# block 1

File: src/rtl/vad_pkg.sv
// Shared types and constants for the voice-activity frame sequencer.
package vad_pkg;

    // Frame payload width and classification width.
    localparam int unsigned FRAME_W = 20;
    localparam int unsigned RES_W   = 2;

    typedef logic [RES_W-1:0] vad_res_t;

    // Bit positions inside the sticky error vector.
    localparam int unsigned ERR_EARLY = 0;
    localparam int unsigned ERR_TMO   = 1;

    typedef enum logic [2:0] {
        StIdle,
        StLoad,
        StStream,
        StDrain,
        StWaitMac,
        StHold
    } vad_state_e;

endpackage

File: src/rtl/vad_step_cnt.sv
// Loadable down-counter with a zero flag; shared by the chunk, drain and
// timeout phases of the frame sequencer.
module vad_step_cnt #(
    parameter int unsigned W = 8
) (
    input  logic         clk_i,
    input  logic         rst_i,
    input  logic         load_i,
    input  logic [W-1:0] load_val_i,
    input  logic         dec_i,
    output logic         zero_o
);

    logic [W-1:0] cnt_q, cnt_d;

    // Load has priority; decrement saturates at zero.
    always_comb begin
        cnt_d = cnt_q;
        if (load_i) begin
            cnt_d = load_val_i;
        end else if (dec_i && (cnt_q != '0)) begin
            cnt_d = cnt_q - 1'b1;
        end
    end

    // Counter state.
    always_ff @(posedge clk_i or posedge rst_i) begin
        if (rst_i) begin
            cnt_q <= '0;
        end else begin
            cnt_q <= cnt_d;
        end
    end

    assign zero_o = (cnt_q == '0);

endmodule

File: src/rtl/vad_frame_ctrl.sv
// Frame sequencer: accepts a feature frame, loads the fetch unit, issues
// N_CHUNK chunk advances, drains the pipeline, waits for the MAC and holds
// the classification until the consumer takes it.
// Optional MAC watchdog: define VAD_FRAME_CTRL_TIMEOUT_EN.
// N_CHUNK must be at least 1.
module vad_frame_ctrl
    import vad_pkg::*;
#(
    parameter int unsigned N_CHUNK  = 5,
    parameter int unsigned PIPE_LAT = 2,
    parameter int unsigned TIMEOUT  = 64
) (
    input  logic               clk_i,
    input  logic               rst_i,
    input  logic               frame_valid_i,
    input  logic [FRAME_W-1:0] frame_data_i,
    output logic               frame_ready_o,
    output logic               fetch_load_o,
    output logic [FRAME_W-1:0] fetch_data_o,
    output logic               chunk_en_o,
    output logic               mac_clear_o,
    input  logic               mac_done_i,
    input  logic [RES_W-1:0]   mac_out_i,
    output logic [RES_W-1:0]   result_o,
    output logic               result_valid_o,
    input  logic               result_ready_i,
    output logic               busy_o,
    output logic [7:0]         frame_cnt_o,
    output logic [1:0]         err_o
);

    localparam int unsigned MaxNp  = (N_CHUNK > PIPE_LAT) ? N_CHUNK : PIPE_LAT;
    localparam int unsigned CntMax = (TIMEOUT > MaxNp) ? TIMEOUT : MaxNp;
    localparam int unsigned CntW   = $clog2(CntMax + 1);

    // Reload values: the counter reaches zero on the last cycle of each phase.
    localparam logic [CntW-1:0] LdChunk = CntW'(N_CHUNK - 1);
    localparam logic [CntW-1:0] LdDrain = CntW'(PIPE_LAT - 1);
    localparam logic [CntW-1:0] LdTmo   = CntW'(TIMEOUT - 1);

    vad_state_e         state_q, state_d;
    logic               frame_ready_q, fetch_load_q, chunk_en_q, mac_clear_q;
    logic               result_valid_q, busy_q;
    logic [FRAME_W-1:0] fetch_data_q;
    vad_res_t           result_q;
    logic [7:0]         frame_cnt_q;
    logic [1:0]         err_q;

    logic            cnt_load, cnt_dec, cnt_zero;
    logic [CntW-1:0] cnt_val;
    logic            accept, capture, tmo, early, done;

    vad_step_cnt #(
        .W (CntW)
    ) u_step_cnt (
        .clk_i      (clk_i),
        .rst_i      (rst_i),
        .load_i     (cnt_load),
        .load_val_i (cnt_val),
        .dec_i      (cnt_dec),
        .zero_o     (cnt_zero)
    );

    // Next-state decode and step-counter control.
    always_comb begin
        state_d  = state_q;
        cnt_load = 1'b0;
        cnt_val  = '0;
        cnt_dec  = 1'b0;
        accept   = 1'b0;
        capture  = 1'b0;
        tmo      = 1'b0;
        early    = 1'b0;
        done     = 1'b0;
        unique case (state_q)
            StIdle: begin
                if (frame_valid_i && frame_ready_q) begin
                    accept  = 1'b1;
                    state_d = StLoad;
                end
            end
            StLoad: begin
                early    = mac_done_i;
                cnt_load = 1'b1;
                cnt_val  = LdChunk;
                state_d  = StStream;
            end
            StStream: begin
                early = mac_done_i;
                if (cnt_zero) begin
                    cnt_load = 1'b1;
                    if (PIPE_LAT == 0) begin
                        cnt_val = LdTmo;
                        state_d = StWaitMac;
                    end else begin
                        cnt_val = LdDrain;
                        state_d = StDrain;
                    end
                end else begin
                    cnt_dec = 1'b1;
                end
            end
            StDrain: begin
                early = mac_done_i;
                if (cnt_zero) begin
                    cnt_load = 1'b1;
                    cnt_val  = LdTmo;
                    state_d  = StWaitMac;
                end else begin
                    cnt_dec = 1'b1;
                end
            end
            StWaitMac: begin
                // mac_done beats a coincident timeout.
                if (mac_done_i) begin
                    capture = 1'b1;
                    state_d = StHold;
                end
`ifdef VAD_FRAME_CTRL_TIMEOUT_EN
                else if (cnt_zero) begin
                    tmo     = 1'b1;
                    state_d = StHold;
                end else begin
                    cnt_dec = 1'b1;
                end
`endif
            end
            StHold: begin
                if (result_ready_i) begin
                    done    = 1'b1;
                    state_d = StIdle;
                end
            end
            default: state_d = StIdle;
        endcase
    end

    // State, datapath registers and outputs registered from the next state.
    always_ff @(posedge clk_i or posedge rst_i) begin
        if (rst_i) begin
            state_q        <= StIdle;
            frame_ready_q  <= 1'b0;
            fetch_load_q   <= 1'b0;
            mac_clear_q    <= 1'b0;
            chunk_en_q     <= 1'b0;
            result_valid_q <= 1'b0;
            busy_q         <= 1'b0;
            fetch_data_q   <= '0;
            result_q       <= '0;
            frame_cnt_q    <= '0;
            err_q          <= '0;
        end else begin
            state_q        <= state_d;
            frame_ready_q  <= (state_d == StIdle);
            fetch_load_q   <= (state_d == StLoad);
            mac_clear_q    <= (state_d == StLoad);
            chunk_en_q     <= (state_d == StStream);
            result_valid_q <= (state_d == StHold);
            busy_q         <= (state_d != StIdle);
            if (accept) fetch_data_q <= frame_data_i;
            if (capture) begin
                result_q <= mac_out_i;
            end else if (tmo) begin
                result_q <= '0;
            end
            if (done) frame_cnt_q <= frame_cnt_q + 8'd1;
            if (early) err_q[ERR_EARLY] <= 1'b1;
            if (tmo) err_q[ERR_TMO] <= 1'b1;
        end
    end

    assign frame_ready_o  = frame_ready_q;
    assign fetch_load_o   = fetch_load_q;
    assign fetch_data_o   = fetch_data_q;
    assign chunk_en_o     = chunk_en_q;
    assign mac_clear_o    = mac_clear_q;
    assign result_o       = result_q;
    assign result_valid_o = result_valid_q;
    assign busy_o         = busy_q;
    assign frame_cnt_o    = frame_cnt_q;
    assign err_o          = err_q;

endmodule

File: config.mk
export PLATFORM = sky130hd
export DESIGN_NAME = vad_frame_ctrl
export DESIGN_NICKNAME = d
export VERILOG_FILES = /design/src/rtl/vad_pkg.sv /design/src/rtl/vad_step_cnt.sv /design/src/rtl/vad_frame_ctrl.sv
export SDC_FILE = /design/constraint.sdc
export NUM_CORES = 1
export LEC_CHECK = 0
export CAP_MARGIN = 20
export CORE_MARGIN = 4
export CORE_UTILIZATION = 45
export DETAILED_ROUTE_END_ITERATION = 10
export GPL_TIMING_DRIVEN = 0
export PLACE_DENSITY = 0.81
export SYNTH_ARGS = -nofsm -noshare
export SYNTH_HDL_FRONTEND = slang
export SYNTH_SLANG_ARGS = --single-unit
File: constraint.sdc
create_clock -name clk_i -period 3.22 [get_ports clk_i]
set_input_delay 0.322 -clock clk_i [delete_from_list [all_inputs] [get_ports clk_i]]
set_output_delay 0.322 -clock clk_i [all_outputs]
set_load 0.005 [all_outputs]
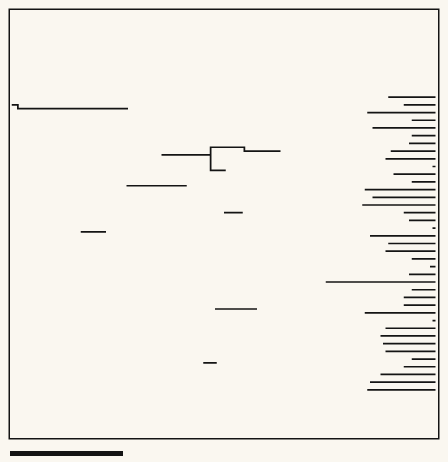
**Above:** block 1 (metal 3).
Scale bar: 20 µm.
42 nets have wire on it. The layer holds 7.6% of the routed length. The wires run mostly horizontal. The longest straight run is 19.3 µm. The layer carries 356 µm of wire.
Total Wirelength: 4680 µm
Vias: 1523
global-route met3 utilization: 3.69%

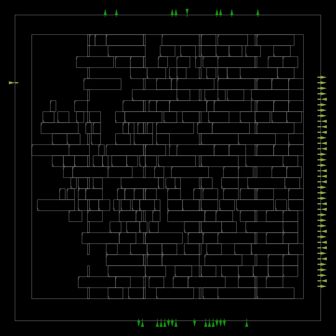
**Above:** block 1 (placement view).
number of inserted filler cells in the final layout: 336
fraction of area in registers: 39.9%

==> metrics.log <==
[report] implementation figures
[metrics] status: complete, no violations
[metrics] DRT antenna net count: 0
[metrics] total negative slack: 0 ns
[metrics] worst-case hold slack: 0.256 ns
[metrics] top_reg_cell synth: dfrtp_1
[metrics] share of final-layout standard cells stronger than drive strength 1: 10.7%
[metrics] net switching power of the design: 0.000675 W
[metrics] power in combinational cells: 0.000851 W
[metrics] cell area after synthesis: 2050 µm²
[metrics] Final Hold Viols: 0
[metrics] cell area after layout: 2880 µm²
[metrics] count of endpoints failing setup in the final report: 0
[metrics] most frequent logic cell in the layout: clkdlybuf4s50_1
[metrics] commonest cells in the netlist: 46 x dfrtp_1, 23 x mux2_1, 7 x nor2_1
[metrics] number of sequential storage elements: 46
[metrics] Max Buffers Root-to-Sink: 2
[metrics] number of warning messages in the yosys log: 0
[metrics] pre-CTS setup slack: 1.43 ns
==> final timing paths <==
| check | from | to | slack, ns | cells after the start |
|---|---|---|---|---|
| min | rst_i | frame_cnt_o[1] | 0.26 | 2 |
| max reg2reg | u_step_cnt.cnt_q[0] | state_q[0] | 1.39 | 5 |
| min in group clk_i | err_o[0] | err_o[0] | 0.47 | 1 |
| min reg2reg | err_o[0] | err_o[0] | 0.47 | 1 |
| max | u_step_cnt.cnt_q[0] | state_q[0] | 1.39 | 5 |
| max in group asynchronous | rst_i | fetch_data_o[1] | 2.50 | 3 |

# block 2

**Block 2: metal 3**

Scale bar: 50 µm.
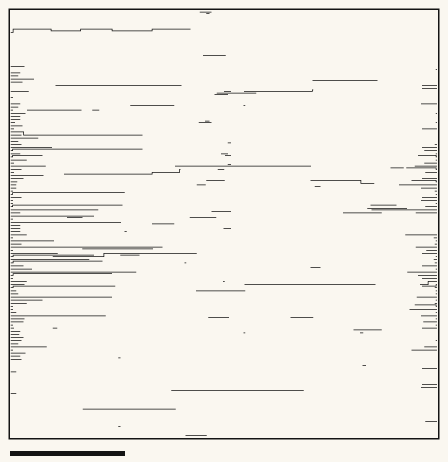
--- src/rtl/jump_pkg.sv ---
// jump_pkg: shared states, op kinds, opcodes, branch funct3, ALU ops and exception numbers for the jump unit
package jump_pkg;
  typedef enum logic [2:0] {S_IDLE, S_LINK, S_CMP, S_TARGET, S_DONE} state_t;
  typedef enum logic [1:0] {K_JAL, K_JALR, K_BR, K_ILL} kind_t;
  localparam logic [6:0] OP_JAL = 7'b1101111;
  localparam logic [6:0] OP_JALR = 7'b1100111;
  localparam logic [6:0] OP_BRANCH = 7'b1100011;
  localparam logic [2:0] F3_BEQ = 3'd0;
  localparam logic [2:0] F3_BNE = 3'd1;
  localparam logic [2:0] F3_BLT = 3'd4;
  localparam logic [2:0] F3_BGE = 3'd5;
  localparam logic [2:0] F3_BLTU = 3'd6;
  localparam logic [2:0] F3_BGEU = 3'd7;
  localparam logic [4:0] ALU_ADD = 5'd0;
  localparam logic [4:0] ALU_SUB = 5'd8;
  localparam int EXC_INSN_MISALIGNED = 0;
  localparam int EXC_ILLEGAL = 2;
endpackage

--- src/rtl/execute_jump_seq_if.sv ---
// execute_jump_seq_if: decode/operand input, shared-ALU and result handshakes of the jump unit
interface execute_jump_seq_if #(parameter int XLEN = 32, parameter int EXC_W = 6);
  logic in_valid, in_ready;
  logic [6:0] decode_opcode;
  logic [2:0] decode_funct3;
  logic [XLEN-1:0] decode_imm, decode_pc, read_rs1_val, read_rs2_val;
  logic [XLEN:0] alu_in_a, alu_in_b;
  logic [4:0] alu_op;
  logic alu_valid;
  logic [XLEN-1:0] alu_result;
  logic alu_lt, alu_ltu, alu_eq;
  logic out_valid, out_ready;
  logic [XLEN-1:0] rd_val_out, pc_out;
  logic rd_write, jump_pc;
  logic [EXC_W-1:0] exception_num_out;
  logic exception_valid_out;
  modport slave (
    input in_valid, decode_opcode, decode_funct3, decode_imm, decode_pc, read_rs1_val, read_rs2_val,
    input alu_result, alu_lt, alu_ltu, alu_eq, out_ready,
    output in_ready, alu_in_a, alu_in_b, alu_op, alu_valid,
    output out_valid, rd_val_out, rd_write, pc_out, jump_pc, exception_num_out, exception_valid_out
  );
  modport master (
    output in_valid, decode_opcode, decode_funct3, decode_imm, decode_pc, read_rs1_val, read_rs2_val,
    output alu_result, alu_lt, alu_ltu, alu_eq, out_ready,
    input in_ready, alu_in_a, alu_in_b, alu_op, alu_valid,
    input out_valid, rd_val_out, rd_write, pc_out, jump_pc, exception_num_out, exception_valid_out
  );
endinterface

--- src/rtl/execute_jump_seq_cond.sv ---
// branch_cond_eval: maps branch funct3 and ALU compare flags to taken / illegal
module branch_cond_eval
  import jump_pkg::*;
(
  input  logic [2:0] funct3_i,
  input  logic       eq_i,
  input  logic       lt_i,
  input  logic       ltu_i,
  output logic       taken_o,
  output logic       illegal_o
);
  always_comb begin
    taken_o = funct3_i == F3_BEQ  ? eq_i :
              funct3_i == F3_BNE  ? !eq_i :
              funct3_i == F3_BLT  ? lt_i :
              funct3_i == F3_BGE  ? !lt_i :
              funct3_i == F3_BLTU ? ltu_i :
              funct3_i == F3_BGEU ? !ltu_i : 1'b0;
    illegal_o = funct3_i inside {3'd2, 3'd3};
  end
endmodule

--- src/rtl/execute_jump_seq.sv ---
// execute_jump_seq: multi-cycle JAL/JALR/branch execute unit driving the shared ALU
module execute_jump_seq
  import jump_pkg::*;
#(
  parameter int XLEN = 32,
  parameter int ILEN_BYTES = 4,
  parameter int COMPRESSED = 0,
  parameter int EXC_W = 6
) (
  input logic clk,
  input logic reset_n,
  input logic flush,
  execute_jump_seq_if.slave bus
);
  state_t state_q;
  kind_t kind_q, kind_d;
  logic [2:0] funct3_q, f3;
  logic [XLEN-1:0] imm_q, pc_q, rs1_q, rs2_q, link_q, tgt;
  logic out_valid_q, rd_write_q, jump_q, exc_valid_q;
  logic [XLEN-1:0] rd_val_q, pc_out_q;
  logic [EXC_W-1:0] exc_num_q;
  logic taken, br_ill, sgn, alu_on, mis;
  // funct3 is live from decode while idle so branch legality is known at accept
  assign f3 = state_q == S_IDLE ? bus.decode_funct3 : funct3_q;
  branch_cond_eval u_cond (
    .funct3_i(f3), .eq_i(bus.alu_eq), .lt_i(bus.alu_lt), .ltu_i(bus.alu_ltu),
    .taken_o(taken), .illegal_o(br_ill)
  );
  assign kind_d = bus.decode_opcode == OP_JAL ? K_JAL :
                  bus.decode_opcode == OP_JALR && bus.decode_funct3 == 3'd0 ? K_JALR :
                  bus.decode_opcode == OP_BRANCH && !br_ill ? K_BR : K_ILL;
  assign sgn = funct3_q == F3_BLT || funct3_q == F3_BGE;
  // illegal ops walk LINK/TARGET only to keep the common latency, without touching the ALU
  assign alu_on = state_q == S_CMP || ((state_q == S_LINK || state_q == S_TARGET) && kind_q != K_ILL);
  assign tgt = kind_q == K_JALR ? {bus.alu_result[XLEN-1:1], 1'b0} : bus.alu_result;
  assign mis = COMPRESSED != 0 ? tgt[0] : tgt[1];
  assign bus.alu_valid = alu_on;
  assign bus.alu_op = state_q == S_CMP ? ALU_SUB : ALU_ADD;
  assign bus.alu_in_a = !alu_on ? '0 : state_q == S_CMP ? {sgn & rs1_q[XLEN-1], rs1_q} :
                        {1'b0, state_q == S_TARGET && kind_q == K_JALR ? rs1_q : pc_q};
  assign bus.alu_in_b = !alu_on ? '0 : state_q == S_CMP ? {sgn & rs2_q[XLEN-1], rs2_q} :
                        {1'b0, state_q == S_LINK ? XLEN'(ILEN_BYTES) : imm_q};
  assign bus.in_ready = state_q == S_IDLE;
  assign bus.out_valid = out_valid_q;
  assign bus.rd_val_out = rd_val_q;
  assign bus.rd_write = rd_write_q;
  assign bus.pc_out = pc_out_q;
  assign bus.jump_pc = jump_q;
  assign bus.exception_num_out = exc_num_q;
  assign bus.exception_valid_out = exc_valid_q;
  // result registers are zero whenever the unit leaves DONE, so each path only sets its own fields
  always_ff @(posedge clk or negedge reset_n) begin
    if (!reset_n) begin
      state_q <= S_IDLE;
      kind_q <= K_JAL;
      funct3_q <= '0;
      imm_q <= '0;
      pc_q <= '0;
      rs1_q <= '0;
      rs2_q <= '0;
      link_q <= '0;
      out_valid_q <= 1'b0;
      rd_val_q <= '0;
      rd_write_q <= 1'b0;
      pc_out_q <= '0;
      jump_q <= 1'b0;
      exc_num_q <= '0;
      exc_valid_q <= 1'b0;
    end else if (flush || (state_q == S_DONE && bus.out_ready)) begin
      state_q <= S_IDLE;
      out_valid_q <= 1'b0;
      rd_val_q <= '0;
      rd_write_q <= 1'b0;
      pc_out_q <= '0;
      jump_q <= 1'b0;
      exc_num_q <= '0;
      exc_valid_q <= 1'b0;
    end else begin
      case (state_q)
        S_IDLE: if (bus.in_valid) begin
          kind_q <= kind_d;
          funct3_q <= bus.decode_funct3;
          imm_q <= bus.decode_imm;
          pc_q <= bus.decode_pc;
          rs1_q <= bus.read_rs1_val;
          rs2_q <= bus.read_rs2_val;
          state_q <= kind_d == K_BR ? S_CMP : S_LINK;
        end
        S_CMP: state_q <= taken ? S_TARGET : S_LINK;
        S_LINK: if (kind_q == K_BR) begin
          state_q <= S_DONE;
          out_valid_q <= 1'b1;
          pc_out_q <= bus.alu_result;
        end else begin
          link_q <= bus.alu_result;
          state_q <= S_TARGET;
        end
        S_TARGET: begin
          state_q <= S_DONE;
          out_valid_q <= 1'b1;
          if (kind_q == K_ILL) begin
            exc_valid_q <= 1'b1;
            exc_num_q <= EXC_W'(EXC_ILLEGAL);
          end else begin
            pc_out_q <= tgt;
            rd_val_q <= kind_q == K_BR ? '0 : link_q;
            rd_write_q <= kind_q != K_BR && !mis;
            jump_q <= !mis;
            exc_valid_q <= mis;
            exc_num_q <= EXC_W'(EXC_INSN_MISALIGNED);
          end
        end
        default: ;
      endcase
    end
  end
endmodule

--- src/flat_wrapper.sv ---
// flat-port wrapper written by rule: the top's interface ports become plain ports
module execute_jump_seq_flat import jump_pkg::*;
#(
  parameter int XLEN = 32,
  parameter int ILEN_BYTES = 4,
  parameter int COMPRESSED = 0,
  parameter int EXC_W = 6
)
  (clk, reset_n, flush, bus_in_valid, bus_decode_opcode, bus_decode_funct3, bus_decode_imm, bus_decode_pc, bus_read_rs1_val, bus_read_rs2_val, bus_alu_result, bus_alu_lt, bus_alu_ltu, bus_alu_eq, bus_out_ready, bus_in_ready, bus_alu_in_a, bus_alu_in_b, bus_alu_op, bus_alu_valid, bus_out_valid, bus_rd_val_out, bus_rd_write, bus_pc_out, bus_jump_pc, bus_exception_num_out, bus_exception_valid_out);
  execute_jump_seq_if #(.XLEN(XLEN), .EXC_W(EXC_W)) bus_i ();
  input logic clk;
  input logic reset_n;
  input logic flush;
  input wire logic [$bits(bus_i.in_valid)-1:0] bus_in_valid;
  input wire logic [$bits(bus_i.decode_opcode)-1:0] bus_decode_opcode;
  input wire logic [$bits(bus_i.decode_funct3)-1:0] bus_decode_funct3;
  input wire logic [$bits(bus_i.decode_imm)-1:0] bus_decode_imm;
  input wire logic [$bits(bus_i.decode_pc)-1:0] bus_decode_pc;
  input wire logic [$bits(bus_i.read_rs1_val)-1:0] bus_read_rs1_val;
  input wire logic [$bits(bus_i.read_rs2_val)-1:0] bus_read_rs2_val;
  input wire logic [$bits(bus_i.alu_result)-1:0] bus_alu_result;
  input wire logic [$bits(bus_i.alu_lt)-1:0] bus_alu_lt;
  input wire logic [$bits(bus_i.alu_ltu)-1:0] bus_alu_ltu;
  input wire logic [$bits(bus_i.alu_eq)-1:0] bus_alu_eq;
  input wire logic [$bits(bus_i.out_ready)-1:0] bus_out_ready;
  output wire logic [$bits(bus_i.in_ready)-1:0] bus_in_ready;
  output wire logic [$bits(bus_i.alu_in_a)-1:0] bus_alu_in_a;
  output wire logic [$bits(bus_i.alu_in_b)-1:0] bus_alu_in_b;
  output wire logic [$bits(bus_i.alu_op)-1:0] bus_alu_op;
  output wire logic [$bits(bus_i.alu_valid)-1:0] bus_alu_valid;
  output wire logic [$bits(bus_i.out_valid)-1:0] bus_out_valid;
  output wire logic [$bits(bus_i.rd_val_out)-1:0] bus_rd_val_out;
  output wire logic [$bits(bus_i.rd_write)-1:0] bus_rd_write;
  output wire logic [$bits(bus_i.pc_out)-1:0] bus_pc_out;
  output wire logic [$bits(bus_i.jump_pc)-1:0] bus_jump_pc;
  output wire logic [$bits(bus_i.exception_num_out)-1:0] bus_exception_num_out;
  output wire logic [$bits(bus_i.exception_valid_out)-1:0] bus_exception_valid_out;
  assign bus_i.in_valid = bus_in_valid;
  assign bus_i.decode_opcode = bus_decode_opcode;
  assign bus_i.decode_funct3 = bus_decode_funct3;
  assign bus_i.decode_imm = bus_decode_imm;
  assign bus_i.decode_pc = bus_decode_pc;
  assign bus_i.read_rs1_val = bus_read_rs1_val;
  assign bus_i.read_rs2_val = bus_read_rs2_val;
  assign bus_i.alu_result = bus_alu_result;
  assign bus_i.alu_lt = bus_alu_lt;
  assign bus_i.alu_ltu = bus_alu_ltu;
  assign bus_i.alu_eq = bus_alu_eq;
  assign bus_i.out_ready = bus_out_ready;
  assign bus_in_ready = bus_i.in_ready;
  assign bus_alu_in_a = bus_i.alu_in_a;
  assign bus_alu_in_b = bus_i.alu_in_b;
  assign bus_alu_op = bus_i.alu_op;
  assign bus_alu_valid = bus_i.alu_valid;
  assign bus_out_valid = bus_i.out_valid;
  assign bus_rd_val_out = bus_i.rd_val_out;
  assign bus_rd_write = bus_i.rd_write;
  assign bus_pc_out = bus_i.pc_out;
  assign bus_jump_pc = bus_i.jump_pc;
  assign bus_exception_num_out = bus_i.exception_num_out;
  assign bus_exception_valid_out = bus_i.exception_valid_out;
  execute_jump_seq #(.XLEN(XLEN), .ILEN_BYTES(ILEN_BYTES), .COMPRESSED(COMPRESSED), .EXC_W(EXC_W)) u_core (.clk(clk), .reset_n(reset_n), .flush(flush), .bus(bus_i));
endmodule
--- config.mk ---
export PLATFORM = sky130hd
export DESIGN_NAME = execute_jump_seq_flat
export DESIGN_NICKNAME = d
export VERILOG_FILES = /design/src/rtl/jump_pkg.sv /design/src/rtl/execute_jump_seq_if.sv /design/src/rtl/execute_jump_seq_cond.sv /design/src/rtl/execute_jump_seq.sv /design/src/flat_wrapper.sv
export SDC_FILE = /design/constraint.sdc
export NUM_CORES = 1
export LEC_CHECK = 0
export ABC_AREA = 1
export CELL_PAD_IN_SITES_DETAIL_PLACEMENT = 0
export CELL_PAD_IN_SITES_GLOBAL_PLACEMENT = 1
export CORE_MARGIN = 2
export CORE_UTILIZATION = 31
export CTS_BUF_LIST = sky130_fd_sc_hd__clkbuf_4 sky130_fd_sc_hd__clkbuf_8 sky130_fd_sc_hd__clkbuf_16
export CTS_CLUSTER_SIZE = 28
export DETAILED_ROUTE_END_ITERATION = 10
export GPL_TIMING_DRIVEN = 0
export PLACE_DENSITY_LB_ADDON = 0.1
export SLEW_MARGIN = 20
export SYNTH_ARGS = -nofsm -noshare
export SYNTH_HDL_FRONTEND = slang
export SYNTH_SLANG_ARGS = --single-unit
export TNS_END_PERCENT = 10
--- constraint.sdc ---
create_clock -name clk -period 1.8 [get_ports clk]
set_input_delay 0.36 -clock clk [delete_from_list [all_inputs] [get_ports clk]]
set_output_delay 0.36 -clock clk [all_outputs]
set_load 0.1 [all_outputs]
==> metrics.log <==
[report] implementation figures
[metrics] status: complete, but fails checks
[metrics] violations in the final reports: negative setup slack
[metrics] cell area after synthesis: 10400 µm²
[metrics] flop and latch count out of synthesis: 237
[metrics] area of the placeable core: 32700 µm²
[metrics] Adder Area Share: 0%
[metrics] final clock period utilization by the worst path: 146%
[metrics] critical path endpoint category: output port
[metrics] DRT iter0 DRCs: 479
[metrics] cell type group with the largest total delay on the critical path: buffers and inverters
[metrics] final worst setup slack: -0.824 ns
[metrics] count of endpoints failing setup in the final report: 243
[metrics] Slowest cell on crit path: dfrtp_2
[metrics] number of warnings in the stage logs: 29
[metrics] total negative slack: -65.60 ns
[metrics] clk_skew: 0.0148 ns
[metrics] Sequential Power: 0.00885 W
[metrics] Wirelength per Cell: 17.1 µm
[metrics] startpoint of the most critical hold path: bus_read_rs2_val[3]
[metrics] XOR/XNOR Area Share: 0%
[metrics] most common logic cells in the final layout: 496 x nand2_1, 235 x dfrtp_1, 176 x clkdlybuf4s50_1
[metrics] maximum ir drop on the vdd rail: 0.00126 V
[metrics] total power: 0.0377 W
[metrics] CP Data Arrival Time: 2.26 ns
## Picture notes: 'metal 3' of block 2
189 nets have wire on it. The layer carries 2350 µm of wire. The layer holds 6.6% of the routed length. The wires run mostly horizontal. The longest straight run is 66.0 µm.
Total Wirelength: 35500 µm
Vias: 9459
global-route met3 utilization: 5.18%

[area by class of cell]
cell class                      instances  area, µm²  area share (%)
Buffer                                 83        748            4.42
Inverter                               95        374            2.21
Multi-Input combinational cell        833       4600            27.2
Timing Repair Buffer                  335       3740            22.1
Sequential cell                       237       5930            35.1
Tap cell                              442        553            3.27
Clock buffer                           40        817            4.83
Clock inverter                          9        145           0.858
Antenna cell                            4       10.0          0.0592
[what timing repair did]
item,in CTS,in global routing
endpoints found under the setup margin,367,346
gates resized,837,162
hold endpoints to repair,66,0
hold buffers,1,0
setup buffers,10,3
pin swaps,3,4
gates cloned,4,1

# block 3

**Block 3: ports around the boundary**

Scale bar: 20 µm. Pins as bars across the die edge, other pins in grey.
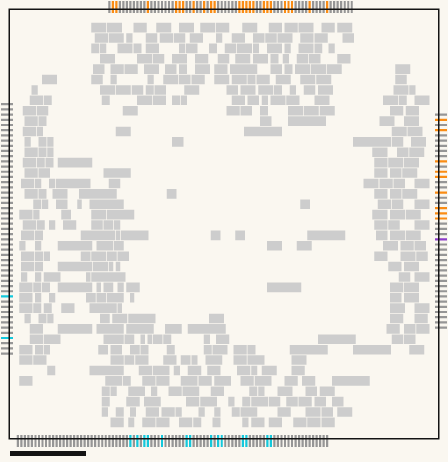
**Block 3: placement view**

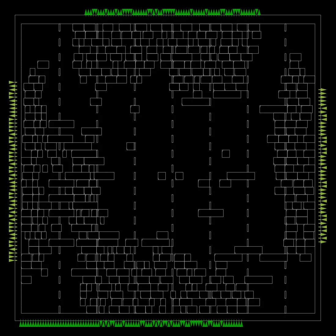
**Block 3: cell sizes after repair**

Scale bar: 20 µm.
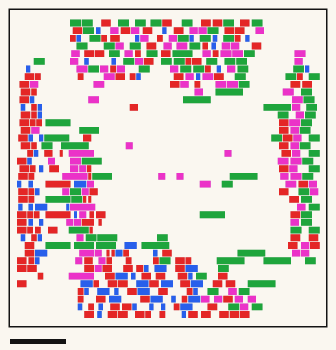
## src/rtl/mem_arb_ctrl_if.sv

```systemverilog
// Bundle for the two cache-side requesters and the single-ported RAM behind mem_arb_ctrl.
// Signal names follow the cache/RAM port list so waveforms match the block diagram.
// Modports:
//   master : the arbiter view.
//            Inputs:  requests, addresses, store data, ramload, ramready.
//            Outputs: waits, loads, RAM strobes, ramaddr, ramstore.
//   slave  : the environment view (caches plus RAM model), with every direction mirrored.
interface mem_arb_ctrl_if #(
  parameter int RAM_AW = 16
);

  // Instruction cache side.
  logic              iREN;
  logic [31:0]       iaddr;
  logic              iwait;
  logic [31:0]       iload;

  // Data cache side.
  logic              dREN;
  logic              dWEN;
  logic [31:0]       daddr;
  logic [31:0]       dstore;
  logic              dwait;
  logic [31:0]       dload;

  // RAM side. ramaddr is a word address.
  logic              ramREN;
  logic              ramWEN;
  logic [RAM_AW-1:0] ramaddr;
  logic [31:0]       ramstore;
  logic [31:0]       ramload;
  logic              ramready;

  modport master (
    input  iREN, iaddr, dREN, dWEN, daddr, dstore, ramload, ramready,
    output iwait, iload, dwait, dload, ramREN, ramWEN, ramaddr, ramstore
  );

  modport slave (
    output iREN, iaddr, dREN, dWEN, daddr, dstore, ramload, ramready,
    input  iwait, iload, dwait, dload, ramREN, ramWEN, ramaddr, ramstore
  );

endinterface

```

## src/rtl/mem_arb_ctrl.sv

```systemverilog
// Arbitrates the instruction cache and data cache onto one single-ported RAM.
// Latency: at least 2 cycles from request to completion (one IDLE grant cycle, then an access cycle with ramready).
// Backpressure: a requester is held by its wait output until the RAM asserts ramready on its access.
//
// Ports:
//   CLK  : system clock, rising edge.
//   nRST : asynchronous active-low reset.
//   bus  : mem_arb_ctrl_if.master carrying the cache requests, the waits and loads,
//          and the RAM strobes, address, data and ready.
//
// Configuration macro ROUND_ROBIN_ARB_EN:
//   undefined : fixed priority, so data wins every tie seen in IDLE.
//   defined   : a tie in IDLE goes to the requester that was not granted last.
//
// All outputs are combinational from the state and the live inputs. A requester that drops its
// request while it is being served is let go without a completion. Its strobes are 0 in that cycle.
module mem_arb_ctrl #(
  parameter int RAM_AW = 16
) (
  input  logic          CLK,
  input  logic          nRST,
  mem_arb_ctrl_if.master bus
);

  typedef enum logic [1:0] {
    IDLE = 2'd0,
    DACC = 2'd1,
    IACC = 2'd2
  } state_t;

  state_t            state;
  state_t            state_nxt;

  logic              d_req;
  logic              tie_pick_d;   // 1: a simultaneous request in IDLE goes to data

  logic              ram_ren;
  logic              ram_wen;
  logic [RAM_AW-1:0] ram_addr;
  logic [31:0]       ram_store;
  logic              i_wait;
  logic              d_wait;
  logic [31:0]       i_load;
  logic [31:0]       d_load;

  // A write counts as a data request even without dREN. Read plus write together is a write.
  assign d_req = bus.dREN | bus.dWEN;

  // The byte-lane bits and the bits above the RAM window never reach the RAM.
  logic unused_addr_bits;
  assign unused_addr_bits = ^{bus.iaddr[31:RAM_AW+2], bus.iaddr[1:0],
                              bus.daddr[31:RAM_AW+2], bus.daddr[1:0]};

  // --------------------------------------------------------------------------
  // Tie-break selection
  // --------------------------------------------------------------------------
`ifdef ROUND_ROBIN_ARB_EN
  logic last_d;   // 1: the most recent grant went to data

  always_ff @(posedge CLK or negedge nRST) begin
    if (!nRST) begin
      last_d <= 1'b0;                      // reset as if instruction had been served last
    end else if (state == IDLE && state_nxt != IDLE) begin
      last_d <= (state_nxt == DACC);       // every grant, tie or not, updates history
    end
  end

  assign tie_pick_d = ~last_d;
`else
  assign tie_pick_d = 1'b1;
`endif

  // --------------------------------------------------------------------------
  // State register
  // --------------------------------------------------------------------------
  always_ff @(posedge CLK or negedge nRST) begin
    if (!nRST) begin
      state <= IDLE;
    end else begin
      state <= state_nxt;
    end
  end

  // --------------------------------------------------------------------------
  // Next state and outputs
  // --------------------------------------------------------------------------
  always_comb begin
    state_nxt = state;
    ram_ren   = 1'b0;
    ram_wen   = 1'b0;
    ram_addr  = '0;
    ram_store = '0;
    i_wait    = 1'b1;
    d_wait    = 1'b1;
    i_load    = '0;
    d_load    = '0;

    case (state)
      IDLE: begin
        // No strobes in IDLE. A grant always costs one cycle here.
        if (d_req && (!bus.iREN || tie_pick_d)) begin
          state_nxt = DACC;
        end else if (bus.iREN) begin
          state_nxt = IACC;
        end
      end

      DACC: begin
        if (!d_req) begin
          // The requester walked away, so release the RAM without a completion.
          state_nxt = IDLE;
        end else begin
          ram_wen   = bus.dWEN;
          ram_ren   = bus.dREN & ~bus.dWEN;
          ram_addr  = bus.daddr[RAM_AW+1:2];
          ram_store = bus.dstore;
          if (bus.ramready) begin
            d_wait    = 1'b0;
            d_load    = bus.ramload;
            state_nxt = IDLE;
          end
        end
      end

      IACC: begin
        if (!bus.iREN) begin
          state_nxt = IDLE;
        end else begin
          ram_ren  = 1'b1;
          ram_addr = bus.iaddr[RAM_AW+1:2];
          if (bus.ramready) begin
            i_wait    = 1'b0;
            i_load    = bus.ramload;
            state_nxt = IDLE;
          end
        end
      end

      default: begin
        state_nxt = IDLE;
      end
    endcase
  end

  assign bus.ramREN   = ram_ren;
  assign bus.ramWEN   = ram_wen;
  assign bus.ramaddr  = ram_addr;
  assign bus.ramstore = ram_store;
  assign bus.iwait    = i_wait;
  assign bus.iload    = i_load;
  assign bus.dwait    = d_wait;
  assign bus.dload    = d_load;

endmodule
```

## src/flat_wrapper.sv

```systemverilog
// flat-port wrapper written by rule: the top's interface ports become plain ports
module mem_arb_ctrl_flat 
#(
  parameter int RAM_AW = 16
)
  (CLK, nRST, bus_iREN, bus_iaddr, bus_dREN, bus_dWEN, bus_daddr, bus_dstore, bus_ramload, bus_ramready, bus_iwait, bus_iload, bus_dwait, bus_dload, bus_ramREN, bus_ramWEN, bus_ramaddr, bus_ramstore);
  mem_arb_ctrl_if #(.RAM_AW(RAM_AW)) bus_i ();
  input  logic CLK;
  input  logic nRST;
  input wire logic [$bits(bus_i.iREN)-1:0] bus_iREN;
  input wire logic [$bits(bus_i.iaddr)-1:0] bus_iaddr;
  input wire logic [$bits(bus_i.dREN)-1:0] bus_dREN;
  input wire logic [$bits(bus_i.dWEN)-1:0] bus_dWEN;
  input wire logic [$bits(bus_i.daddr)-1:0] bus_daddr;
  input wire logic [$bits(bus_i.dstore)-1:0] bus_dstore;
  input wire logic [$bits(bus_i.ramload)-1:0] bus_ramload;
  input wire logic [$bits(bus_i.ramready)-1:0] bus_ramready;
  output wire logic [$bits(bus_i.iwait)-1:0] bus_iwait;
  output wire logic [$bits(bus_i.iload)-1:0] bus_iload;
  output wire logic [$bits(bus_i.dwait)-1:0] bus_dwait;
  output wire logic [$bits(bus_i.dload)-1:0] bus_dload;
  output wire logic [$bits(bus_i.ramREN)-1:0] bus_ramREN;
  output wire logic [$bits(bus_i.ramWEN)-1:0] bus_ramWEN;
  output wire logic [$bits(bus_i.ramaddr)-1:0] bus_ramaddr;
  output wire logic [$bits(bus_i.ramstore)-1:0] bus_ramstore;
  assign bus_i.iREN = bus_iREN;
  assign bus_i.iaddr = bus_iaddr;
  assign bus_i.dREN = bus_dREN;
  assign bus_i.dWEN = bus_dWEN;
  assign bus_i.daddr = bus_daddr;
  assign bus_i.dstore = bus_dstore;
  assign bus_i.ramload = bus_ramload;
  assign bus_i.ramready = bus_ramready;
  assign bus_iwait = bus_i.iwait;
  assign bus_iload = bus_i.iload;
  assign bus_dwait = bus_i.dwait;
  assign bus_dload = bus_i.dload;
  assign bus_ramREN = bus_i.ramREN;
  assign bus_ramWEN = bus_i.ramWEN;
  assign bus_ramaddr = bus_i.ramaddr;
  assign bus_ramstore = bus_i.ramstore;
  mem_arb_ctrl #(.RAM_AW(RAM_AW)) u_core (.CLK(CLK), .nRST(nRST), .bus(bus_i));
endmodule
```

## config.mk

```make
export PLATFORM = sky130hd
export DESIGN_NAME = mem_arb_ctrl_flat
export DESIGN_NICKNAME = d
export VERILOG_FILES = /design/src/rtl/mem_arb_ctrl_if.sv /design/src/rtl/mem_arb_ctrl.sv /design/src/flat_wrapper.sv
export SDC_FILE = /design/constraint.sdc
export NUM_CORES = 1
export LEC_CHECK = 0
export CAP_MARGIN = 5
export CELL_PAD_IN_SITES_DETAIL_PLACEMENT = 0
export CELL_PAD_IN_SITES_GLOBAL_PLACEMENT = 1
export CORE_MARGIN = 2
export CORE_UTILIZATION = 10
export DETAILED_ROUTE_END_ITERATION = 7
export MAX_ROUTING_LAYER = met4
export PLACE_DENSITY = 0.92
export SETUP_SLACK_MARGIN = 0.1
export SYNTH_ARGS = -nofsm -noshare
export SYNTH_HDL_FRONTEND = slang
export SYNTH_SLANG_ARGS = --single-unit
```

## constraint.sdc

```tcl
create_clock -name CLK -period 1.85 [get_ports CLK]
set_input_delay 0.37 -clock CLK [delete_from_list [all_inputs] [get_ports CLK]]
set_output_delay 0.37 -clock CLK [all_outputs]
set_load 0.01 [all_outputs]
```

==> metrics.log <==
[report] implementation figures
[metrics] Floorplan Nets: 314
[metrics] global-route met3 utilization: 0.972%
[metrics] cell total after placement: 532
[metrics] XOR/XNOR Area Share: 0%
[metrics] FF/Latch Area: 50.0 µm²
[metrics] Post-Synth AOI/OAI Area: 15.1%
[metrics] final worst setup slack: -0.180 ns
[metrics] Row Count: 39
[metrics] top-level port count: 250
[metrics] critical register-to-register path startpoint: u_core.state[1]
[metrics] proportion of total power due to net switching: 37.0%
[metrics] Achievable Freq: 493 MHz
[metrics] violations in the final reports: negative setup slack
[metrics] number of hold buffers added after cts: 0
[metrics] count of endpoints failing setup in the final report: 114
[metrics] biggest power consumer among the groups: combinational logic
[metrics] first-pass iteration count of the detailed router: 4
[metrics] final estimated routing congestion in global placement: 0.832
[metrics] status: complete, but fails checks
[metrics] DIE AREA: 12600 µm²
[metrics] flop and latch count out of synthesis: 2
[metrics] CP Data Arrival Time: 1.66 ns
[metrics] required time of the critical path: 1.48 ns
About 'ports around the boundary' of block 3:
Purple is `bus_iwait`, pins 1, direction output, edge right. Orange is `bus_iload`, pins 32, direction output, edge 23 top, 9 right. Cyan is `bus_ramaddr`, pins 16, direction output, edge 14 bottom, 2 left.

About 'placement view' of block 3:
number of sequential storage elements: 2
Post-Layout Cell Count: 563

About 'cell sizes after repair' of block 3:
Red is _0 and _1 cells, cells 165. Green is _6 and larger, cells 96. Blue is _2 cells, cells 69. Magenta is _3 and _4 cells, cells 90.
area growth from synthesis to layout: 274%
Buffers, non-clock: 260
final worst setup slack: -0.180 ns
cell area after layout: 4360 µm²

-- layout make-up --
cell class	instances	area share, %
inverter	2	0.172
timing repair buffer	260	61.6
tap	143	4.10
multi-input combinational	153	31.2
sequential	2	1.15
clock buffer	3	1.72
-- final timing paths --
path | end | cells after the start
min in group CLK | u_core.state[0] | 3
max in group asynchronous | u_core.state[1] | 1
worst max register to register | u_core.state[1] | 9
worst max-delay path | bus_ramaddr[10] | 7
worst min register to register | u_core.state[0] | 3
worst min-delay path | u_core.state[0] | 1
-- what timing repair did --
item,CTS,global route
pin swaps,35,20
setup endpoints to repair,116,116
resized,583,65
cloned,10,2
setup buffers,13,3

# block 4

**Block 4: met4 routing**

Supply wires on this layer in grey. Cells faint in the background.
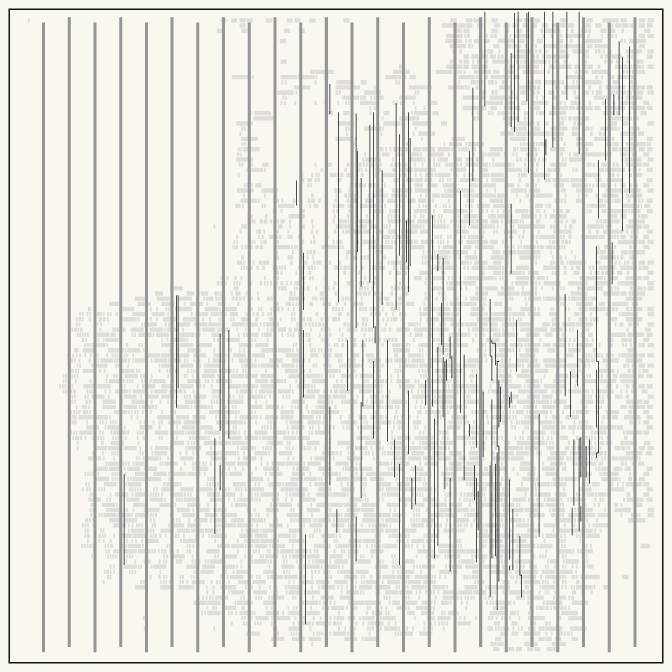
**Block 4: routed metal, one colour a layer**

Scale bar: 100 µm.
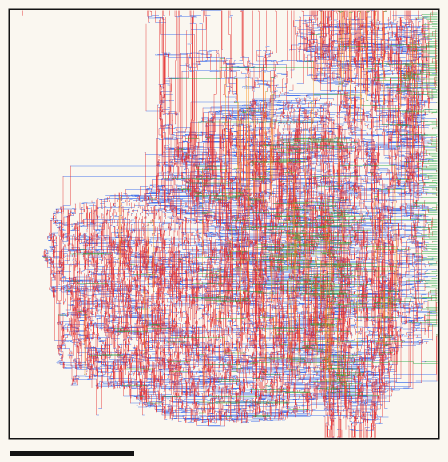
[src/rtl/rk4_ctrl_pkg.sv]
// Shared types and constants for the RK4 projectile run controller.
package rk4_ctrl_pkg;

   typedef logic signed [31:0] q16_t;

   typedef enum logic [2:0] {
      S_IDLE,
      S_CALC,
      S_STEP,
      S_WAIT,
      S_SEND_T,
      S_SEND_Y,
      S_EOS,
      S_WDOG
   } state_t;

   localparam logic [31:0] EOS_MARKER          = 32'hDEAD_BEEF;
   localparam logic [31:0] WDOG_MARKER         = 32'hBADC_0DE0;
   localparam q16_t        DT_K_DEFAULT        = 32'sh0000_0086;
   localparam int          N_STEPS_DEFAULT     = 100;
   localparam int          WDOG_CYCLES_DEFAULT = 4096;

endpackage

[src/rtl/q16_mul.sv]
// Combinational signed Q16.16 multiply: full 64-bit product, arithmetic shift by 16, low 32 bits kept.
module q16_mul
   import rk4_ctrl_pkg::*;
(
   input  q16_t a,
   input  q16_t b,
   output q16_t p
);

   logic signed [63:0] a_x;
   logic signed [63:0] b_x;

   assign a_x = {{32{a[31]}}, a};
   assign b_x = {{32{b[31]}}, b};
   assign p   = q16_t'((a_x * b_x) >>> 16);

endmodule

[src/rtl/rk4_run_controller.sv]
// Sequences one projectile run: derives dt from v0y, steps the RK4 core, streams (t, y) pairs and EOS.
// Optional core_done watchdog enabled by defining RK4_WDOG_EN.
//
// state    | meaning
// ---------+------------------------------------------------------------
// S_IDLE   | waiting for a launch velocity
// S_CALC   | compute dt, seed t/y/vy, reject non-positive v0y
// S_STEP   | issue one core_start pulse
// S_WAIT   | core in flight, inputs held
// S_SEND_T | offer committed t to the serializer
// S_SEND_Y | offer committed y to the serializer
// S_EOS    | offer end-of-stream marker, then back to idle
// S_WDOG   | offer watchdog marker (core never answered), then EOS
module rk4_run_controller
   import rk4_ctrl_pkg::*;
#(
   parameter int   N_STEPS = N_STEPS_DEFAULT,
   parameter q16_t DT_K    = DT_K_DEFAULT
`ifdef RK4_WDOG_EN
   ,parameter int  WDOG_CYCLES = WDOG_CYCLES_DEFAULT
`endif
)(
   input  logic        clk,
   input  logic        rst_n,
   input  logic        v0y_valid,
   input  logic [31:0] v0y_data,
   output logic        busy,
   output logic        core_start,
   output logic [31:0] core_dt,
   output logic [31:0] core_t,
   output logic [31:0] core_y,
   output logic [31:0] core_vy,
   input  logic        core_done,
   input  logic [31:0] core_t_out,
   input  logic [31:0] core_y_out,
   input  logic [31:0] core_vy_out,
   output logic        tx_valid,
   output logic [31:0] tx_data,
   input  logic        tx_ready,
   output logic [7:0]  step_cnt
);

   state_t      state, state_nxt;
   q16_t        v0y_q, v0y_nxt;
   q16_t        dt_prod;
   logic        busy_nxt, start_nxt, valid_nxt;
   logic [31:0] dt_nxt, t_nxt, y_nxt, vy_nxt, data_nxt;
   logic [7:0]  cnt_nxt;
`ifdef RK4_WDOG_EN
   logic [31:0] wdog_cnt, wdog_nxt;
`endif

   q16_mul u_dt_mul (
      .a (v0y_q),
      .b (DT_K),
      .p (dt_prod)
   );

   always_comb begin
      state_nxt = state;
      v0y_nxt   = v0y_q;
      busy_nxt  = busy;
      start_nxt = 1'b0;
      dt_nxt    = core_dt;
      t_nxt     = core_t;
      y_nxt     = core_y;
      vy_nxt    = core_vy;
      valid_nxt = tx_valid;
      data_nxt  = tx_data;
      cnt_nxt   = step_cnt;
`ifdef RK4_WDOG_EN
      wdog_nxt  = wdog_cnt;
`endif
      case (state)
         S_IDLE: begin
            if (v0y_valid) begin
               v0y_nxt   = q16_t'(v0y_data);
               busy_nxt  = 1'b1;
               state_nxt = S_CALC;
            end
         end
         S_CALC: begin
            dt_nxt  = dt_prod;
            t_nxt   = '0;
            y_nxt   = '0;
            vy_nxt  = v0y_q;
            cnt_nxt = '0;
            if (v0y_q[31] || (v0y_q == '0)) begin
               state_nxt = S_EOS;
               valid_nxt = 1'b1;
               data_nxt  = EOS_MARKER;
            end else begin
               state_nxt = S_STEP;
            end
         end
         S_STEP: begin
            start_nxt = 1'b1;
            state_nxt = S_WAIT;
`ifdef RK4_WDOG_EN
            wdog_nxt  = 32'(WDOG_CYCLES - 1);
`endif
         end
         S_WAIT: begin
            if (core_done) begin
               cnt_nxt   = step_cnt + 8'd1;
               valid_nxt = 1'b1;
               // A step that lands below ground is counted but never committed or sent.
               if (core_y_out[31]) begin
                  state_nxt = S_EOS;
                  data_nxt  = EOS_MARKER;
               end else begin
                  t_nxt     = core_t_out;
                  y_nxt     = core_y_out;
                  vy_nxt    = core_vy_out;
                  state_nxt = S_SEND_T;
                  data_nxt  = core_t_out;
               end
            end
`ifdef RK4_WDOG_EN
            else if (wdog_cnt == '0) begin
               state_nxt = S_WDOG;
               valid_nxt = 1'b1;
               data_nxt  = WDOG_MARKER;
            end else begin
               wdog_nxt  = wdog_cnt - 32'd1;
            end
`endif
         end
         S_SEND_T: begin
            if (tx_ready) begin
               state_nxt = S_SEND_Y;
               data_nxt  = core_y;
            end
         end
         S_SEND_Y: begin
            if (tx_ready) begin
               if (step_cnt == 8'(N_STEPS)) begin
                  state_nxt = S_EOS;
                  data_nxt  = EOS_MARKER;
               end else begin
                  state_nxt = S_STEP;
                  valid_nxt = 1'b0;
               end
            end
         end
         S_WDOG: begin
            if (tx_ready) begin
               state_nxt = S_EOS;
               data_nxt  = EOS_MARKER;
            end
         end
         S_EOS: begin
            if (tx_ready) begin
               state_nxt = S_IDLE;
               valid_nxt = 1'b0;
               busy_nxt  = 1'b0;
            end
         end
         default: state_nxt = S_IDLE;
      endcase
   end

   always_ff @(posedge clk or negedge rst_n) begin
      if (!rst_n) begin
         state      <= S_IDLE;
         v0y_q      <= '0;
         busy       <= 1'b0;
         core_start <= 1'b0;
         core_dt    <= '0;
         core_t     <= '0;
         core_y     <= '0;
         core_vy    <= '0;
         tx_valid   <= 1'b0;
         tx_data    <= '0;
         step_cnt   <= '0;
`ifdef RK4_WDOG_EN
         wdog_cnt   <= '0;
`endif
      end else begin
         state      <= state_nxt;
         v0y_q      <= v0y_nxt;
         busy       <= busy_nxt;
         core_start <= start_nxt;
         core_dt    <= dt_nxt;
         core_t     <= t_nxt;
         core_y     <= y_nxt;
         core_vy    <= vy_nxt;
         tx_valid   <= valid_nxt;
         tx_data    <= data_nxt;
         step_cnt   <= cnt_nxt;
`ifdef RK4_WDOG_EN
         wdog_cnt   <= wdog_nxt;
`endif
      end
   end

endmodule

[config.mk]
export PLATFORM = sky130hd
export DESIGN_NAME = rk4_run_controller
export DESIGN_NICKNAME = d
export VERILOG_FILES = /design/src/rtl/rk4_ctrl_pkg.sv /design/src/rtl/q16_mul.sv /design/src/rtl/rk4_run_controller.sv
export SDC_FILE = /design/constraint.sdc
export NUM_CORES = 1
export LEC_CHECK = 0
export ABC_AREA = 1
export CAP_MARGIN = 20
export CORE_MARGIN = 4
export CORE_UTILIZATION = 35
export CTS_CLUSTER_SIZE = 30
export DETAILED_ROUTE_END_ITERATION = 16
export PLACE_DENSITY_LB_ADDON = 0.3
export SLEW_MARGIN = 20
export SYNTH_ARGS = -nofsm -noshare
export SYNTH_HDL_FRONTEND = slang
export SYNTH_HIERARCHICAL = 1
export SYNTH_SLANG_ARGS = --single-unit
[constraint.sdc]
create_clock -name clk -period 9.65 [get_ports clk]
set_clock_uncertainty 0.2 [all_clocks]
set_input_delay 1.93 -clock clk [delete_from_list [all_inputs] [get_ports clk]]
set_output_delay 1.93 -clock clk [all_outputs]
set_load 0.01 [all_outputs]
==> metrics.log <==
[report] implementation figures
[metrics] async set-or-reset flop fraction in the synthesized netlist: 100%
[metrics] status: complete, no violations
[metrics] overall die height: 344 µm
[metrics] number of warnings in the stage logs: 29
[metrics] total area of multi-input combinational cells: 28400 µm²
[metrics] antenna diode count: 2
[metrics] worst hold endpoint: core_dt[13]
[metrics] Final Hold Viols: 0
[metrics] FF/Latch Area: 5130 µm²
[metrics] type of the worst setup path: flop to flop
[metrics] critical path endpoint category: flop
[metrics] required time of the critical path: 9.96 ns
[metrics] min cycle time layout: 7.79 ns
[metrics] most frequent logic cell in the layout: inv_1
[metrics] Reg2Reg Capture Point: core_dt[28]
[metrics] overflow left after global routing: 0
[metrics] clock transition time at the flip-flop clock pins of the worst setup and hold paths: 0.06 ns
[metrics] final estimated routing congestion in global placement: 0.944
Notes on 'met4 routing' of block 4 above:
The layer holds 3.9% of the routed length. The wires run mostly vertical. The layer carries 4930 µm of wire. 91 nets have wire on it.

Notes on 'routed metal, one colour a layer' of block 4 above:
Green is metal 3, wire length 8150 µm. Red is metal 2, wire length 64.2 mm. Blue is metal 1, wire length 50.8 mm. Orange is metal 4, wire length 4930 µm.

==> per-layer routing <==
layer	vias to the layer above	global-route usage [%]	wire, µm
met2	1102	39.2	64200
met5	-	0	0
li1	14600	-	-
met4	0	7.34	4930
met1	16100	27.9	50800
met3	234	2.50	8150
==> registers in the layout, indices dropped and copies added (netlist names) <==
name,count
core_start,1
step_cnt,8
tx_data,32
core_dt,32
core_vy,32
core_t,32
state,3
v0y_q,32
core_y,31
tx_valid,1
busy,1

# block 5

**Block 5: ports around the boundary**

Scale bar: 20 µm. Pins as bars across the die edge, other pins in grey.
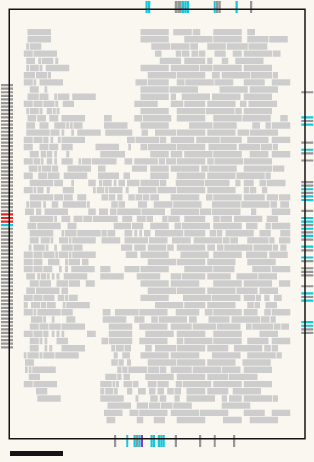
**Block 5: placement view**

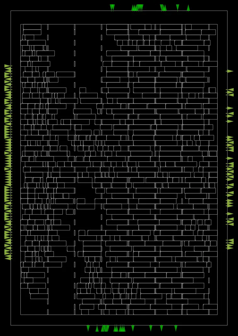
--- config.mk ---
export PLATFORM = sky130hd
export DESIGN_NAME = pe_inject_ctrl
export DESIGN_NICKNAME = d
export VERILOG_FILES = /design/src/rtl/chipper_pkg.sv /design/src/rtl/flit_fifo.sv /design/src/rtl/pe_inject_ctrl.sv
export SDC_FILE = /design/constraint.sdc
export NUM_CORES = 1
export LEC_CHECK = 0
export CORE_ASPECT_RATIO = 1.5
export CORE_MARGIN = 5
export CORE_UTILIZATION = 47
export CTS_CLUSTER_DIAMETER = 120
export CTS_CLUSTER_SIZE = 24
export DETAILED_ROUTE_END_ITERATION = 12
export HOLD_SLACK_MARGIN = 0.03
export PLACE_DENSITY = 0.76
export SYNTH_ARGS = -nofsm -noshare
export SYNTH_HDL_FRONTEND = slang
export SYNTH_HIERARCHICAL = 1
export SYNTH_SLANG_ARGS = --single-unit
--- constraint.sdc ---
create_clock -name clk -period 2.2 [get_ports clk]
set_input_delay 0.22 -clock clk [delete_from_list [all_inputs] [get_ports clk]]
set_output_delay 0.22 -clock clk [all_outputs]
set_load 0.05 [all_outputs]
--- src/rtl/chipper_pkg.sv ---
// ---------------------------------------------------------------------------
// chipper_pkg
// Shared definitions for the chipper router local-PE interface:
//   - flit width and field bit positions ([31:30] X, [29:28] Y, [27:26] Z,
//     [25] golden, [24:0] payload)
//   - NULL_FLIT, the all-zero empty-link code
//   - small helpers for null detection and golden promotion
// No ports (package).
// ---------------------------------------------------------------------------
package chipper_pkg;

    localparam int FLIT_W     = 32;
    localparam int X_HI       = 31;
    localparam int X_LO       = 30;
    localparam int Y_HI       = 29;
    localparam int Y_LO       = 28;
    localparam int Z_HI       = 27;
    localparam int Z_LO       = 26;
    localparam int GOLDEN_BIT = 25;

    typedef logic [FLIT_W-1:0] flit_t;

    localparam flit_t NULL_FLIT = '0;

    function automatic logic is_null(input flit_t f);
        return (f == NULL_FLIT);
    endfunction

    // Golden marking makes the router arbiters favour this flit.
    function automatic flit_t promote(input flit_t f);
        flit_t r;
        r             = f;
        r[GOLDEN_BIT] = 1'b1;
        return r;
    endfunction

endpackage

--- src/rtl/flit_fifo.sv ---
// ---------------------------------------------------------------------------
// flit_fifo
// Synchronous flit FIFO with asynchronous active-low reset. The head entry is
// presented continuously on `head` (show-ahead); `pop` only advances it.
// Ports:
//   clk, rst_n          clock / async active-low reset
//   push, din           write request and data (ignored when full)
//   pop                 read advance (ignored when empty)
//   head                current head entry (undefined content when empty)
//   full, empty, count  occupancy status, all from registered state
// ---------------------------------------------------------------------------
module flit_fifo
    import chipper_pkg::*;
#(
    parameter int DEPTH = 4
) (
    input  logic                     clk,
    input  logic                     rst_n,
    input  logic                     push,
    input  flit_t                    din,
    input  logic                     pop,
    output flit_t                    head,
    output logic                     full,
    output logic                     empty,
    output logic [$clog2(DEPTH):0]   count
);

    localparam int AW = $clog2(DEPTH);
    localparam int CW = AW + 1;
    localparam logic [CW-1:0] DEPTH_C = CW'(DEPTH);

    flit_t          mem_q [DEPTH];
    logic [AW-1:0]  wr_ptr_q, wr_ptr_d;
    logic [AW-1:0]  rd_ptr_q, rd_ptr_d;
    logic [CW-1:0]  count_q, count_d;
    logic           wr_en;
    logic           rd_en;

    assign full  = (count_q == DEPTH_C);
    assign empty = (count_q == '0);
    assign count = count_q;
    assign head  = mem_q[rd_ptr_q];

    assign wr_en = push && !full;
    assign rd_en = pop && !empty;

    // DEPTH is a power of two, so pointer overflow is the modulo wrap.
    always_comb begin
        wr_ptr_d = wr_ptr_q;
        rd_ptr_d = rd_ptr_q;
        count_d  = count_q;
        if (wr_en) wr_ptr_d = wr_ptr_q + 1'b1;
        if (rd_en) rd_ptr_d = rd_ptr_q + 1'b1;
        case ({wr_en, rd_en})
            2'b10:   count_d = count_q + 1'b1;
            2'b01:   count_d = count_q - 1'b1;
            default: count_d = count_q;
        endcase
    end

    always_ff @(posedge clk or negedge rst_n) begin
        if (!rst_n) begin
            wr_ptr_q <= '0;
            rd_ptr_q <= '0;
            count_q  <= '0;
        end else begin
            wr_ptr_q <= wr_ptr_d;
            rd_ptr_q <= rd_ptr_d;
            count_q  <= count_d;
        end
    end

    // Storage carries no reset; occupancy alone decides what is valid.
    always_ff @(posedge clk) begin
        if (wr_en) mem_q[wr_ptr_q] <= din;
    end

endmodule

--- src/rtl/pe_inject_ctrl.sv ---
// ---------------------------------------------------------------------------
// pe_inject_ctrl
// Local-PE network interface for one chipper router node. PE flits are
// queued in a flit_fifo and offered to the router via inject_flit /
// inject_request, popped on inject_grant. A head flit denied for
// STARVE_LIMIT consecutive cycles is shown to the router as golden.
// Ejected flits from PEOUT are registered into a one-cycle strobe.
// Ports:
//   clk, rst_n                      clock / async active-low reset
//   pe_flit_in, pe_valid, pe_ready  PE push interface (pe_ready = !full)
//   inject_flit, inject_request     to router PEIN
//   inject_grant                    from router, same cycle as request
//   eject_flit_in                   router PEOUT (zero = no flit)
//   eject_valid, eject_data         registered eject to PE
//   fifo_count                      FIFO occupancy
//   starved                         head flit currently promoted
// Optional (macro PE_INJECT_STATS_EN): inj_count, starve_events, drop_count,
// 16-bit wrapping statistics counters.
// ---------------------------------------------------------------------------
module pe_inject_ctrl
    import chipper_pkg::*;
#(
    parameter int DEPTH        = 4,
    parameter int STARVE_LIMIT = 16,
    parameter int CNT_W        = 5
) (
    input  logic                    clk,
    input  logic                    rst_n,
    input  logic [FLIT_W-1:0]       pe_flit_in,
    input  logic                    pe_valid,
    output logic                    pe_ready,
    output logic [FLIT_W-1:0]       inject_flit,
    output logic                    inject_request,
    input  logic                    inject_grant,
    input  logic [FLIT_W-1:0]       eject_flit_in,
    output logic                    eject_valid,
    output logic [FLIT_W-1:0]       eject_data,
    output logic [$clog2(DEPTH):0]  fifo_count,
    output logic                    starved
`ifdef PE_INJECT_STATS_EN
    ,
    output logic [15:0]             inj_count,
    output logic [15:0]             starve_events,
    output logic [15:0]             drop_count
`endif
);

    localparam logic [CNT_W-1:0] STARVE_C = CNT_W'(STARVE_LIMIT);

    flit_t             head;
    logic              full;
    logic              empty;
    logic              accept;
    logic              store;
    logic              drop;
    logic              pop;
    logic [CNT_W-1:0]  starve_cnt_q, starve_cnt_d;
    logic              eject_valid_q, eject_valid_d;
    flit_t             eject_data_q, eject_data_d;

    // Zero flits are accepted from the PE but never stored: zero is the
    // empty-link code and must not reach the router as a real flit.
    assign accept = pe_valid && !full;
    assign store  = accept && !is_null(pe_flit_in);
    assign drop   = accept && is_null(pe_flit_in);
    assign pop    = !empty && inject_grant;

    flit_fifo #(
        .DEPTH (DEPTH)
    ) u_fifo (
        .clk   (clk),
        .rst_n (rst_n),
        .push  (store),
        .din   (pe_flit_in),
        .pop   (pop),
        .head  (head),
        .full  (full),
        .empty (empty),
        .count (fifo_count)
    );

    // When the FIFO is non-empty and no pop happens, the grant was low, so
    // this is a denied request cycle; saturate at the limit.
    always_comb begin
        starve_cnt_d = starve_cnt_q;
        if (empty || pop) begin
            starve_cnt_d = '0;
        end else if (starve_cnt_q != STARVE_C) begin
            starve_cnt_d = starve_cnt_q + 1'b1;
        end
    end

    always_comb begin
        eject_valid_d = !is_null(eject_flit_in);
        eject_data_d  = eject_valid_d ? eject_flit_in : eject_data_q;
    end

    always_ff @(posedge clk or negedge rst_n) begin
        if (!rst_n) begin
            starve_cnt_q  <= '0;
            eject_valid_q <= 1'b0;
            eject_data_q  <= NULL_FLIT;
        end else begin
            starve_cnt_q  <= starve_cnt_d;
            eject_valid_q <= eject_valid_d;
            eject_data_q  <= eject_data_d;
        end
    end

    assign starved        = (starve_cnt_q == STARVE_C);
    assign pe_ready       = !full;
    assign inject_request = !empty;
    // Promotion only alters the presented copy; the stored head is untouched.
    assign inject_flit    = empty   ? NULL_FLIT :
                            starved ? promote(head) : head;
    assign eject_valid    = eject_valid_q;
    assign eject_data     = eject_data_q;

`ifdef PE_INJECT_STATS_EN
    logic [15:0] inj_count_q, inj_count_d;
    logic [15:0] starve_events_q, starve_events_d;
    logic [15:0] drop_count_q, drop_count_d;

    // A starvation event is counted on the edge that makes starved rise.
    always_comb begin
        inj_count_d     = inj_count_q + 16'(pop);
        starve_events_d = starve_events_q
                          + 16'((starve_cnt_d == STARVE_C) && !starved);
        drop_count_d    = drop_count_q + 16'(drop);
    end

    always_ff @(posedge clk or negedge rst_n) begin
        if (!rst_n) begin
            inj_count_q     <= '0;
            starve_events_q <= '0;
            drop_count_q    <= '0;
        end else begin
            inj_count_q     <= inj_count_d;
            starve_events_q <= starve_events_d;
            drop_count_q    <= drop_count_d;
        end
    end

    assign inj_count     = inj_count_q;
    assign starve_events = starve_events_q;
    assign drop_count    = drop_count_q;
`endif

endmodule

==> metrics.log <==
[report] implementation figures
[metrics] share of final-layout standard cells stronger than drive strength 1: 35.7%
[metrics] number of warning messages in the yosys log: 6
[metrics] initial standard-cell utilization of the core: 47.8%
[metrics] post-synthesis area per instance: 17.0 µm²
[metrics] end point of the critical path: inject_flit[21]
[metrics] most crowded layer after global routing: met2
[metrics] dominant kind of combinational cell: multiplexers
[metrics] overall die height: 162 µm
[metrics] worst reg-to-reg setup slack: 0.12 ns
[metrics] status: complete, no violations
[metrics] DPL Wire Length: 11100 µm
[metrics] cells traversed along the worst timing path: buf_12 -> clkbuf_16 -> mux4_2 -> nor2b_2 -> buf_12
[metrics] most frequent logic cell in the layout: edfxtp_1
[metrics] number of warnings in the stage logs: 33
[metrics] cell type group with the largest total delay on the critical path: flip-flops
[metrics] area growth from synthesis to layout: 43.9%
[metrics] Clk Tree Root Cell: clkbuf_16
## Picture notes: 'ports around the boundary' of block 5
Red is `fifo_count`, pins 3, direction output, edge left. Cyan is `pe_flit_in`, pins 32, direction input, edge 16 right, 8 bottom, 7 top, 1 left. Purple is `inject_request`, pins 1, direction output, edge bottom.
All pins by edge: 74 left, 37 right, 15 bottom, 13 top.

## Picture notes: 'placement view' of block 5
Post-Layout Cell Count: 844
number of sequential storage elements: 173
area of the placeable core: 15100 µm²
fraction of area in registers: 47.8%

-- cell type report --
cell class | count | area, µm²
fillers | 995 | 4720
repair buffers | 206 | 2400
clock inverters | 14 | 145
multi-input cells | 161 | 1940
clock buffers | 17 | 425
well taps | 199 | 249
flip-flops and latches | 173 | 4980
inverters | 74 | 280
-- logic make-up (layout without fill, tap and decap cells) --
group                      Yosys count  after routing
AOI/OAI and AO/OA                   35             35
xor gates and xnor gates             9              9
adders and majority gates            8              8
buffers and inverters               93            311
DFF                                173            173
muxes                               35             35
and+or+nand+nor                     74             74

# block 6

**Block 6: placement view**

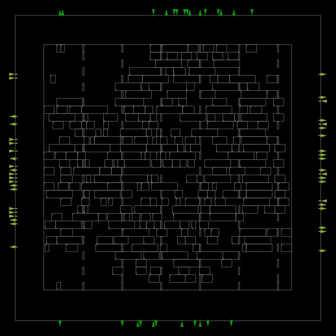
**Block 6: ports around the boundary**

Scale bar: 20 µm. Pins as bars across the die edge, other pins in grey.
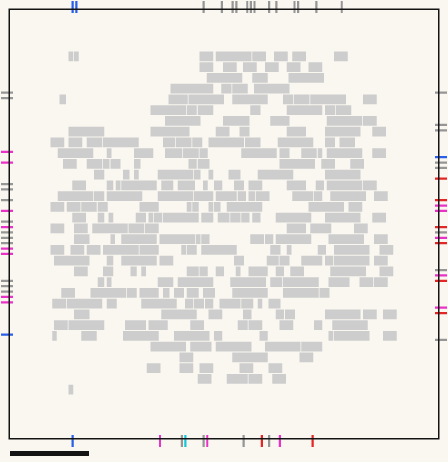
===== src/rtl/mul_seq.sv =====
// Sequential 8x8 unsigned shift-and-add multiplier that borrows an external ALU for the adds.
`default_nettype none

package mul_seq_pkg;
  localparam logic [4:0] kMOV = 5'h00;
  localparam logic [4:0] kADD = 5'h01;
endpackage

module mul_seq
  import mul_seq_pkg::*;
(
  input  logic        clk,
  input  logic        rst_n,
  input  logic        start,
  input  logic [7:0]  mcand,
  input  logic [7:0]  mplier,
  output logic [4:0]  alu_op,
  output logic [7:0]  alu_a,
  output logic [7:0]  alu_b,
  input  logic [7:0]  alu_rslt,
  input  logic        alu_co,
  output logic        busy,
  output logic        done,
  output logic [15:0] prod
);

  typedef enum logic [1:0] {
    S_IDLE  = 2'd0,
    S_ADD   = 2'd1,
    S_SHIFT = 2'd2,
    S_DONE  = 2'd3
  } state_t;

  state_t      state_q, state_d;
  logic [7:0]  mc_q, mc_d;
  logic [7:0]  hi_q, hi_d;
  logic [7:0]  lo_q, lo_d;
  logic        c_q, c_d;
  logic [2:0]  cnt_q, cnt_d;
  logic [15:0] prod_q, prod_d;
  logic        busy_q, busy_d;
  logic        done_q, done_d;
  logic [4:0]  alu_op_q, alu_op_d;
  logic [7:0]  alu_a_q, alu_a_d;
  logic [7:0]  alu_b_q, alu_b_d;

  always_comb begin
    state_d = state_q;
    mc_d    = mc_q;
    hi_d    = hi_q;
    lo_d    = lo_q;
    c_d     = c_q;
    cnt_d   = cnt_q;
    prod_d  = prod_q;

    case (state_q)
      S_IDLE: begin
        if (start) begin
          mc_d    = mcand;
          hi_d    = 8'd0;
          lo_d    = mplier;
          c_d     = 1'b0;
          cnt_d   = 3'd0;
          state_d = S_ADD;
        end
      end
      S_ADD: begin
        if (lo_q[0] && !c_q) begin
          {c_d, hi_d} = {alu_co, alu_rslt};
        end
        state_d = S_SHIFT;
      end
      S_SHIFT: begin
        {c_d, hi_d, lo_d} = {1'b0, c_q, hi_q, lo_q[7:1]};
        cnt_d = cnt_q + 3'd1;
        if (cnt_q == 3'd7) begin
          prod_d  = {c_q, hi_q, lo_q[7:1]};
          state_d = S_DONE;
        end else begin
          state_d = S_ADD;
        end
      end
      default: begin
        state_d = S_IDLE;
      end
    endcase

    // Outputs are registered, so they are derived from the state being entered.
    busy_d   = (state_d != S_IDLE);
    done_d   = (state_d == S_DONE);
    alu_op_d = (state_d == S_ADD) ? kADD : kMOV;
    alu_a_d  = (state_d == S_ADD) ? hi_d : 8'd0;
    alu_b_d  = (state_d == S_ADD) ? mc_d : 8'd0;
  end

  always_ff @(posedge clk or negedge rst_n) begin
    if (!rst_n) begin
      state_q  <= S_IDLE;
      mc_q     <= 8'd0;
      hi_q     <= 8'd0;
      lo_q     <= 8'd0;
      c_q      <= 1'b0;
      cnt_q    <= 3'd0;
      prod_q   <= 16'd0;
      busy_q   <= 1'b0;
      done_q   <= 1'b0;
      alu_op_q <= kMOV;
      alu_a_q  <= 8'd0;
      alu_b_q  <= 8'd0;
    end else begin
      state_q  <= state_d;
      mc_q     <= mc_d;
      hi_q     <= hi_d;
      lo_q     <= lo_d;
      c_q      <= c_d;
      cnt_q    <= cnt_d;
      prod_q   <= prod_d;
      busy_q   <= busy_d;
      done_q   <= done_d;
      alu_op_q <= alu_op_d;
      alu_a_q  <= alu_a_d;
      alu_b_q  <= alu_b_d;
    end
  end

  assign busy   = busy_q;
  assign done   = done_q;
  assign prod   = prod_q;
  assign alu_op = alu_op_q;
  assign alu_a  = alu_a_q;
  assign alu_b  = alu_b_q;

endmodule

`default_nettype wire


===== config.mk =====
export PLATFORM = sky130hd
export DESIGN_NAME = mul_seq
export DESIGN_NICKNAME = d
export VERILOG_FILES = /design/src/rtl/mul_seq.sv
export SDC_FILE = /design/constraint.sdc
export NUM_CORES = 1
export LEC_CHECK = 0
export CAP_MARGIN = 40
export CORE_MARGIN = 10
export CORE_UTILIZATION = 35
export DETAILED_ROUTE_END_ITERATION = 10
export GPL_ROUTABILITY_DRIVEN = 0
export SLEW_MARGIN = 20
export SYNTH_ARGS = -nofsm -noshare
export SYNTH_HDL_FRONTEND = slang
export SYNTH_SLANG_ARGS = --single-unit
export TNS_END_PERCENT = 30

===== constraint.sdc =====
create_clock -name clk -period 4.04 [get_ports clk]
set_input_delay 1.212 -clock clk [delete_from_list [all_inputs] [get_ports clk]]
set_output_delay 1.212 -clock clk [all_outputs]
set_load 0.05 [all_outputs]

==> metrics.log <==
[report] implementation figures
[metrics] total placed instance area: 3470 µm²
[metrics] DRT antenna net count: 0
[metrics] clk_skew: 0.00891 ns
[metrics] Synth top cell by count: dfrtp_1
[metrics] commonest cells in the netlist: 65 x dfrtp_1, 16 x mux2_2, 10 x nand2_1, 10 x o21ai_0, 9 x a22oi_1
[metrics] Wirelength per Cell: 16.2 µm
[metrics] area growth from synthesis to layout: 34.8%
[metrics] Worst setup SP type: flop
[metrics] CTS H-Tree Depth: 3
[metrics] Reg2Reg Capture Point: prod[15]
[metrics] pre-CTS setup slack: 1.05 ns
[metrics] clock network contribution to total cell area: 5.65%
[metrics] most frequent logic cell in the layout: dfrtp_1
[metrics] Top-area cell share: 59.6%
[metrics] area of the placeable core: 7650 µm²
[metrics] CP Data Arrival Time: 1.51 ns
[metrics] flop and latch count out of synthesis: 65
[metrics] post-synthesis area per instance: 13.1 µm²
[metrics] Clk Tree Root Cell: clkbuf_8
[metrics] number of warning messages in the yosys log: 0
[metrics] XOR/XNOR Area Share: 0%
[metrics] status: complete, no violations
[metrics] Post-Layout Cell Count: 381
[metrics] cell area after layout: 3680 µm²
[metrics] number of CTS-inserted buffers: 9
About 'placement view' of block 6:
Tap Cells: 102
fraction of area in registers: 44.2%
Row Count: 32

About 'ports around the boundary' of block 6:
Red is `alu_a`, pins 8, direction output, edge 6 right, 2 bottom. Blue is `alu_op`, pins 5, direction output, edge 2 top, 1 right, 1 bottom, 1 left. Magenta is `prod`, pins 16, direction output, edge 8 left, 5 right, 3 bottom. Cyan is `busy`, pins 1, direction output, edge bottom.
overall die height: 108 µm
overall die width: 108 µm
tally of buffers added on design ports: 62

routing by layer:
layer  track usage [%]  vias up  part of all wire [%]
met5                 0        -                     0
met4              5.27        0                  0.55
met3              5.41        4                   8.5
met2              15.9       47                    45
met1              14.0      894                    46
li1                  -      864                     -
flip-flops by register name (all words and copies together), names as in the netlist, 2 cells and up:
name     flops
alu_a        8
alu_b        8
cnt_q        3
hi_q         8
lo_q         8
mc_q         8
prod        16
state_q      2
where the power goes:
group	switching [W]	internal, W
clock	0.000235	0.000335
sequential	0.000182	0.000863
combinational	0.000563	0.000449

# block 7

**Block 7: metal 3**

Scale bar: 20 µm.
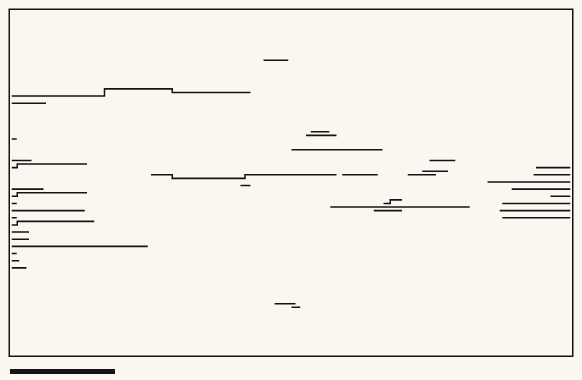
**Block 7: placement view**

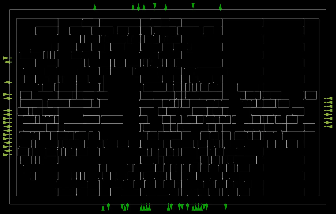
**Block 7: cell sizes after repair**

Scale bar: 20 µm.
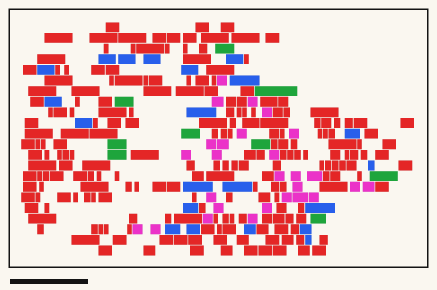
## config.mk

```make
export PLATFORM = sky130hd
export DESIGN_NAME = i2c_master_read_seq
export DESIGN_NICKNAME = d
export VERILOG_FILES = /design/src/rtl/i2c_pkg.sv /design/src/rtl/i2c_rx_shift.sv /design/src/rtl/i2c_master_read_seq.sv
export SDC_FILE = /design/constraint.sdc
export NUM_CORES = 1
export LEC_CHECK = 0
export CORE_ASPECT_RATIO = 0.6
export CORE_MARGIN = 2
export CORE_UTILIZATION = 28
export CTS_CLUSTER_DIAMETER = 100
export DETAILED_ROUTE_END_ITERATION = 8
export SLEW_MARGIN = 20
export SYNTH_ARGS = -nofsm -noshare
export SYNTH_HDL_FRONTEND = slang
export SYNTH_SLANG_ARGS = --single-unit
```

## constraint.sdc

```tcl
create_clock -name clock -period 1.8 [get_ports clock]
set_input_delay 0.36 -clock clock [delete_from_list [all_inputs] [get_ports clock]]
set_output_delay 0.36 -clock clock [all_outputs]
set_load 0.01 [all_outputs]
```

## src/rtl/i2c_pkg.sv

```systemverilog
// Shared definitions for the I2C master read sequencer.
//   state_e  : sequencer states, in transaction order
//   ACK/NACK : value of the acknowledge bit on the bus (ACK drives SDA low)
//   RW_READ  : R/W bit that follows the 7-bit slave address for a read
//   addr_byte: builds the first byte sent on the bus from a 7-bit address
package i2c_pkg;

    typedef enum logic [2:0] {
        ST_IDLE     = 3'd0,
        ST_START    = 3'd1,
        ST_ADDR     = 3'd2,
        ST_ADDR_ACK = 3'd3,
        ST_READ     = 3'd4,
        ST_MACK     = 3'd5,
        ST_STOP     = 3'd6,
        ST_DONE     = 3'd7
    } state_e;

    localparam logic ACK     = 1'b0;
    localparam logic NACK    = 1'b1;
    localparam logic RW_READ = 1'b1;

    function automatic logic [7:0] addr_byte(input logic [6:0] addr);
        return {addr, RW_READ};
    endfunction

endpackage

```

## src/rtl/i2c_rx_shift.sv

```systemverilog
// MSB-first serial-to-parallel assembler for bytes read from the slave.
// Ports:
//   clock_i   : system clock
//   reset_i   : synchronous active-high reset
//   load_i    : bit_i holds the next serial bit (MSB first)
//   bit_i     : serial data bit
//   capture_i : byte boundary; the bit loaded in the same cycle is included
//   data_o    : last captured byte, held until the next capture
//   valid_o   : one-cycle pulse in the cycle after a capture
module i2c_rx_shift (
    input  logic       clock_i,
    input  logic       reset_i,
    input  logic       load_i,
    input  logic       bit_i,
    input  logic       capture_i,
    output logic [7:0] data_o,
    output logic       valid_o
);

    logic [7:0] sr_q, sr_d;
    logic [7:0] data_q;
    logic       valid_q;

    // The captured byte is taken from sr_d so that a final bit arriving
    // together with the capture strobe is part of the byte.
    always_comb begin
        sr_d = sr_q;
        if (load_i) begin
            sr_d = {sr_q[6:0], bit_i};
        end
    end

    always_ff @(posedge clock_i) begin
        if (reset_i) begin
            sr_q    <= 8'h00;
            data_q  <= 8'h00;
            valid_q <= 1'b0;
        end else begin
            sr_q    <= sr_d;
            valid_q <= capture_i;
            if (capture_i) begin
                data_q <= sr_d;
            end
        end
    end

    assign data_o  = data_q;
    assign valid_o = valid_q;

endmodule

```

## src/rtl/i2c_master_read_seq.sv

```systemverilog
// I2C master read-transaction sequencer: START, address+R, slave ACK check,
// N data bytes each followed by a master ACK (NACK on the last), STOP.
// Ports:
//   clock, reset             : clock, synchronous active-high reset
//   cmd_valid/cmd_ready      : host command; accepted only in IDLE
//   cmd_addr, cmd_len        : 7-bit slave address, byte count (0 = probe)
//   rx_data, rx_valid        : assembled byte and its one-cycle strobe
//   done, nack_err           : end-of-transaction pulse, address NACK flag
//   start_*/stop_*/wbyte_*/ack_*/rbyte_*/mack_* : bit/byte primitives
//
// Primitive handshake: a state that uses a primitive holds its *_go high for
// the whole time the FSM sits in that state. The primitive pulses *_finish
// once; the FSM leaves on the next clock edge, which drops *_go. A *_finish
// seen in any state other than the owning one has no effect. All *_go
// outputs are pure decodes of the state register, so no *_finish reaches a
// *_go combinationally.
module i2c_master_read_seq
    import i2c_pkg::*;
#(
    parameter int LEN_W = 8
) (
    input  logic             clock,
    input  logic             reset,
    input  logic             cmd_valid,
    output logic             cmd_ready,
    input  logic [6:0]       cmd_addr,
    input  logic [LEN_W-1:0] cmd_len,
    output logic [7:0]       rx_data,
    output logic             rx_valid,
    output logic             done,
    output logic             nack_err,
    output logic             start_go,
    input  logic             start_finish,
    output logic             stop_go,
    input  logic             stop_finish,
    output logic             wbyte_go,
    output logic [7:0]       wbyte_data,
    input  logic             wbyte_finish,
    output logic             ack_go,
    input  logic             ack_value,
    input  logic             ack_finish,
    output logic             rbyte_go,
    input  logic             rbyte_bit,
    input  logic             rbyte_load,
    input  logic             rbyte_finish,
    output logic             mack_go,
    output logic             mack_bit,
    input  logic             mack_finish
);

    state_e           state_q, state_d;
    logic [7:0]       wbyte_q, wbyte_d;
    logic [LEN_W-1:0] rem_q, rem_d;
    logic             err_q, err_d;

    always_ff @(posedge clock) begin
        if (reset) begin
            state_q <= ST_IDLE;
            wbyte_q <= 8'h00;
            rem_q   <= '0;
            err_q   <= 1'b0;
        end else begin
            state_q <= state_d;
            wbyte_q <= wbyte_d;
            rem_q   <= rem_d;
            err_q   <= err_d;
        end
    end

    always_comb begin
        state_d = state_q;
        wbyte_d = wbyte_q;
        rem_d   = rem_q;
        err_d   = err_q;
        case (state_q)
            ST_IDLE: begin
                if (cmd_valid) begin
                    wbyte_d = addr_byte(cmd_addr);
                    rem_d   = cmd_len;
                    err_d   = 1'b0;
                    state_d = ST_START;
                end
            end
            ST_START: begin
                if (start_finish) state_d = ST_ADDR;
            end
            ST_ADDR: begin
                if (wbyte_finish) state_d = ST_ADDR_ACK;
            end
            ST_ADDR_ACK: begin
                if (ack_finish) begin
                    if (ack_value == NACK) begin
                        err_d   = 1'b1;
                        state_d = ST_STOP;
                    end else if (rem_q == '0) begin
                        state_d = ST_STOP;     // address probe, no data phase
                    end else begin
                        state_d = ST_READ;
                    end
                end
            end
            ST_READ: begin
                if (rbyte_finish) begin
                    rem_d   = rem_q - LEN_W'(1);
                    state_d = ST_MACK;
                end
            end
            ST_MACK: begin
                if (mack_finish) begin
                    state_d = (rem_q != '0) ? ST_READ : ST_STOP;
                end
            end
            ST_STOP: begin
                if (stop_finish) state_d = ST_DONE;
            end
            ST_DONE: begin
                state_d = ST_IDLE;
            end
            default: begin
                state_d = ST_IDLE;
            end
        endcase
    end

    assign cmd_ready  = (state_q == ST_IDLE);
    assign start_go   = (state_q == ST_START);
    assign wbyte_go   = (state_q == ST_ADDR);
    assign ack_go     = (state_q == ST_ADDR_ACK);
    assign rbyte_go   = (state_q == ST_READ);
    assign mack_go    = (state_q == ST_MACK);
    assign stop_go    = (state_q == ST_STOP);
    assign done       = (state_q == ST_DONE);
    assign nack_err   = (state_q == ST_DONE) && err_q;
    assign wbyte_data = wbyte_q;

    // rem_q already counts the byte just read, so reaching zero here means
    // the byte being acknowledged is the last one and gets a NACK.
    assign mack_bit   = (rem_q == '0) ? NACK : ACK;

    i2c_rx_shift u_rx_shift (
        .clock_i   (clock),
        .reset_i   (reset),
        .load_i    ((state_q == ST_READ) && rbyte_load),
        .bit_i     (rbyte_bit),
        .capture_i ((state_q == ST_READ) && rbyte_finish),
        .data_o    (rx_data),
        .valid_o   (rx_valid)
    );

endmodule
```

==> metrics.log <==
[report] implementation figures
[metrics] status: complete, no violations
[metrics] Clk Tree Root Cell: clkbuf_8
[metrics] number of warnings in the stage logs: 27
[metrics] sequential share of power: 35.8%
[metrics] maximum fanout encountered on the critical timing path: 9
[metrics] Buffers, non-clock: 76
[metrics] FF/Latch Area: 747 µm²
[metrics] clk_skew: 0.00792 ns
[metrics] transition at the pin with the smallest max-transition slack: 0.488 ns
[metrics] number of hold buffers added after cts: 0
[metrics] Post-synth seq share: 41.8%
[metrics] post-detailed-route via-to-cell ratio: 4.57
[metrics] final clock period utilization by the worst path: 97.1%
[metrics] min cycle time layout: 1.75 ns
[metrics] worst setup path start: state_q[2]
[metrics] final estimated routing congestion in global placement: 0.813
[metrics] buffer count from post-CTS setup fixing: 0
[metrics] type of the worst setup path: flop to output port
## Picture notes: 'metal 3' of block 7
The wires run mostly horizontal. The layer carries 370 µm of wire. 38 nets have wire on it. The longest straight run is 26.2 µm. The layer holds 8.2% of the routed length.

## Picture notes: 'placement view' of block 7
fraction of area in registers: 28.6%
Row Count: 22
number of inserted filler cells in the final layout: 613
Post-Layout Cell Count: 354
number of sequential storage elements: 37

## Picture notes: 'cell sizes after repair' of block 7
Magenta is _3 and _4 cells, cells 27. Green is _6 and larger, cells 9. Red is _0 and _1 cells, cells 213. Blue is _2 cells, cells 21.

## critical path, cell delays in order (launching register included)
cell,delay (ns)
dfxtp_2,0.33
buf_6,0.13
and2b_2,0.24
nor2b_1,0.13
clkdlybuf4s15_1,0.27
## cell families (layout without fill, tap and decap cells)
family	Yosys count	after routing	synth area share [%]
compound gates	48	48	19.3
simple gates	81	81	22.1
mux	14	14	8.12
fa+ha+maj	2	2	1.41
flops	37	37	41.8
buf+inv	19	88	7.34

# block 8

## src/rtl/sobel_pkg.sv

```systemverilog
// Shared Sobel definitions: mode encodings, gradient-width helper and a 3x3 window type.
// Pure declarations; no latency or flow control of its own.
package sobel_pkg;

  localparam logic [1:0] MODE_MAG  = 2'd0;
  localparam logic [1:0] MODE_PACK = 2'd1;
  localparam logic [1:0] MODE_THR  = 2'd2;

  localparam int PIX_W_DEF = 8;

  // Row-major [row][col]; row 0 is the top of the window.
  typedef logic [PIX_W_DEF-1:0] window_t [3][3];

  // A 3x3 Sobel sum of unsigned pixels needs three extra bits, sign included.
  function automatic int gw(input int pix_w);
    return pix_w + 3;
  endfunction

endpackage

```

## src/rtl/sobel_line_buf.sv

```systemverilog
// One-row pixel store with asynchronous read and a synchronous write, so a read and a write
// to the same address in one cycle return the old word. No flow control; the caller gates wr_en.
module sobel_line_buf #(
  parameter int DEPTH = 256,
  parameter int WIDTH = 8,
  localparam int AW = (DEPTH > 1) ? $clog2(DEPTH) : 1
) (
  input  logic             clk,
  input  logic             wr_en,
  input  logic [AW-1:0]    addr,
  input  logic [WIDTH-1:0] wr_data,
  output logic [WIDTH-1:0] rd_data
);

  logic [WIDTH-1:0] mem [DEPTH];

  assign rd_data = mem[addr];

  always_ff @(posedge clk) begin
    if (wr_en) mem[addr] <= wr_data;
  end

endmodule

```

## src/rtl/sobel_gradient_stream.sv

```systemverilog
// Streaming 3x3 Sobel over raster grey pixels; a result is registered 1 cycle after its triggering accept.
// Input busy is raised while a held result is blocked by the sink, so nothing is ever dropped.
module sobel_gradient_stream
  import sobel_pkg::*;
#(
  parameter int IMG_W = 256,
  parameter int IMG_H = 256,
  parameter int PIX_W = 8,
  localparam int GW = gw(PIX_W)
) (
  input  logic              i_clk,
  input  logic              i_rst,
  input  logic [1:0]        i_mode,
  input  logic [GW-1:0]     i_thresh,
  input  logic              i_grey_vld,
  input  logic [PIX_W-1:0]  i_grey_data,
  output logic              i_grey_busy,
  input  logic              o_result_busy,
  output logic              o_result_vld,
  output logic [2*GW-1:0]   o_result_data,
  output logic              o_result_last
);

  localparam int CW = $clog2(IMG_W);
  localparam int RW = $clog2(IMG_H);

  logic             accept, handoff, trig;
  logic             col_end, row_end;
  logic [CW-1:0]    col;
  logic [RW-1:0]    row;
  logic [1:0]       mode_q;
  logic [PIX_W-1:0] lb0_rd, lb1_rd;
  logic [PIX_W-1:0] hist [3][2];
  logic [GW-1:0]    gx, gy, ax, ay, mag;
  logic [GW:0]      mag_raw;
  logic [2*GW-1:0]  res;

  assign i_grey_busy = i_rst && o_result_vld && o_result_busy;
  assign accept      = i_grey_vld && !i_grey_busy;
  assign handoff     = o_result_vld && !o_result_busy;
  assign col_end     = (col == CW'(IMG_W - 1));
  assign row_end     = (row == RW'(IMG_H - 1));
  assign trig        = accept && (row >= RW'(2)) && (col >= CW'(2));

  always_ff @(posedge i_clk) begin
    if (!i_rst) begin
      col    <= '0;
      row    <= '0;
      mode_q <= MODE_MAG;
    end else if (accept) begin
      if (col == '0 && row == '0) mode_q <= i_mode;
      if (col_end) begin
        col <= '0;
        row <= row_end ? '0 : row + 1'b1;
      end else begin
        col <= col + 1'b1;
      end
    end
  end

  // LB0 holds the previous row, LB1 the one before; LB1 is fed by LB0's old word.
  sobel_line_buf #(.DEPTH(IMG_W), .WIDTH(PIX_W)) u_lb0 (
    .clk     (i_clk),
    .wr_en   (accept && i_rst),
    .addr    (col),
    .wr_data (i_grey_data),
    .rd_data (lb0_rd)
  );

  sobel_line_buf #(.DEPTH(IMG_W), .WIDTH(PIX_W)) u_lb1 (
    .clk     (i_clk),
    .wr_en   (accept && i_rst),
    .addr    (col),
    .wr_data (lb0_rd),
    .rd_data (lb1_rd)
  );

  // Only the left and middle columns are stored; the right column is the live read/pixel.
  always_ff @(posedge i_clk) begin
    if (accept) begin
      hist[0][0] <= hist[0][1];
      hist[1][0] <= hist[1][1];
      hist[2][0] <= hist[2][1];
      hist[0][1] <= lb1_rd;
      hist[1][1] <= lb0_rd;
      hist[2][1] <= i_grey_data;
    end
  end

  function automatic logic [GW-1:0] ext(input logic [PIX_W-1:0] p);
    return {3'b000, p};
  endfunction

  assign gx = (ext(lb1_rd) + (ext(lb0_rd) << 1) + ext(i_grey_data))
            - (ext(hist[0][0]) + (ext(hist[1][0]) << 1) + ext(hist[2][0]));
  assign gy = (ext(hist[2][0]) + (ext(hist[2][1]) << 1) + ext(i_grey_data))
            - (ext(hist[0][0]) + (ext(hist[0][1]) << 1) + ext(lb1_rd));

  assign ax      = gx[GW-1] ? (~gx + 1'b1) : gx;
  assign ay      = gy[GW-1] ? (~gy + 1'b1) : gy;
  assign mag_raw = {1'b0, ax} + {1'b0, ay};
  assign mag     = mag_raw[GW] ? {GW{1'b1}} : mag_raw[GW-1:0];

  always_comb begin
    res = '0;
    case (mode_q)
      MODE_PACK: res = {gx, gy};
      MODE_THR:  res = {{GW{1'b0}}, (mag >= i_thresh) ? {GW{1'b1}} : {GW{1'b0}}};
      default:   res = {{GW{1'b0}}, mag};
    endcase
  end

  // A trigger only happens when the register is empty or being handed off this cycle.
  always_ff @(posedge i_clk) begin
    if (!i_rst) begin
      o_result_vld  <= 1'b0;
      o_result_data <= '0;
      o_result_last <= 1'b0;
    end else if (trig) begin
      o_result_vld  <= 1'b1;
      o_result_data <= res;
      o_result_last <= row_end && col_end;
    end else if (handoff) begin
      o_result_vld  <= 1'b0;
    end
  end

endmodule
```

## config.mk

```make
export PLATFORM = sky130hd
export DESIGN_NAME = sobel_gradient_stream
export DESIGN_NICKNAME = d
export VERILOG_FILES = /design/src/rtl/sobel_pkg.sv /design/src/rtl/sobel_line_buf.sv /design/src/rtl/sobel_gradient_stream.sv
export SDC_FILE = /design/constraint.sdc
export NUM_CORES = 2
export LEC_CHECK = 0
export ABC_AREA = 1
export CAP_MARGIN = 20
export CORE_MARGIN = 2
export CORE_UTILIZATION = 60
export DETAILED_ROUTE_END_ITERATION = 8
export PLACE_DENSITY = 0.76
export SLEW_MARGIN = 5
export SYNTH_ARGS = -nofsm -noshare
export SYNTH_HDL_FRONTEND = slang
export SYNTH_MEMORY_MAX_BITS = 65536
export SYNTH_SLANG_ARGS = --single-unit
```

## constraint.sdc

```tcl
create_clock -name i_clk -period 13.4 [get_ports i_clk]
set_clock_uncertainty 0.05 [all_clocks]
set_input_delay 1.34 -clock i_clk [delete_from_list [all_inputs] [get_ports i_clk]]
set_output_delay 1.34 -clock i_clk [all_outputs]
set_load 0.05 [all_outputs]
```

==> metrics.log <==
[report] implementation figures
[metrics] buffer count from post-CTS setup fixing: 0
[metrics] Internal Pwr Total: 0.0233 W
[metrics] cell type group with the largest total delay on the critical path: simple AND/OR/NAND/NOR gates
[metrics] Buffers & Inverters on Critical Path: 8
[metrics] count of endpoints failing setup in the final report: 0
[metrics] post-synthesis area per instance: 11.9 µm²
[metrics] total area of multi-input combinational cells: 41500 µm²
[metrics] status: complete, no violations
[metrics] total placed instance area: 177000 µm²
[metrics] delay of the slowest cell on the worst path: 0.88 ns
[metrics] Post-Synth AOI/OAI Area: 0.263%
[metrics] transition at the pin with the smallest max-transition slack: 1.19 ns
[metrics] most frequent logic cell in the layout: nand2_1
[metrics] combinational share of cell area: 21.8%
[metrics] Global Route met2 Usage: 49.7%
[metrics] critical path endpoint category: flop
[metrics] total global-route track usage: 32.0%
[metrics] proportion of total power due to net switching: 30.0%
[metrics] Tap Cells: 3762
[metrics] overall die height: 540 µm
==> sequential cells by signal, indices dropped and copies added, names as in the netlist, 2 cells and up, named ones only <==
name           flops
col                8
u_lb1.mem       2048
mode_q             2
o_result_data     22
u_lb0.mem       2048
hist              48
row                8
==> metrics by stage <==
stage | util, % | setup slack (ns) | instances | power, W
global placement | 61.9 | 2.65 | 17800 | 0.0220
CTS | 66.6 | 2.51 | 18500 | 0.0332
global route | 66.6 | 1.38 | 18500 | 0.0347
detailed placement | 61.9 | 2.59 | 17800 | 0.0220
finish | 66.6 | 2.04 | 18500 | 0.0333
floorplan | - | 2.94 | 14500 | 0.0200
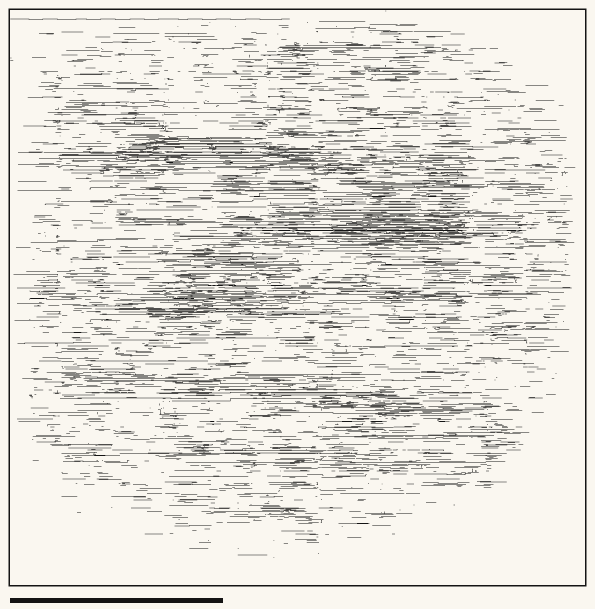
**Above:** block 8 (metal 3).
Scale bar: 200 µm.
1494 nets have wire on it. The wires run mostly horizontal. The longest straight run is 192 µm. The layer holds 12% of the routed length. The layer carries 59.4 mm of wire.
Vias: 118000
Total Wirelength: 476000 µm
global-route met3 utilization: 6.94%

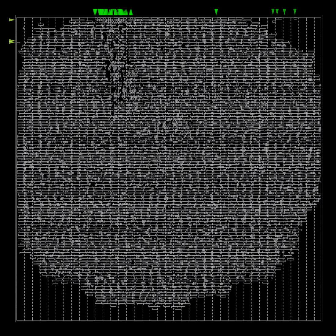
**Above:** block 8 (placement view).
fraction of area in registers: 65.9%
Row Count: 196
Post-Layout Cell Count: 18500
Finished Core Util: 66.6%
number of sequential storage elements: 4194


# block 9

**Block 9: metal 3**

Scale bar: 20 µm.
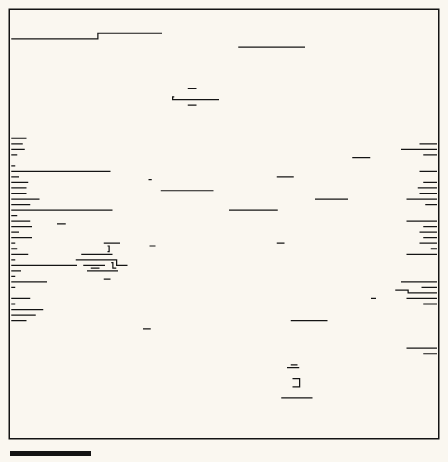
==> src/rtl/parking_gate_if.sv <==
`default_nettype none
// ---------------------------------------------------------------------------
// parking_gate_if : lane request/response and Parking event bundle
// Rev 1.0
// ---------------------------------------------------------------------------
interface parking_gate_if #(
  parameter int NUM_LANES = 4
);
  logic [NUM_LANES-1:0] ent_req;
  logic [NUM_LANES-1:0] ent_uni;
  logic [NUM_LANES-1:0] ext_req;
  logic [NUM_LANES-1:0] ext_uni;
  logic                 illegal_enter;
  logic                 illegal_exit;
  logic                 car_entered;
  logic                 is_uni_car_entered;
  logic                 car_exited;
  logic                 is_uni_car_exited;
  logic [NUM_LANES-1:0] ent_grant;
  logic [NUM_LANES-1:0] ent_deny;
  logic [NUM_LANES-1:0] ext_grant;
  logic [NUM_LANES-1:0] ext_deny;

  // master: barriers plus Parking; slave: the scheduler
  modport master (
    output ent_req, ent_uni, ext_req, ext_uni, illegal_enter, illegal_exit,
    input  car_entered, is_uni_car_entered, car_exited, is_uni_car_exited,
    input  ent_grant, ent_deny, ext_grant, ext_deny
  );

  modport slave (
    input  ent_req, ent_uni, ext_req, ext_uni, illegal_enter, illegal_exit,
    output car_entered, is_uni_car_entered, car_exited, is_uni_car_exited,
    output ent_grant, ent_deny, ext_grant, ext_deny
  );
endinterface
`default_nettype wire

==> src/rtl/parking_gate_scheduler.sv <==
`default_nettype none
// ---------------------------------------------------------------------------
// parking_gate_scheduler : round-robin entry/exit lane front end for Parking
// Rev 1.0
// ---------------------------------------------------------------------------
module parking_gate_scheduler #(
  parameter int NUM_LANES = 4,
  parameter int CNT_W     = 16
) (
  input  logic             clk,
  input  logic             reset,
  parking_gate_if.slave    bus,
  output logic             busy,
  output logic [CNT_W-1:0] ent_served_cnt,
  output logic [CNT_W-1:0] ent_denied_cnt,
  output logic [CNT_W-1:0] ext_served_cnt,
  output logic [CNT_W-1:0] ext_denied_cnt
);

  localparam int LANE_W = (NUM_LANES > 1) ? $clog2(NUM_LANES) : 1;
  localparam int IDX_W  = LANE_W + 1;

  // Gray-coded so every transition of the normal loop flips a single bit
  localparam logic [1:0] S_IDLE  = 2'b00;
  localparam logic [1:0] S_ISSUE = 2'b01;
  localparam logic [1:0] S_WAIT  = 2'b11;
  localparam logic [1:0] S_RESP  = 2'b10;

  // index 0 = entry direction, index 1 = exit direction
  logic [1:0][NUM_LANES-1:0] req;
  logic [1:0][NUM_LANES-1:0] uni;
  logic [1:0][NUM_LANES-1:0] grant;
  logic [1:0][NUM_LANES-1:0] deny;
  logic [1:0][CNT_W-1:0]     served;
  logic [1:0][CNT_W-1:0]     denied;
  logic [1:0]                illegal;
  logic [1:0]                car;
  logic [1:0]                car_uni;
  logic [1:0]                active;

  assign req[0]     = bus.ent_req;
  assign req[1]     = bus.ext_req;
  assign uni[0]     = bus.ent_uni;
  assign uni[1]     = bus.ext_uni;
  assign illegal[0] = bus.illegal_enter;
  assign illegal[1] = bus.illegal_exit;

  for (genvar d = 0; d < 2; d++) begin : g_dir
    logic [1:0]           state_q;
    logic [1:0]           state_d;
    logic [LANE_W-1:0]    lane_q;
    logic [LANE_W-1:0]    ptr_q;
    logic [LANE_W-1:0]    pick;
    logic [IDX_W-1:0]     idx;
    logic                 uni_q;
    logic                 found;
    logic [CNT_W-1:0]     served_q;
    logic [CNT_W-1:0]     denied_q;
    logic                 car_c;
    logic                 car_uni_c;
    logic [NUM_LANES-1:0] grant_c;
    logic [NUM_LANES-1:0] deny_c;

    // first requesting lane at or after the pointer, wrapping past the last lane
    always_comb begin
      found = 1'b0;
      pick  = ptr_q;
      idx   = '0;
      for (int i = 0; i < NUM_LANES; i++) begin
        idx = {1'b0, ptr_q} + IDX_W'(i);
        if (idx >= IDX_W'(NUM_LANES)) begin
          idx = idx - IDX_W'(NUM_LANES);
        end
        if (!found && req[d][idx[LANE_W-1:0]]) begin
          found = 1'b1;
          pick  = idx[LANE_W-1:0];
        end
      end
    end

    always_ff @(posedge clk) begin
      if (reset) begin
        state_q  <= S_IDLE;
        lane_q   <= '0;
        uni_q    <= 1'b0;
        ptr_q    <= '0;
        served_q <= '0;
        denied_q <= '0;
      end else begin
        state_q <= state_d;
        if (state_q == S_IDLE && found) begin
          lane_q <= pick;
          uni_q  <= uni[d][pick];
        end
        if (state_q == S_RESP) begin
          ptr_q <= (lane_q == LANE_W'(NUM_LANES - 1)) ? '0 : lane_q + 1'b1;
          // counters stick at all-ones instead of wrapping
          if (illegal[d]) begin
            if (denied_q != '1) denied_q <= denied_q + 1'b1;
          end else begin
            if (served_q != '1) served_q <= served_q + 1'b1;
          end
        end
      end
    end

    always_comb begin
      state_d = state_q;
      case (state_q)
        S_IDLE:  if (found) state_d = S_ISSUE;
        S_ISSUE: state_d = S_WAIT;
        S_WAIT:  state_d = S_RESP;
        default: state_d = S_IDLE;
      endcase
    end

    always_comb begin
      car_c     = 1'b0;
      car_uni_c = 1'b0;
      grant_c   = '0;
      deny_c    = '0;
      case (state_q)
        S_ISSUE: begin
          car_c     = 1'b1;
          car_uni_c = uni_q;
        end
        S_RESP: begin
          if (illegal[d]) deny_c  = {{(NUM_LANES-1){1'b0}}, 1'b1} << lane_q;
          else            grant_c = {{(NUM_LANES-1){1'b0}}, 1'b1} << lane_q;
        end
        default: ;
      endcase
    end

    assign car[d]     = car_c;
    assign car_uni[d] = car_uni_c;
    assign grant[d]   = grant_c;
    assign deny[d]    = deny_c;
    assign served[d]  = served_q;
    assign denied[d]  = denied_q;
    assign active[d]  = (state_q != S_IDLE);
  end

  assign bus.car_entered        = car[0];
  assign bus.is_uni_car_entered = car_uni[0];
  assign bus.car_exited         = car[1];
  assign bus.is_uni_car_exited  = car_uni[1];
  assign bus.ent_grant          = grant[0];
  assign bus.ent_deny           = deny[0];
  assign bus.ext_grant          = grant[1];
  assign bus.ext_deny           = deny[1];

  assign busy           = |active;
  assign ent_served_cnt = served[0];
  assign ent_denied_cnt = denied[0];
  assign ext_served_cnt = served[1];
  assign ext_denied_cnt = denied[1];

endmodule
`default_nettype wire
==> src/flat_wrapper.sv <==
// flat-port wrapper written by rule: the top's interface ports become plain ports
module parking_gate_scheduler_flat 
#(
  parameter int NUM_LANES = 4,
  parameter int CNT_W     = 16
)
  (clk, reset, busy, ent_served_cnt, ent_denied_cnt, ext_served_cnt, ext_denied_cnt, bus_ent_req, bus_ent_uni, bus_ext_req, bus_ext_uni, bus_illegal_enter, bus_illegal_exit, bus_car_entered, bus_is_uni_car_entered, bus_car_exited, bus_is_uni_car_exited, bus_ent_grant, bus_ent_deny, bus_ext_grant, bus_ext_deny);
  parking_gate_if #(.NUM_LANES(NUM_LANES)) bus_i ();
  input  logic clk;
  input  logic reset;
  output logic busy;
  output logic [CNT_W-1:0] ent_served_cnt;
  output logic [CNT_W-1:0] ent_denied_cnt;
  output logic [CNT_W-1:0] ext_served_cnt;
  output logic [CNT_W-1:0] ext_denied_cnt;
  input wire logic [$bits(bus_i.ent_req)-1:0] bus_ent_req;
  input wire logic [$bits(bus_i.ent_uni)-1:0] bus_ent_uni;
  input wire logic [$bits(bus_i.ext_req)-1:0] bus_ext_req;
  input wire logic [$bits(bus_i.ext_uni)-1:0] bus_ext_uni;
  input wire logic [$bits(bus_i.illegal_enter)-1:0] bus_illegal_enter;
  input wire logic [$bits(bus_i.illegal_exit)-1:0] bus_illegal_exit;
  output wire logic [$bits(bus_i.car_entered)-1:0] bus_car_entered;
  output wire logic [$bits(bus_i.is_uni_car_entered)-1:0] bus_is_uni_car_entered;
  output wire logic [$bits(bus_i.car_exited)-1:0] bus_car_exited;
  output wire logic [$bits(bus_i.is_uni_car_exited)-1:0] bus_is_uni_car_exited;
  output wire logic [$bits(bus_i.ent_grant)-1:0] bus_ent_grant;
  output wire logic [$bits(bus_i.ent_deny)-1:0] bus_ent_deny;
  output wire logic [$bits(bus_i.ext_grant)-1:0] bus_ext_grant;
  output wire logic [$bits(bus_i.ext_deny)-1:0] bus_ext_deny;
  assign bus_i.ent_req = bus_ent_req;
  assign bus_i.ent_uni = bus_ent_uni;
  assign bus_i.ext_req = bus_ext_req;
  assign bus_i.ext_uni = bus_ext_uni;
  assign bus_i.illegal_enter = bus_illegal_enter;
  assign bus_i.illegal_exit = bus_illegal_exit;
  assign bus_car_entered = bus_i.car_entered;
  assign bus_is_uni_car_entered = bus_i.is_uni_car_entered;
  assign bus_car_exited = bus_i.car_exited;
  assign bus_is_uni_car_exited = bus_i.is_uni_car_exited;
  assign bus_ent_grant = bus_i.ent_grant;
  assign bus_ent_deny = bus_i.ent_deny;
  assign bus_ext_grant = bus_i.ext_grant;
  assign bus_ext_deny = bus_i.ext_deny;
  parking_gate_scheduler #(.NUM_LANES(NUM_LANES), .CNT_W(CNT_W)) u_core (.clk(clk), .reset(reset), .bus(bus_i), .busy(busy), .ent_served_cnt(ent_served_cnt), .ent_denied_cnt(ent_denied_cnt), .ext_served_cnt(ext_served_cnt), .ext_denied_cnt(ext_denied_cnt));
endmodule
==> config.mk <==
export PLATFORM = sky130hd
export DESIGN_NAME = parking_gate_scheduler_flat
export DESIGN_NICKNAME = d
export VERILOG_FILES = /design/src/rtl/parking_gate_if.sv /design/src/rtl/parking_gate_scheduler.sv /design/src/flat_wrapper.sv
export SDC_FILE = /design/constraint.sdc
export NUM_CORES = 1
export LEC_CHECK = 0
export CELL_PAD_IN_SITES_DETAIL_PLACEMENT = 0
export CELL_PAD_IN_SITES_GLOBAL_PLACEMENT = 1
export CORE_UTILIZATION = 39
export CTS_CLUSTER_DIAMETER = 150
export DETAILED_ROUTE_END_ITERATION = 7
export PLACE_DENSITY = 0.95
export RECOVER_POWER = 50
export SETUP_SLACK_MARGIN = 0.1
export SYNTH_ARGS = -nofsm -noshare
export SYNTH_HDL_FRONTEND = slang
export SYNTH_SLANG_ARGS = --single-unit
==> constraint.sdc <==
create_clock -name clk -period 3.17 [get_ports clk]
set_input_delay 0.4755 -clock clk [delete_from_list [all_inputs] [get_ports clk]]
set_output_delay 0.4755 -clock clk [all_outputs]
set_load 0.05 [all_outputs]
==> metrics.log <==
[report] implementation figures
[metrics] critical register-to-register path startpoint: u_core.ext_denied_cnt[12]
[metrics] number of max-cap violations: 1
[metrics] total placed instance area: 5300 µm²
[metrics] Row Count: 37
[metrics] clk_skew: 0.0125 ns
[metrics] number of hold buffers added after cts: 0
[metrics] total negative slack: 0 ns
[metrics] Slew Limit Fails: 41
[metrics] buffer share of cell area: 18.8%
[metrics] status: complete, but fails checks
[metrics] number of warnings in the stage logs: 32
[metrics] Sequential Power: 0.00101 W
[metrics] violations in the final reports: max-capacitance violations, max-slew violations
[metrics] buffer count from post-CTS setup fixing: 0
[metrics] number of nets in the layout: 625
[metrics] end point of the critical path: bus_ext_deny[0]
[metrics] met1 WL: 4820 µm
[metrics] Post-synth seq share: 37.5%
[metrics] total area of multi-input combinational cells: 2480 µm²
[metrics] maximum number of pins on one net before global-route repair: 41
[metrics] most crowded layer after global routing: met2
[metrics] overall die width: 105 µm
[metrics] detailed route wirelength on metal2: 4580 µm
About 'metal 3' of block 9:
78 nets have wire on it. The longest straight run is 24.6 µm.
Vias: 3851
Total Wirelength: 9950 µm

flip-flops by register name, summed over array words and instances (netlist names):
register               flops
u_core.g_dir.state_q       4
u_core.ext_denied_cnt     16
u_core.ent_served_cnt     16
u_core.g_dir.lane_q        4
u_core.ent_denied_cnt     16
u_core.g_dir.ptr_q         4
u_core.g_dir.uni_q         2
u_core.ext_served_cnt     16
metrics by stage:
step,util [%],setup slack [ns]
finish,52.9,0.390
global route,52.9,0.323
CTS,53.0,0.453
detailed placement,51.3,0.452
global placement,51.3,0.484
floorplan,-,1.01

# block 10

**Block 10: placement view**

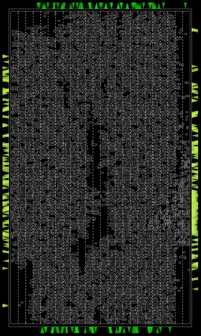
<file path="src/rtl/dma2ip_rx_pkg.sv">
// Shared stream definitions for the DMA<->IP bridge: default widths, beat struct
// and the tkeep legality rule used by both receive and transmit checkers.
package dma2ip_rx_pkg;

   localparam int DEF_DATA_W = 128;
   localparam int DEF_KEEP_W = DEF_DATA_W / 8;
   localparam int KEEP_MAX   = 64;

   typedef struct packed {
      logic [DEF_DATA_W-1:0] data;
      logic [DEF_KEEP_W-1:0] keep;
      logic                  last;
   } beat_t;

   // Legal keep: non-zero, contiguous from bit 0, and full width unless it is the last beat.
   function automatic logic keep_is_valid(input logic [KEEP_MAX-1:0] keep,
                                          input logic                last,
                                          input int unsigned         kw);
      logic [KEEP_MAX-1:0] all_ones;
      all_ones = (kw >= KEEP_MAX) ? '1 : ((KEEP_MAX'(1) << kw) - KEEP_MAX'(1));
      return (keep != '0) &&
             ((keep & (keep + KEEP_MAX'(1))) == '0) &&
             (last || (keep == all_ones));
   endfunction

endpackage

</file>
<file path="src/rtl/dma2ip_rx_fifo.sv">
// First-word-fall-through stream buffer with registered ready and wrap-bit pointers.
// Head entry is presented combinationally; outputs read as zero while empty.
module stream_fifo_fwft
   import dma2ip_rx_pkg::*;
#(
   parameter int WIDTH = 145,
   parameter int DEPTH = 16
) (
   input  logic                   clk,
   input  logic                   rst,
   input  logic [WIDTH-1:0]       wr_data,
   input  logic                   wr_valid,
   output logic                   wr_ready,
   output logic [WIDTH-1:0]       rd_data,
   output logic                   rd_valid,
   input  logic                   rd_ready,
   output logic [$clog2(DEPTH):0] level
);

   localparam int AW    = $clog2(DEPTH);
   localparam int PTR_W = AW + 1;
   localparam int LVL_W = AW + 1;

   logic [WIDTH-1:0] mem [DEPTH];
   logic [PTR_W-1:0] wr_ptr, rd_ptr;
   logic [LVL_W-1:0] level_r, level_nxt;
   logic             ready_r;
   logic             wr_en, rd_en;
   logic             ptr_full, ptr_empty;

   assign wr_en     = wr_valid && ready_r;
   assign rd_en     = rd_valid && rd_ready;
   assign rd_valid  = (level_r != '0);
   assign wr_ready  = ready_r;
   assign level     = level_r;
   assign rd_data   = rd_valid ? mem[rd_ptr[AW-1:0]] : '0;
   assign ptr_empty = (wr_ptr == rd_ptr);
   assign ptr_full  = (wr_ptr[AW] != rd_ptr[AW]) && (wr_ptr[AW-1:0] == rd_ptr[AW-1:0]);

   always_comb begin
      level_nxt = level_r;
      if (wr_en && !rd_en)
         level_nxt = level_r + LVL_W'(1);
      else if (!wr_en && rd_en)
         level_nxt = level_r - LVL_W'(1);
   end

   // Storage carries no reset; only pointers, level and ready are control state.
   always_ff @(posedge clk) begin
      if (wr_en)
         mem[wr_ptr[AW-1:0]] <= wr_data;
   end

   // Ready is registered from the next level, so a full buffer read this cycle
   // only reopens the write side on the following cycle.
   always_ff @(posedge clk or posedge rst) begin
      if (rst) begin
         wr_ptr  <= '0;
         rd_ptr  <= '0;
         level_r <= '0;
         ready_r <= 1'b0;
      end else begin
         if (wr_en)
            wr_ptr <= wr_ptr + PTR_W'(1);
         if (rd_en)
            rd_ptr <= rd_ptr + PTR_W'(1);
         level_r <= level_nxt;
         ready_r <= (level_nxt != LVL_W'(DEPTH));
      end
   end

   a_ptr_level_agree : assert property (@(posedge clk) disable iff (rst)
      (ptr_full == (level_r == LVL_W'(DEPTH))) && (ptr_empty == (level_r == '0)));

endmodule

</file>
<file path="src/rtl/dma2ip_rx.sv">
// Receive side of the DMA<->IP bridge: buffered AXI-Stream path to the IP plus
// packet counter and sticky tkeep protocol-error flag for debug registers.
module dma2ip_rx
   import dma2ip_rx_pkg::*;
#(
   parameter int DATA_W = DEF_DATA_W,
   parameter int KEEP_W = DATA_W / 8,
   parameter int DEPTH  = 16,
   parameter int CNT_W  = 32
) (
   input  logic                   s_axis_s2mm_aclk,
   input  logic                   reset,
   input  logic [DATA_W-1:0]      s_axis_s2mm_tdata,
   input  logic [KEEP_W-1:0]      s_axis_s2mm_tkeep,
   input  logic                   s_axis_s2mm_tlast,
   input  logic                   s_axis_s2mm_tvalid,
   output logic                   s_axis_s2mm_tready,
   output logic [DATA_W-1:0]      din,
   output logic [KEEP_W-1:0]      din_keep,
   output logic                   din_last,
   output logic                   din_valid,
   input  logic                   din_ready,
   output logic [$clog2(DEPTH):0] fifo_level,
   output logic [CNT_W-1:0]       pkt_count,
   output logic                   proto_err,
   input  logic                   err_clr
);

   localparam int BEAT_W = DATA_W + KEEP_W + 1;

   logic [BEAT_W-1:0] wr_beat, rd_beat;
   logic              beat_acc, pkt_done, keep_bad;

   assign wr_beat = {s_axis_s2mm_tdata, s_axis_s2mm_tkeep, s_axis_s2mm_tlast};
   assign {din, din_keep, din_last} = rd_beat;

   stream_fifo_fwft #(
      .WIDTH (BEAT_W),
      .DEPTH (DEPTH)
   ) u_fifo (
      .clk      (s_axis_s2mm_aclk),
      .rst      (reset),
      .wr_data  (wr_beat),
      .wr_valid (s_axis_s2mm_tvalid),
      .wr_ready (s_axis_s2mm_tready),
      .rd_data  (rd_beat),
      .rd_valid (din_valid),
      .rd_ready (din_ready),
      .level    (fifo_level)
   );

   assign beat_acc = s_axis_s2mm_tvalid && s_axis_s2mm_tready;
   assign pkt_done = din_valid && din_ready && din_last;
   assign keep_bad = !keep_is_valid(KEEP_MAX'(s_axis_s2mm_tkeep), s_axis_s2mm_tlast, KEEP_W);

   // A bad beat in the same cycle as err_clr keeps the flag set.
   always_ff @(posedge s_axis_s2mm_aclk or posedge reset) begin
      if (reset) begin
         pkt_count <= '0;
         proto_err <= 1'b0;
      end else begin
         if (pkt_done)
            pkt_count <= pkt_count + CNT_W'(1);
         if (beat_acc && keep_bad)
            proto_err <= 1'b1;
         else if (err_clr)
            proto_err <= 1'b0;
      end
   end

endmodule

</file>
<file path="config.mk">
export PLATFORM = sky130hd
export DESIGN_NAME = dma2ip_rx
export DESIGN_NICKNAME = d
export VERILOG_FILES = /design/src/rtl/dma2ip_rx_pkg.sv /design/src/rtl/dma2ip_rx_fifo.sv /design/src/rtl/dma2ip_rx.sv
export SDC_FILE = /design/constraint.sdc
export NUM_CORES = 2
export LEC_CHECK = 0
export CAP_MARGIN = 20
export CORE_ASPECT_RATIO = 1.75
export CORE_MARGIN = 3
export CORE_UTILIZATION = 47
export DETAILED_ROUTE_END_ITERATION = 6
export SLEW_MARGIN = 0
export SYNTH_ARGS = -nofsm -noshare
export SYNTH_HDL_FRONTEND = slang
export SYNTH_SLANG_ARGS = --single-unit
export TNS_END_PERCENT = 100
</file>
<file path="constraint.sdc">
create_clock -name s_axis_s2mm_aclk -period 12.98 [get_ports s_axis_s2mm_aclk]
set_clock_uncertainty 0.15 [all_clocks]
set_input_delay 2.596 -clock s_axis_s2mm_aclk [delete_from_list [all_inputs] [get_ports s_axis_s2mm_aclk]]
set_output_delay 2.596 -clock s_axis_s2mm_aclk [all_outputs]
set_load 0.05 [all_outputs]
</file>
==> metrics.log <==
[report] implementation figures
[metrics] number of CTS-inserted buffers: 215
[metrics] number of clock buffers in the layout: 275
[metrics] XOR/XNOR Area Share: 0.397%
[metrics] net switching power of the design: 0.00815 W
[metrics] required time of the critical path: 10.23 ns
[metrics] flop and latch count out of synthesis: 2367
[metrics] Met3 Routed Length: 12400 µm
[metrics] count of multi-input gates: 1074
[metrics] number of warning messages in the yosys log: 0
[metrics] type of the worst setup path: flop to output port
[metrics] status: complete, no violations
[metrics] initial standard-cell utilization of the core: 47.4%
[metrics] global-route met3 utilization: 3.94%
[metrics] cell area after synthesis: 90400 µm²
[metrics] DIE AREA: 198000 µm²
[metrics] number of enable-type register cells in the synthesized netlist: 2320
[metrics] Buffers, non-clock: 402
[metrics] WHS Path Cells: 1
[metrics] Clk Tree Root Cell: clkbuf_16
## Picture notes: 'placement view' of block 10
Tap Cells: 2461
number of sequential storage elements: 2367
Finished Core Util: 54.1%

==> sequential cells by signal, indices dropped and copies added (netlist names) <==
signal,flops
u_fifo.rd_ptr,4
u_fifo.wr_ready,1
proto_err,1
u_fifo.level,5
u_fifo.wr_ptr,4
pkt_count,32
u_fifo.mem,2320
==> worst max-delay path: stages (launching register included) <==
cell and delay (ns):
dfrtp_4 1.06, buf_4 0.68, buf_4 0.88, mux4_2 0.60, mux4_2 0.48, and2_1 0.21
clkdlybuf4s50_1 0.71

# block 11

### src/rtl/ovp_pkg.sv
// ovp_pkg: shared state encoding and constants for the 1010 stimulus transmitter.
package ovp_pkg;
    typedef enum logic [1:0] {
        IDLE = 2'd0,
        SEND = 2'd1,
        GAP  = 2'd2,
        DONE = 2'd3
    } state_t;
    localparam logic [3:0] PAT_1010 = 4'b1010;
    localparam int         GAP_W    = 4;
endpackage

### src/rtl/ovp_tx_ctr.sv
// ovp_tx_ctr: loadable down-counter with zero flag; load wins over decrement.
module ovp_tx_ctr #(
    parameter int W = 4
) (
    input  logic         clk,
    input  logic         rst,
    input  logic         i_load,
    input  logic [W-1:0] i_val,
    input  logic         i_dec,
    output logic         o_zero
);
    logic [W-1:0] r_cnt;
    always_ff @(posedge clk) begin
        if (rst)
            r_cnt <= '0;
        else if (i_load)
            r_cnt <= i_val;
        else if (i_dec && r_cnt != '0)
            r_cnt <= r_cnt - 1'b1;
    end
    assign o_zero = (r_cnt == '0);
endmodule

### src/rtl/ovp_1010_tx.sv
// ovp_1010_tx: serial "10"x(N+1) burst plus zero gap, with golden 1010 hit strobe.
// Optional OVP_TX_STATUS_EN adds o_sent_cnt, a saturating count of hit strobes.
module ovp_1010_tx
    import ovp_pkg::*;
#(
    parameter int CW      = 8,
    parameter int GAP_LEN = 2
) (
    input  logic          clk,
    input  logic          rst,
    input  logic          i_start,
    input  logic [CW-1:0] i_cnt_in,
    output logic          o_ready,
    output logic          o_busy,
    output logic          o_bit_out,
    output logic          o_bit_vld,
    output logic          o_exp_det,
    output logic          o_done
`ifdef OVP_TX_STATUS_EN
    ,
    output logic [15:0]   o_sent_cnt
`endif
);
    localparam logic [GAP_W-1:0] GAP_LOAD = GAP_W'(GAP_LEN - 1);

    state_t r_state, w_state_nxt;
    logic   r_ready, r_busy, r_bit_out, r_bit_vld, r_exp_det, r_done;
    logic   [2:0] r_hist;
    logic   [2:0] w_hist_src;
    logic   w_bit_nxt, w_vld_nxt, w_done_nxt, w_exp_nxt;
    logic   w_bit_load, w_bit_dec, w_bit_zero;
    logic   w_gap_load, w_gap_dec, w_gap_zero;

    // Bit counter holds the number of bits still to send after the current one.
    ovp_tx_ctr #(.W(CW + 1)) u_bit_ctr (
        .clk    (clk),
        .rst    (rst),
        .i_load (w_bit_load),
        .i_val  ({i_cnt_in, 1'b1}),
        .i_dec  (w_bit_dec),
        .o_zero (w_bit_zero)
    );

    ovp_tx_ctr #(.W(GAP_W)) u_gap_ctr (
        .clk    (clk),
        .rst    (rst),
        .i_load (w_gap_load),
        .i_val  (GAP_LOAD),
        .i_dec  (w_gap_dec),
        .o_zero (w_gap_zero)
    );

    always_comb begin
        w_state_nxt = r_state;
        w_bit_nxt   = 1'b0;
        w_vld_nxt   = 1'b0;
        w_done_nxt  = 1'b0;
        w_bit_load  = 1'b0;
        w_bit_dec   = 1'b0;
        w_gap_load  = 1'b0;
        w_gap_dec   = 1'b0;
        case (r_state)
            IDLE: begin
                if (i_start && r_ready) begin
                    if (i_cnt_in != '0) begin
                        w_state_nxt = SEND;
                        w_bit_load  = 1'b1;
                        w_bit_nxt   = 1'b1;
                        w_vld_nxt   = 1'b1;
                    end else begin
                        w_state_nxt = DONE;
                        w_done_nxt  = 1'b1;
                    end
                end
            end
            SEND: begin
                w_vld_nxt = 1'b1;
                if (w_bit_zero) begin
                    w_state_nxt = GAP;
                    w_gap_load  = 1'b1;
                end else begin
                    w_bit_dec = 1'b1;
                    w_bit_nxt = ~r_bit_out;
                end
            end
            GAP: begin
                if (w_gap_zero) begin
                    w_state_nxt = DONE;
                    w_done_nxt  = 1'b1;
                end else begin
                    w_gap_dec = 1'b1;
                    w_vld_nxt = 1'b1;
                end
            end
            DONE: w_state_nxt = IDLE;
        endcase
    end

    // History restarts with each burst so the strobe never spans two bursts.
    assign w_hist_src = (r_state == SEND) ? r_hist : 3'b000;
    assign w_exp_nxt  = (w_state_nxt == SEND) && ({w_hist_src, w_bit_nxt} == PAT_1010);

    always_ff @(posedge clk) begin
        if (rst) begin
            r_state   <= IDLE;
            r_ready   <= 1'b1;
            r_busy    <= 1'b0;
            r_bit_out <= 1'b0;
            r_bit_vld <= 1'b0;
            r_exp_det <= 1'b0;
            r_done    <= 1'b0;
            r_hist    <= 3'b000;
        end else begin
            r_state   <= w_state_nxt;
            r_ready   <= (w_state_nxt == IDLE);
            r_busy    <= (w_state_nxt == SEND) || (w_state_nxt == GAP);
            r_bit_out <= w_bit_nxt;
            r_bit_vld <= w_vld_nxt;
            r_exp_det <= w_exp_nxt;
            r_done    <= w_done_nxt;
            r_hist    <= {w_hist_src[1:0], w_bit_nxt};
        end
    end

    assign o_ready   = r_ready;
    assign o_busy    = r_busy;
    assign o_bit_out = r_bit_out;
    assign o_bit_vld = r_bit_vld;
    assign o_exp_det = r_exp_det;
    assign o_done    = r_done;

`ifdef OVP_TX_STATUS_EN
    logic [15:0] r_sent_cnt;
    always_ff @(posedge clk) begin
        if (rst)
            r_sent_cnt <= '0;
        else if (r_exp_det && r_sent_cnt != 16'hFFFF)
            r_sent_cnt <= r_sent_cnt + 16'd1;
    end
    assign o_sent_cnt = r_sent_cnt;
`endif
endmodule

### config.mk
export PLATFORM = sky130hd
export DESIGN_NAME = ovp_1010_tx
export DESIGN_NICKNAME = d
export VERILOG_FILES = /design/src/rtl/ovp_pkg.sv /design/src/rtl/ovp_tx_ctr.sv /design/src/rtl/ovp_1010_tx.sv
export SDC_FILE = /design/constraint.sdc
export NUM_CORES = 1
export LEC_CHECK = 0
export ABC_AREA = 1
export CAP_MARGIN = 25
export CORE_ASPECT_RATIO = 0.8
export CORE_MARGIN = 2
export CORE_UTILIZATION = 24
export DETAILED_ROUTE_END_ITERATION = 16
export PLACE_DENSITY = 0.37
export SYNTH_ARGS = -nofsm -noshare
export SYNTH_HDL_FRONTEND = slang
export SYNTH_HIERARCHICAL = 1
export SYNTH_SLANG_ARGS = --single-unit
### constraint.sdc
create_clock -name clk -period 2.3 [get_ports clk]
set_input_delay 0.345 -clock clk [delete_from_list [all_inputs] [get_ports clk]]
set_output_delay 0.345 -clock clk [all_outputs]
set_load 0.01 [all_outputs]
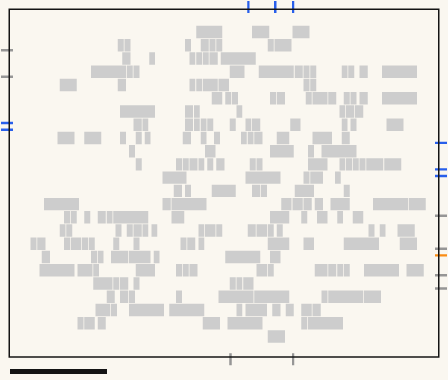
**Above:** block 11 (ports around the boundary).
Scale bar: 20 µm. Pins as bars across the die edge, other pins in grey.
Orange is `o_ready`, pins 1, direction output, edge right. Blue is `i_cnt_in`, pins 8, direction input, edge 3 top, 3 right, 2 left.
overall die height: 71.2 µm
overall die width: 88.0 µm
tally of buffers added on design ports: 16

==> metrics.log <==
[report] implementation figures
[metrics] number of CTS-inserted buffers: 3
[metrics] buffer count from post-CTS setup fixing: 0
[metrics] clock group share of total power: 11.1%
[metrics] critical path endpoint category: flop
[metrics] initial standard-cell utilization of the core: 24.9%
[metrics] first-pass GRT wire length: 5630 µm
[metrics] Vias: 1187
[metrics] proportion of total power due to net switching: 48.5%
[metrics] Reg2Reg Capture Point: o_ready
[metrics] largest cells by area after synthesis: dfxtp_1 34%, nand2_1 12%, nor2_1 8.6%, inv_1 6.1%, nand3_1 4.8%
[metrics] status: complete, no violations
[metrics] count of instantiated cells in the yosys netlist: 203
[metrics] total placed instance area: 1640 µm²
[metrics] combinational share of cell area: 45.8%
[metrics] count of multi-input gates: 151
[metrics] final worst setup slack: 0.215 ns
[metrics] Synth top cell by count: nand2_1
[metrics] DRC viols: 0
[metrics] worst setup path start: u_bit_ctr/r_cnt[0]
[metrics] number of nets in the layout: 244
==> worst min path at each step <==
stage                          from                 end  cells after the start
final                     r_hist[2]           o_exp_det                      2
after global routing      r_hist[2]           o_exp_det                      2
after CTS                 r_hist[2]           o_exp_det                      2
after detailed placement  r_hist[1]           r_hist[2]                      2
after global placement    r_hist[2]           o_exp_det                      2
after floorplan                 rst  u_gap_ctr/r_cnt[3]                      1
==> routing by layer <==
metal	track usage (%)	part of all wire [%]	up-vias
li1	-	-	672
met1	18.5	58	495
met2	15.0	37	18
met3	3.50	3.8	2
met4	3.59	0.87	0
met5	0	0	-


==> gallery <==
Metal 3.
panel A
Scale bar: 20 µm.
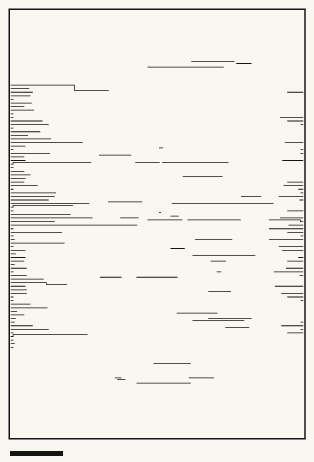
panel B
Scale bar: 100 µm.
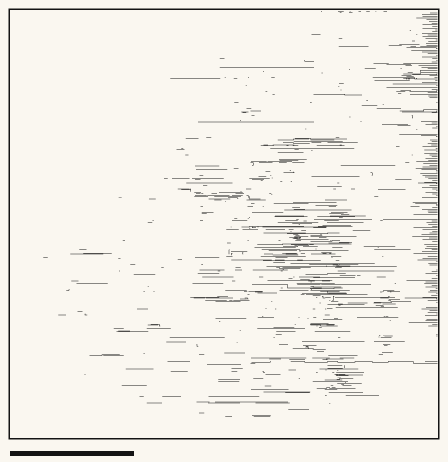
panel C
Scale bar: 20 µm.
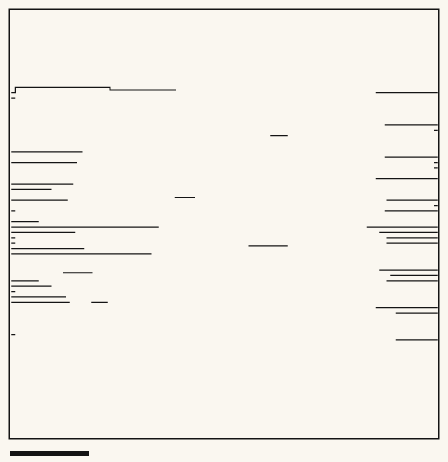
panel D
Scale bar: 20 µm.
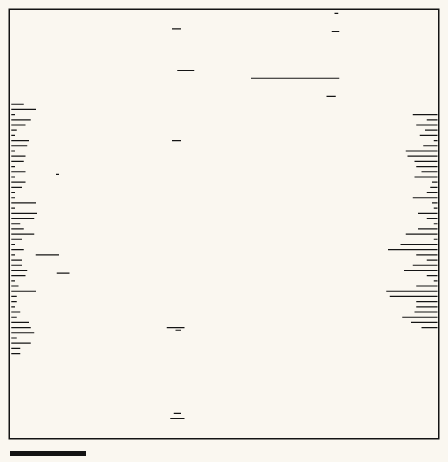
panel E
Scale bar: 100 µm.
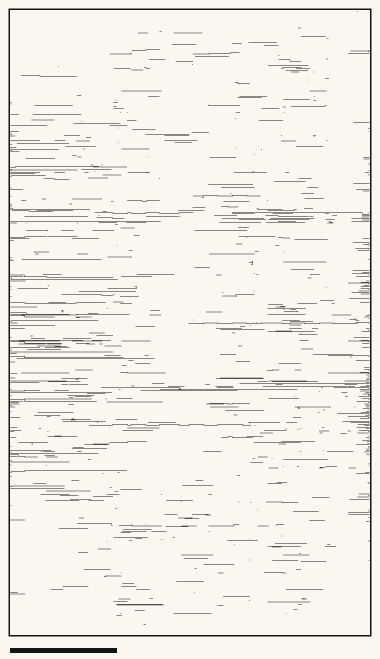
panel F
Scale bar: 20 µm.
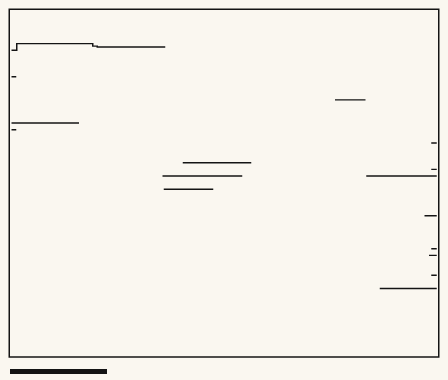
- largest die: panel E
- smallest die: panel F
- panel A = block 5
- panel F = block 11
- panel B = block 4
- panel D = block 3
- panel C = block 6
- panel E = block 10

Key to panel F:
The wires run mostly horizontal. 15 nets have wire on it. The layer holds 3.8% of the routed length. The layer carries 127 µm of wire.


==> screenshots <==
Met4 routing.
Supply wires on this layer in grey. Cells faint in the background.
picture 1
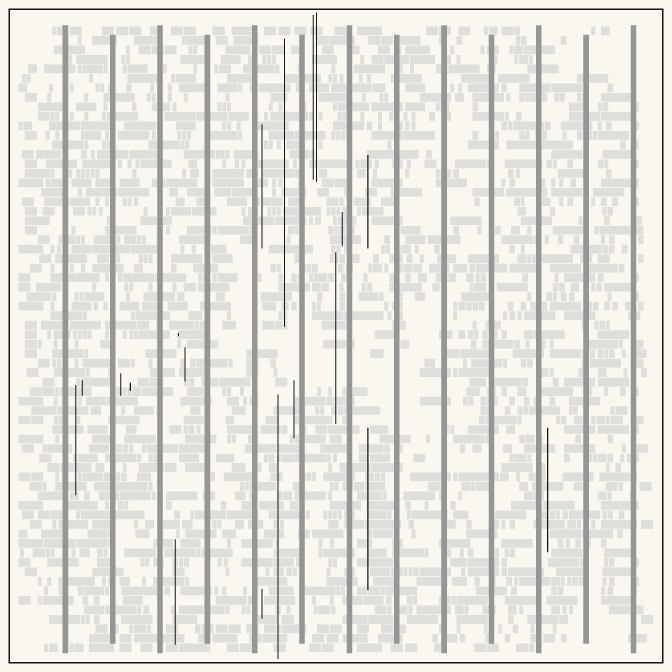
picture 2
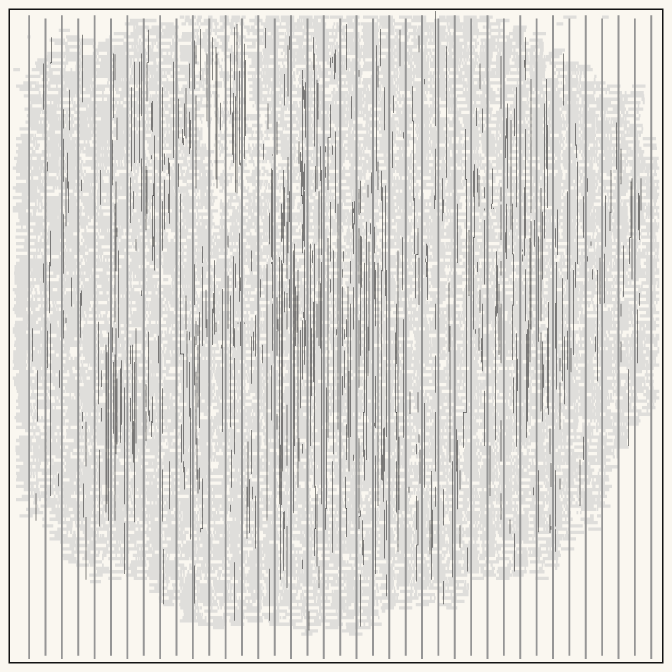
picture 3
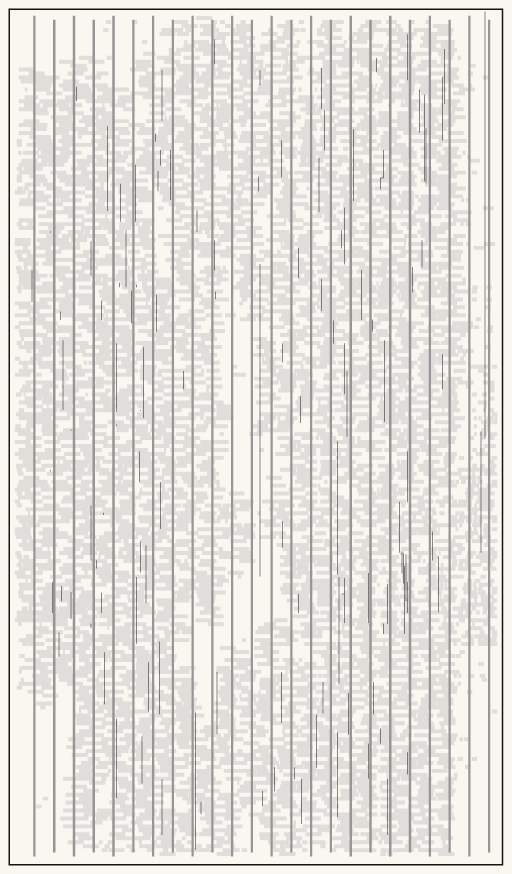
block 10: picture 3
block 8: picture 2
block 2: picture 1

Key to picture 3:
The longest straight run is 293 µm. 55 nets have wire on it. The layer holds 1.7% of the routed length. The layer carries 3610 µm of wire.

Power figures rest on the tool's default switching activity, not on a simulated workload.
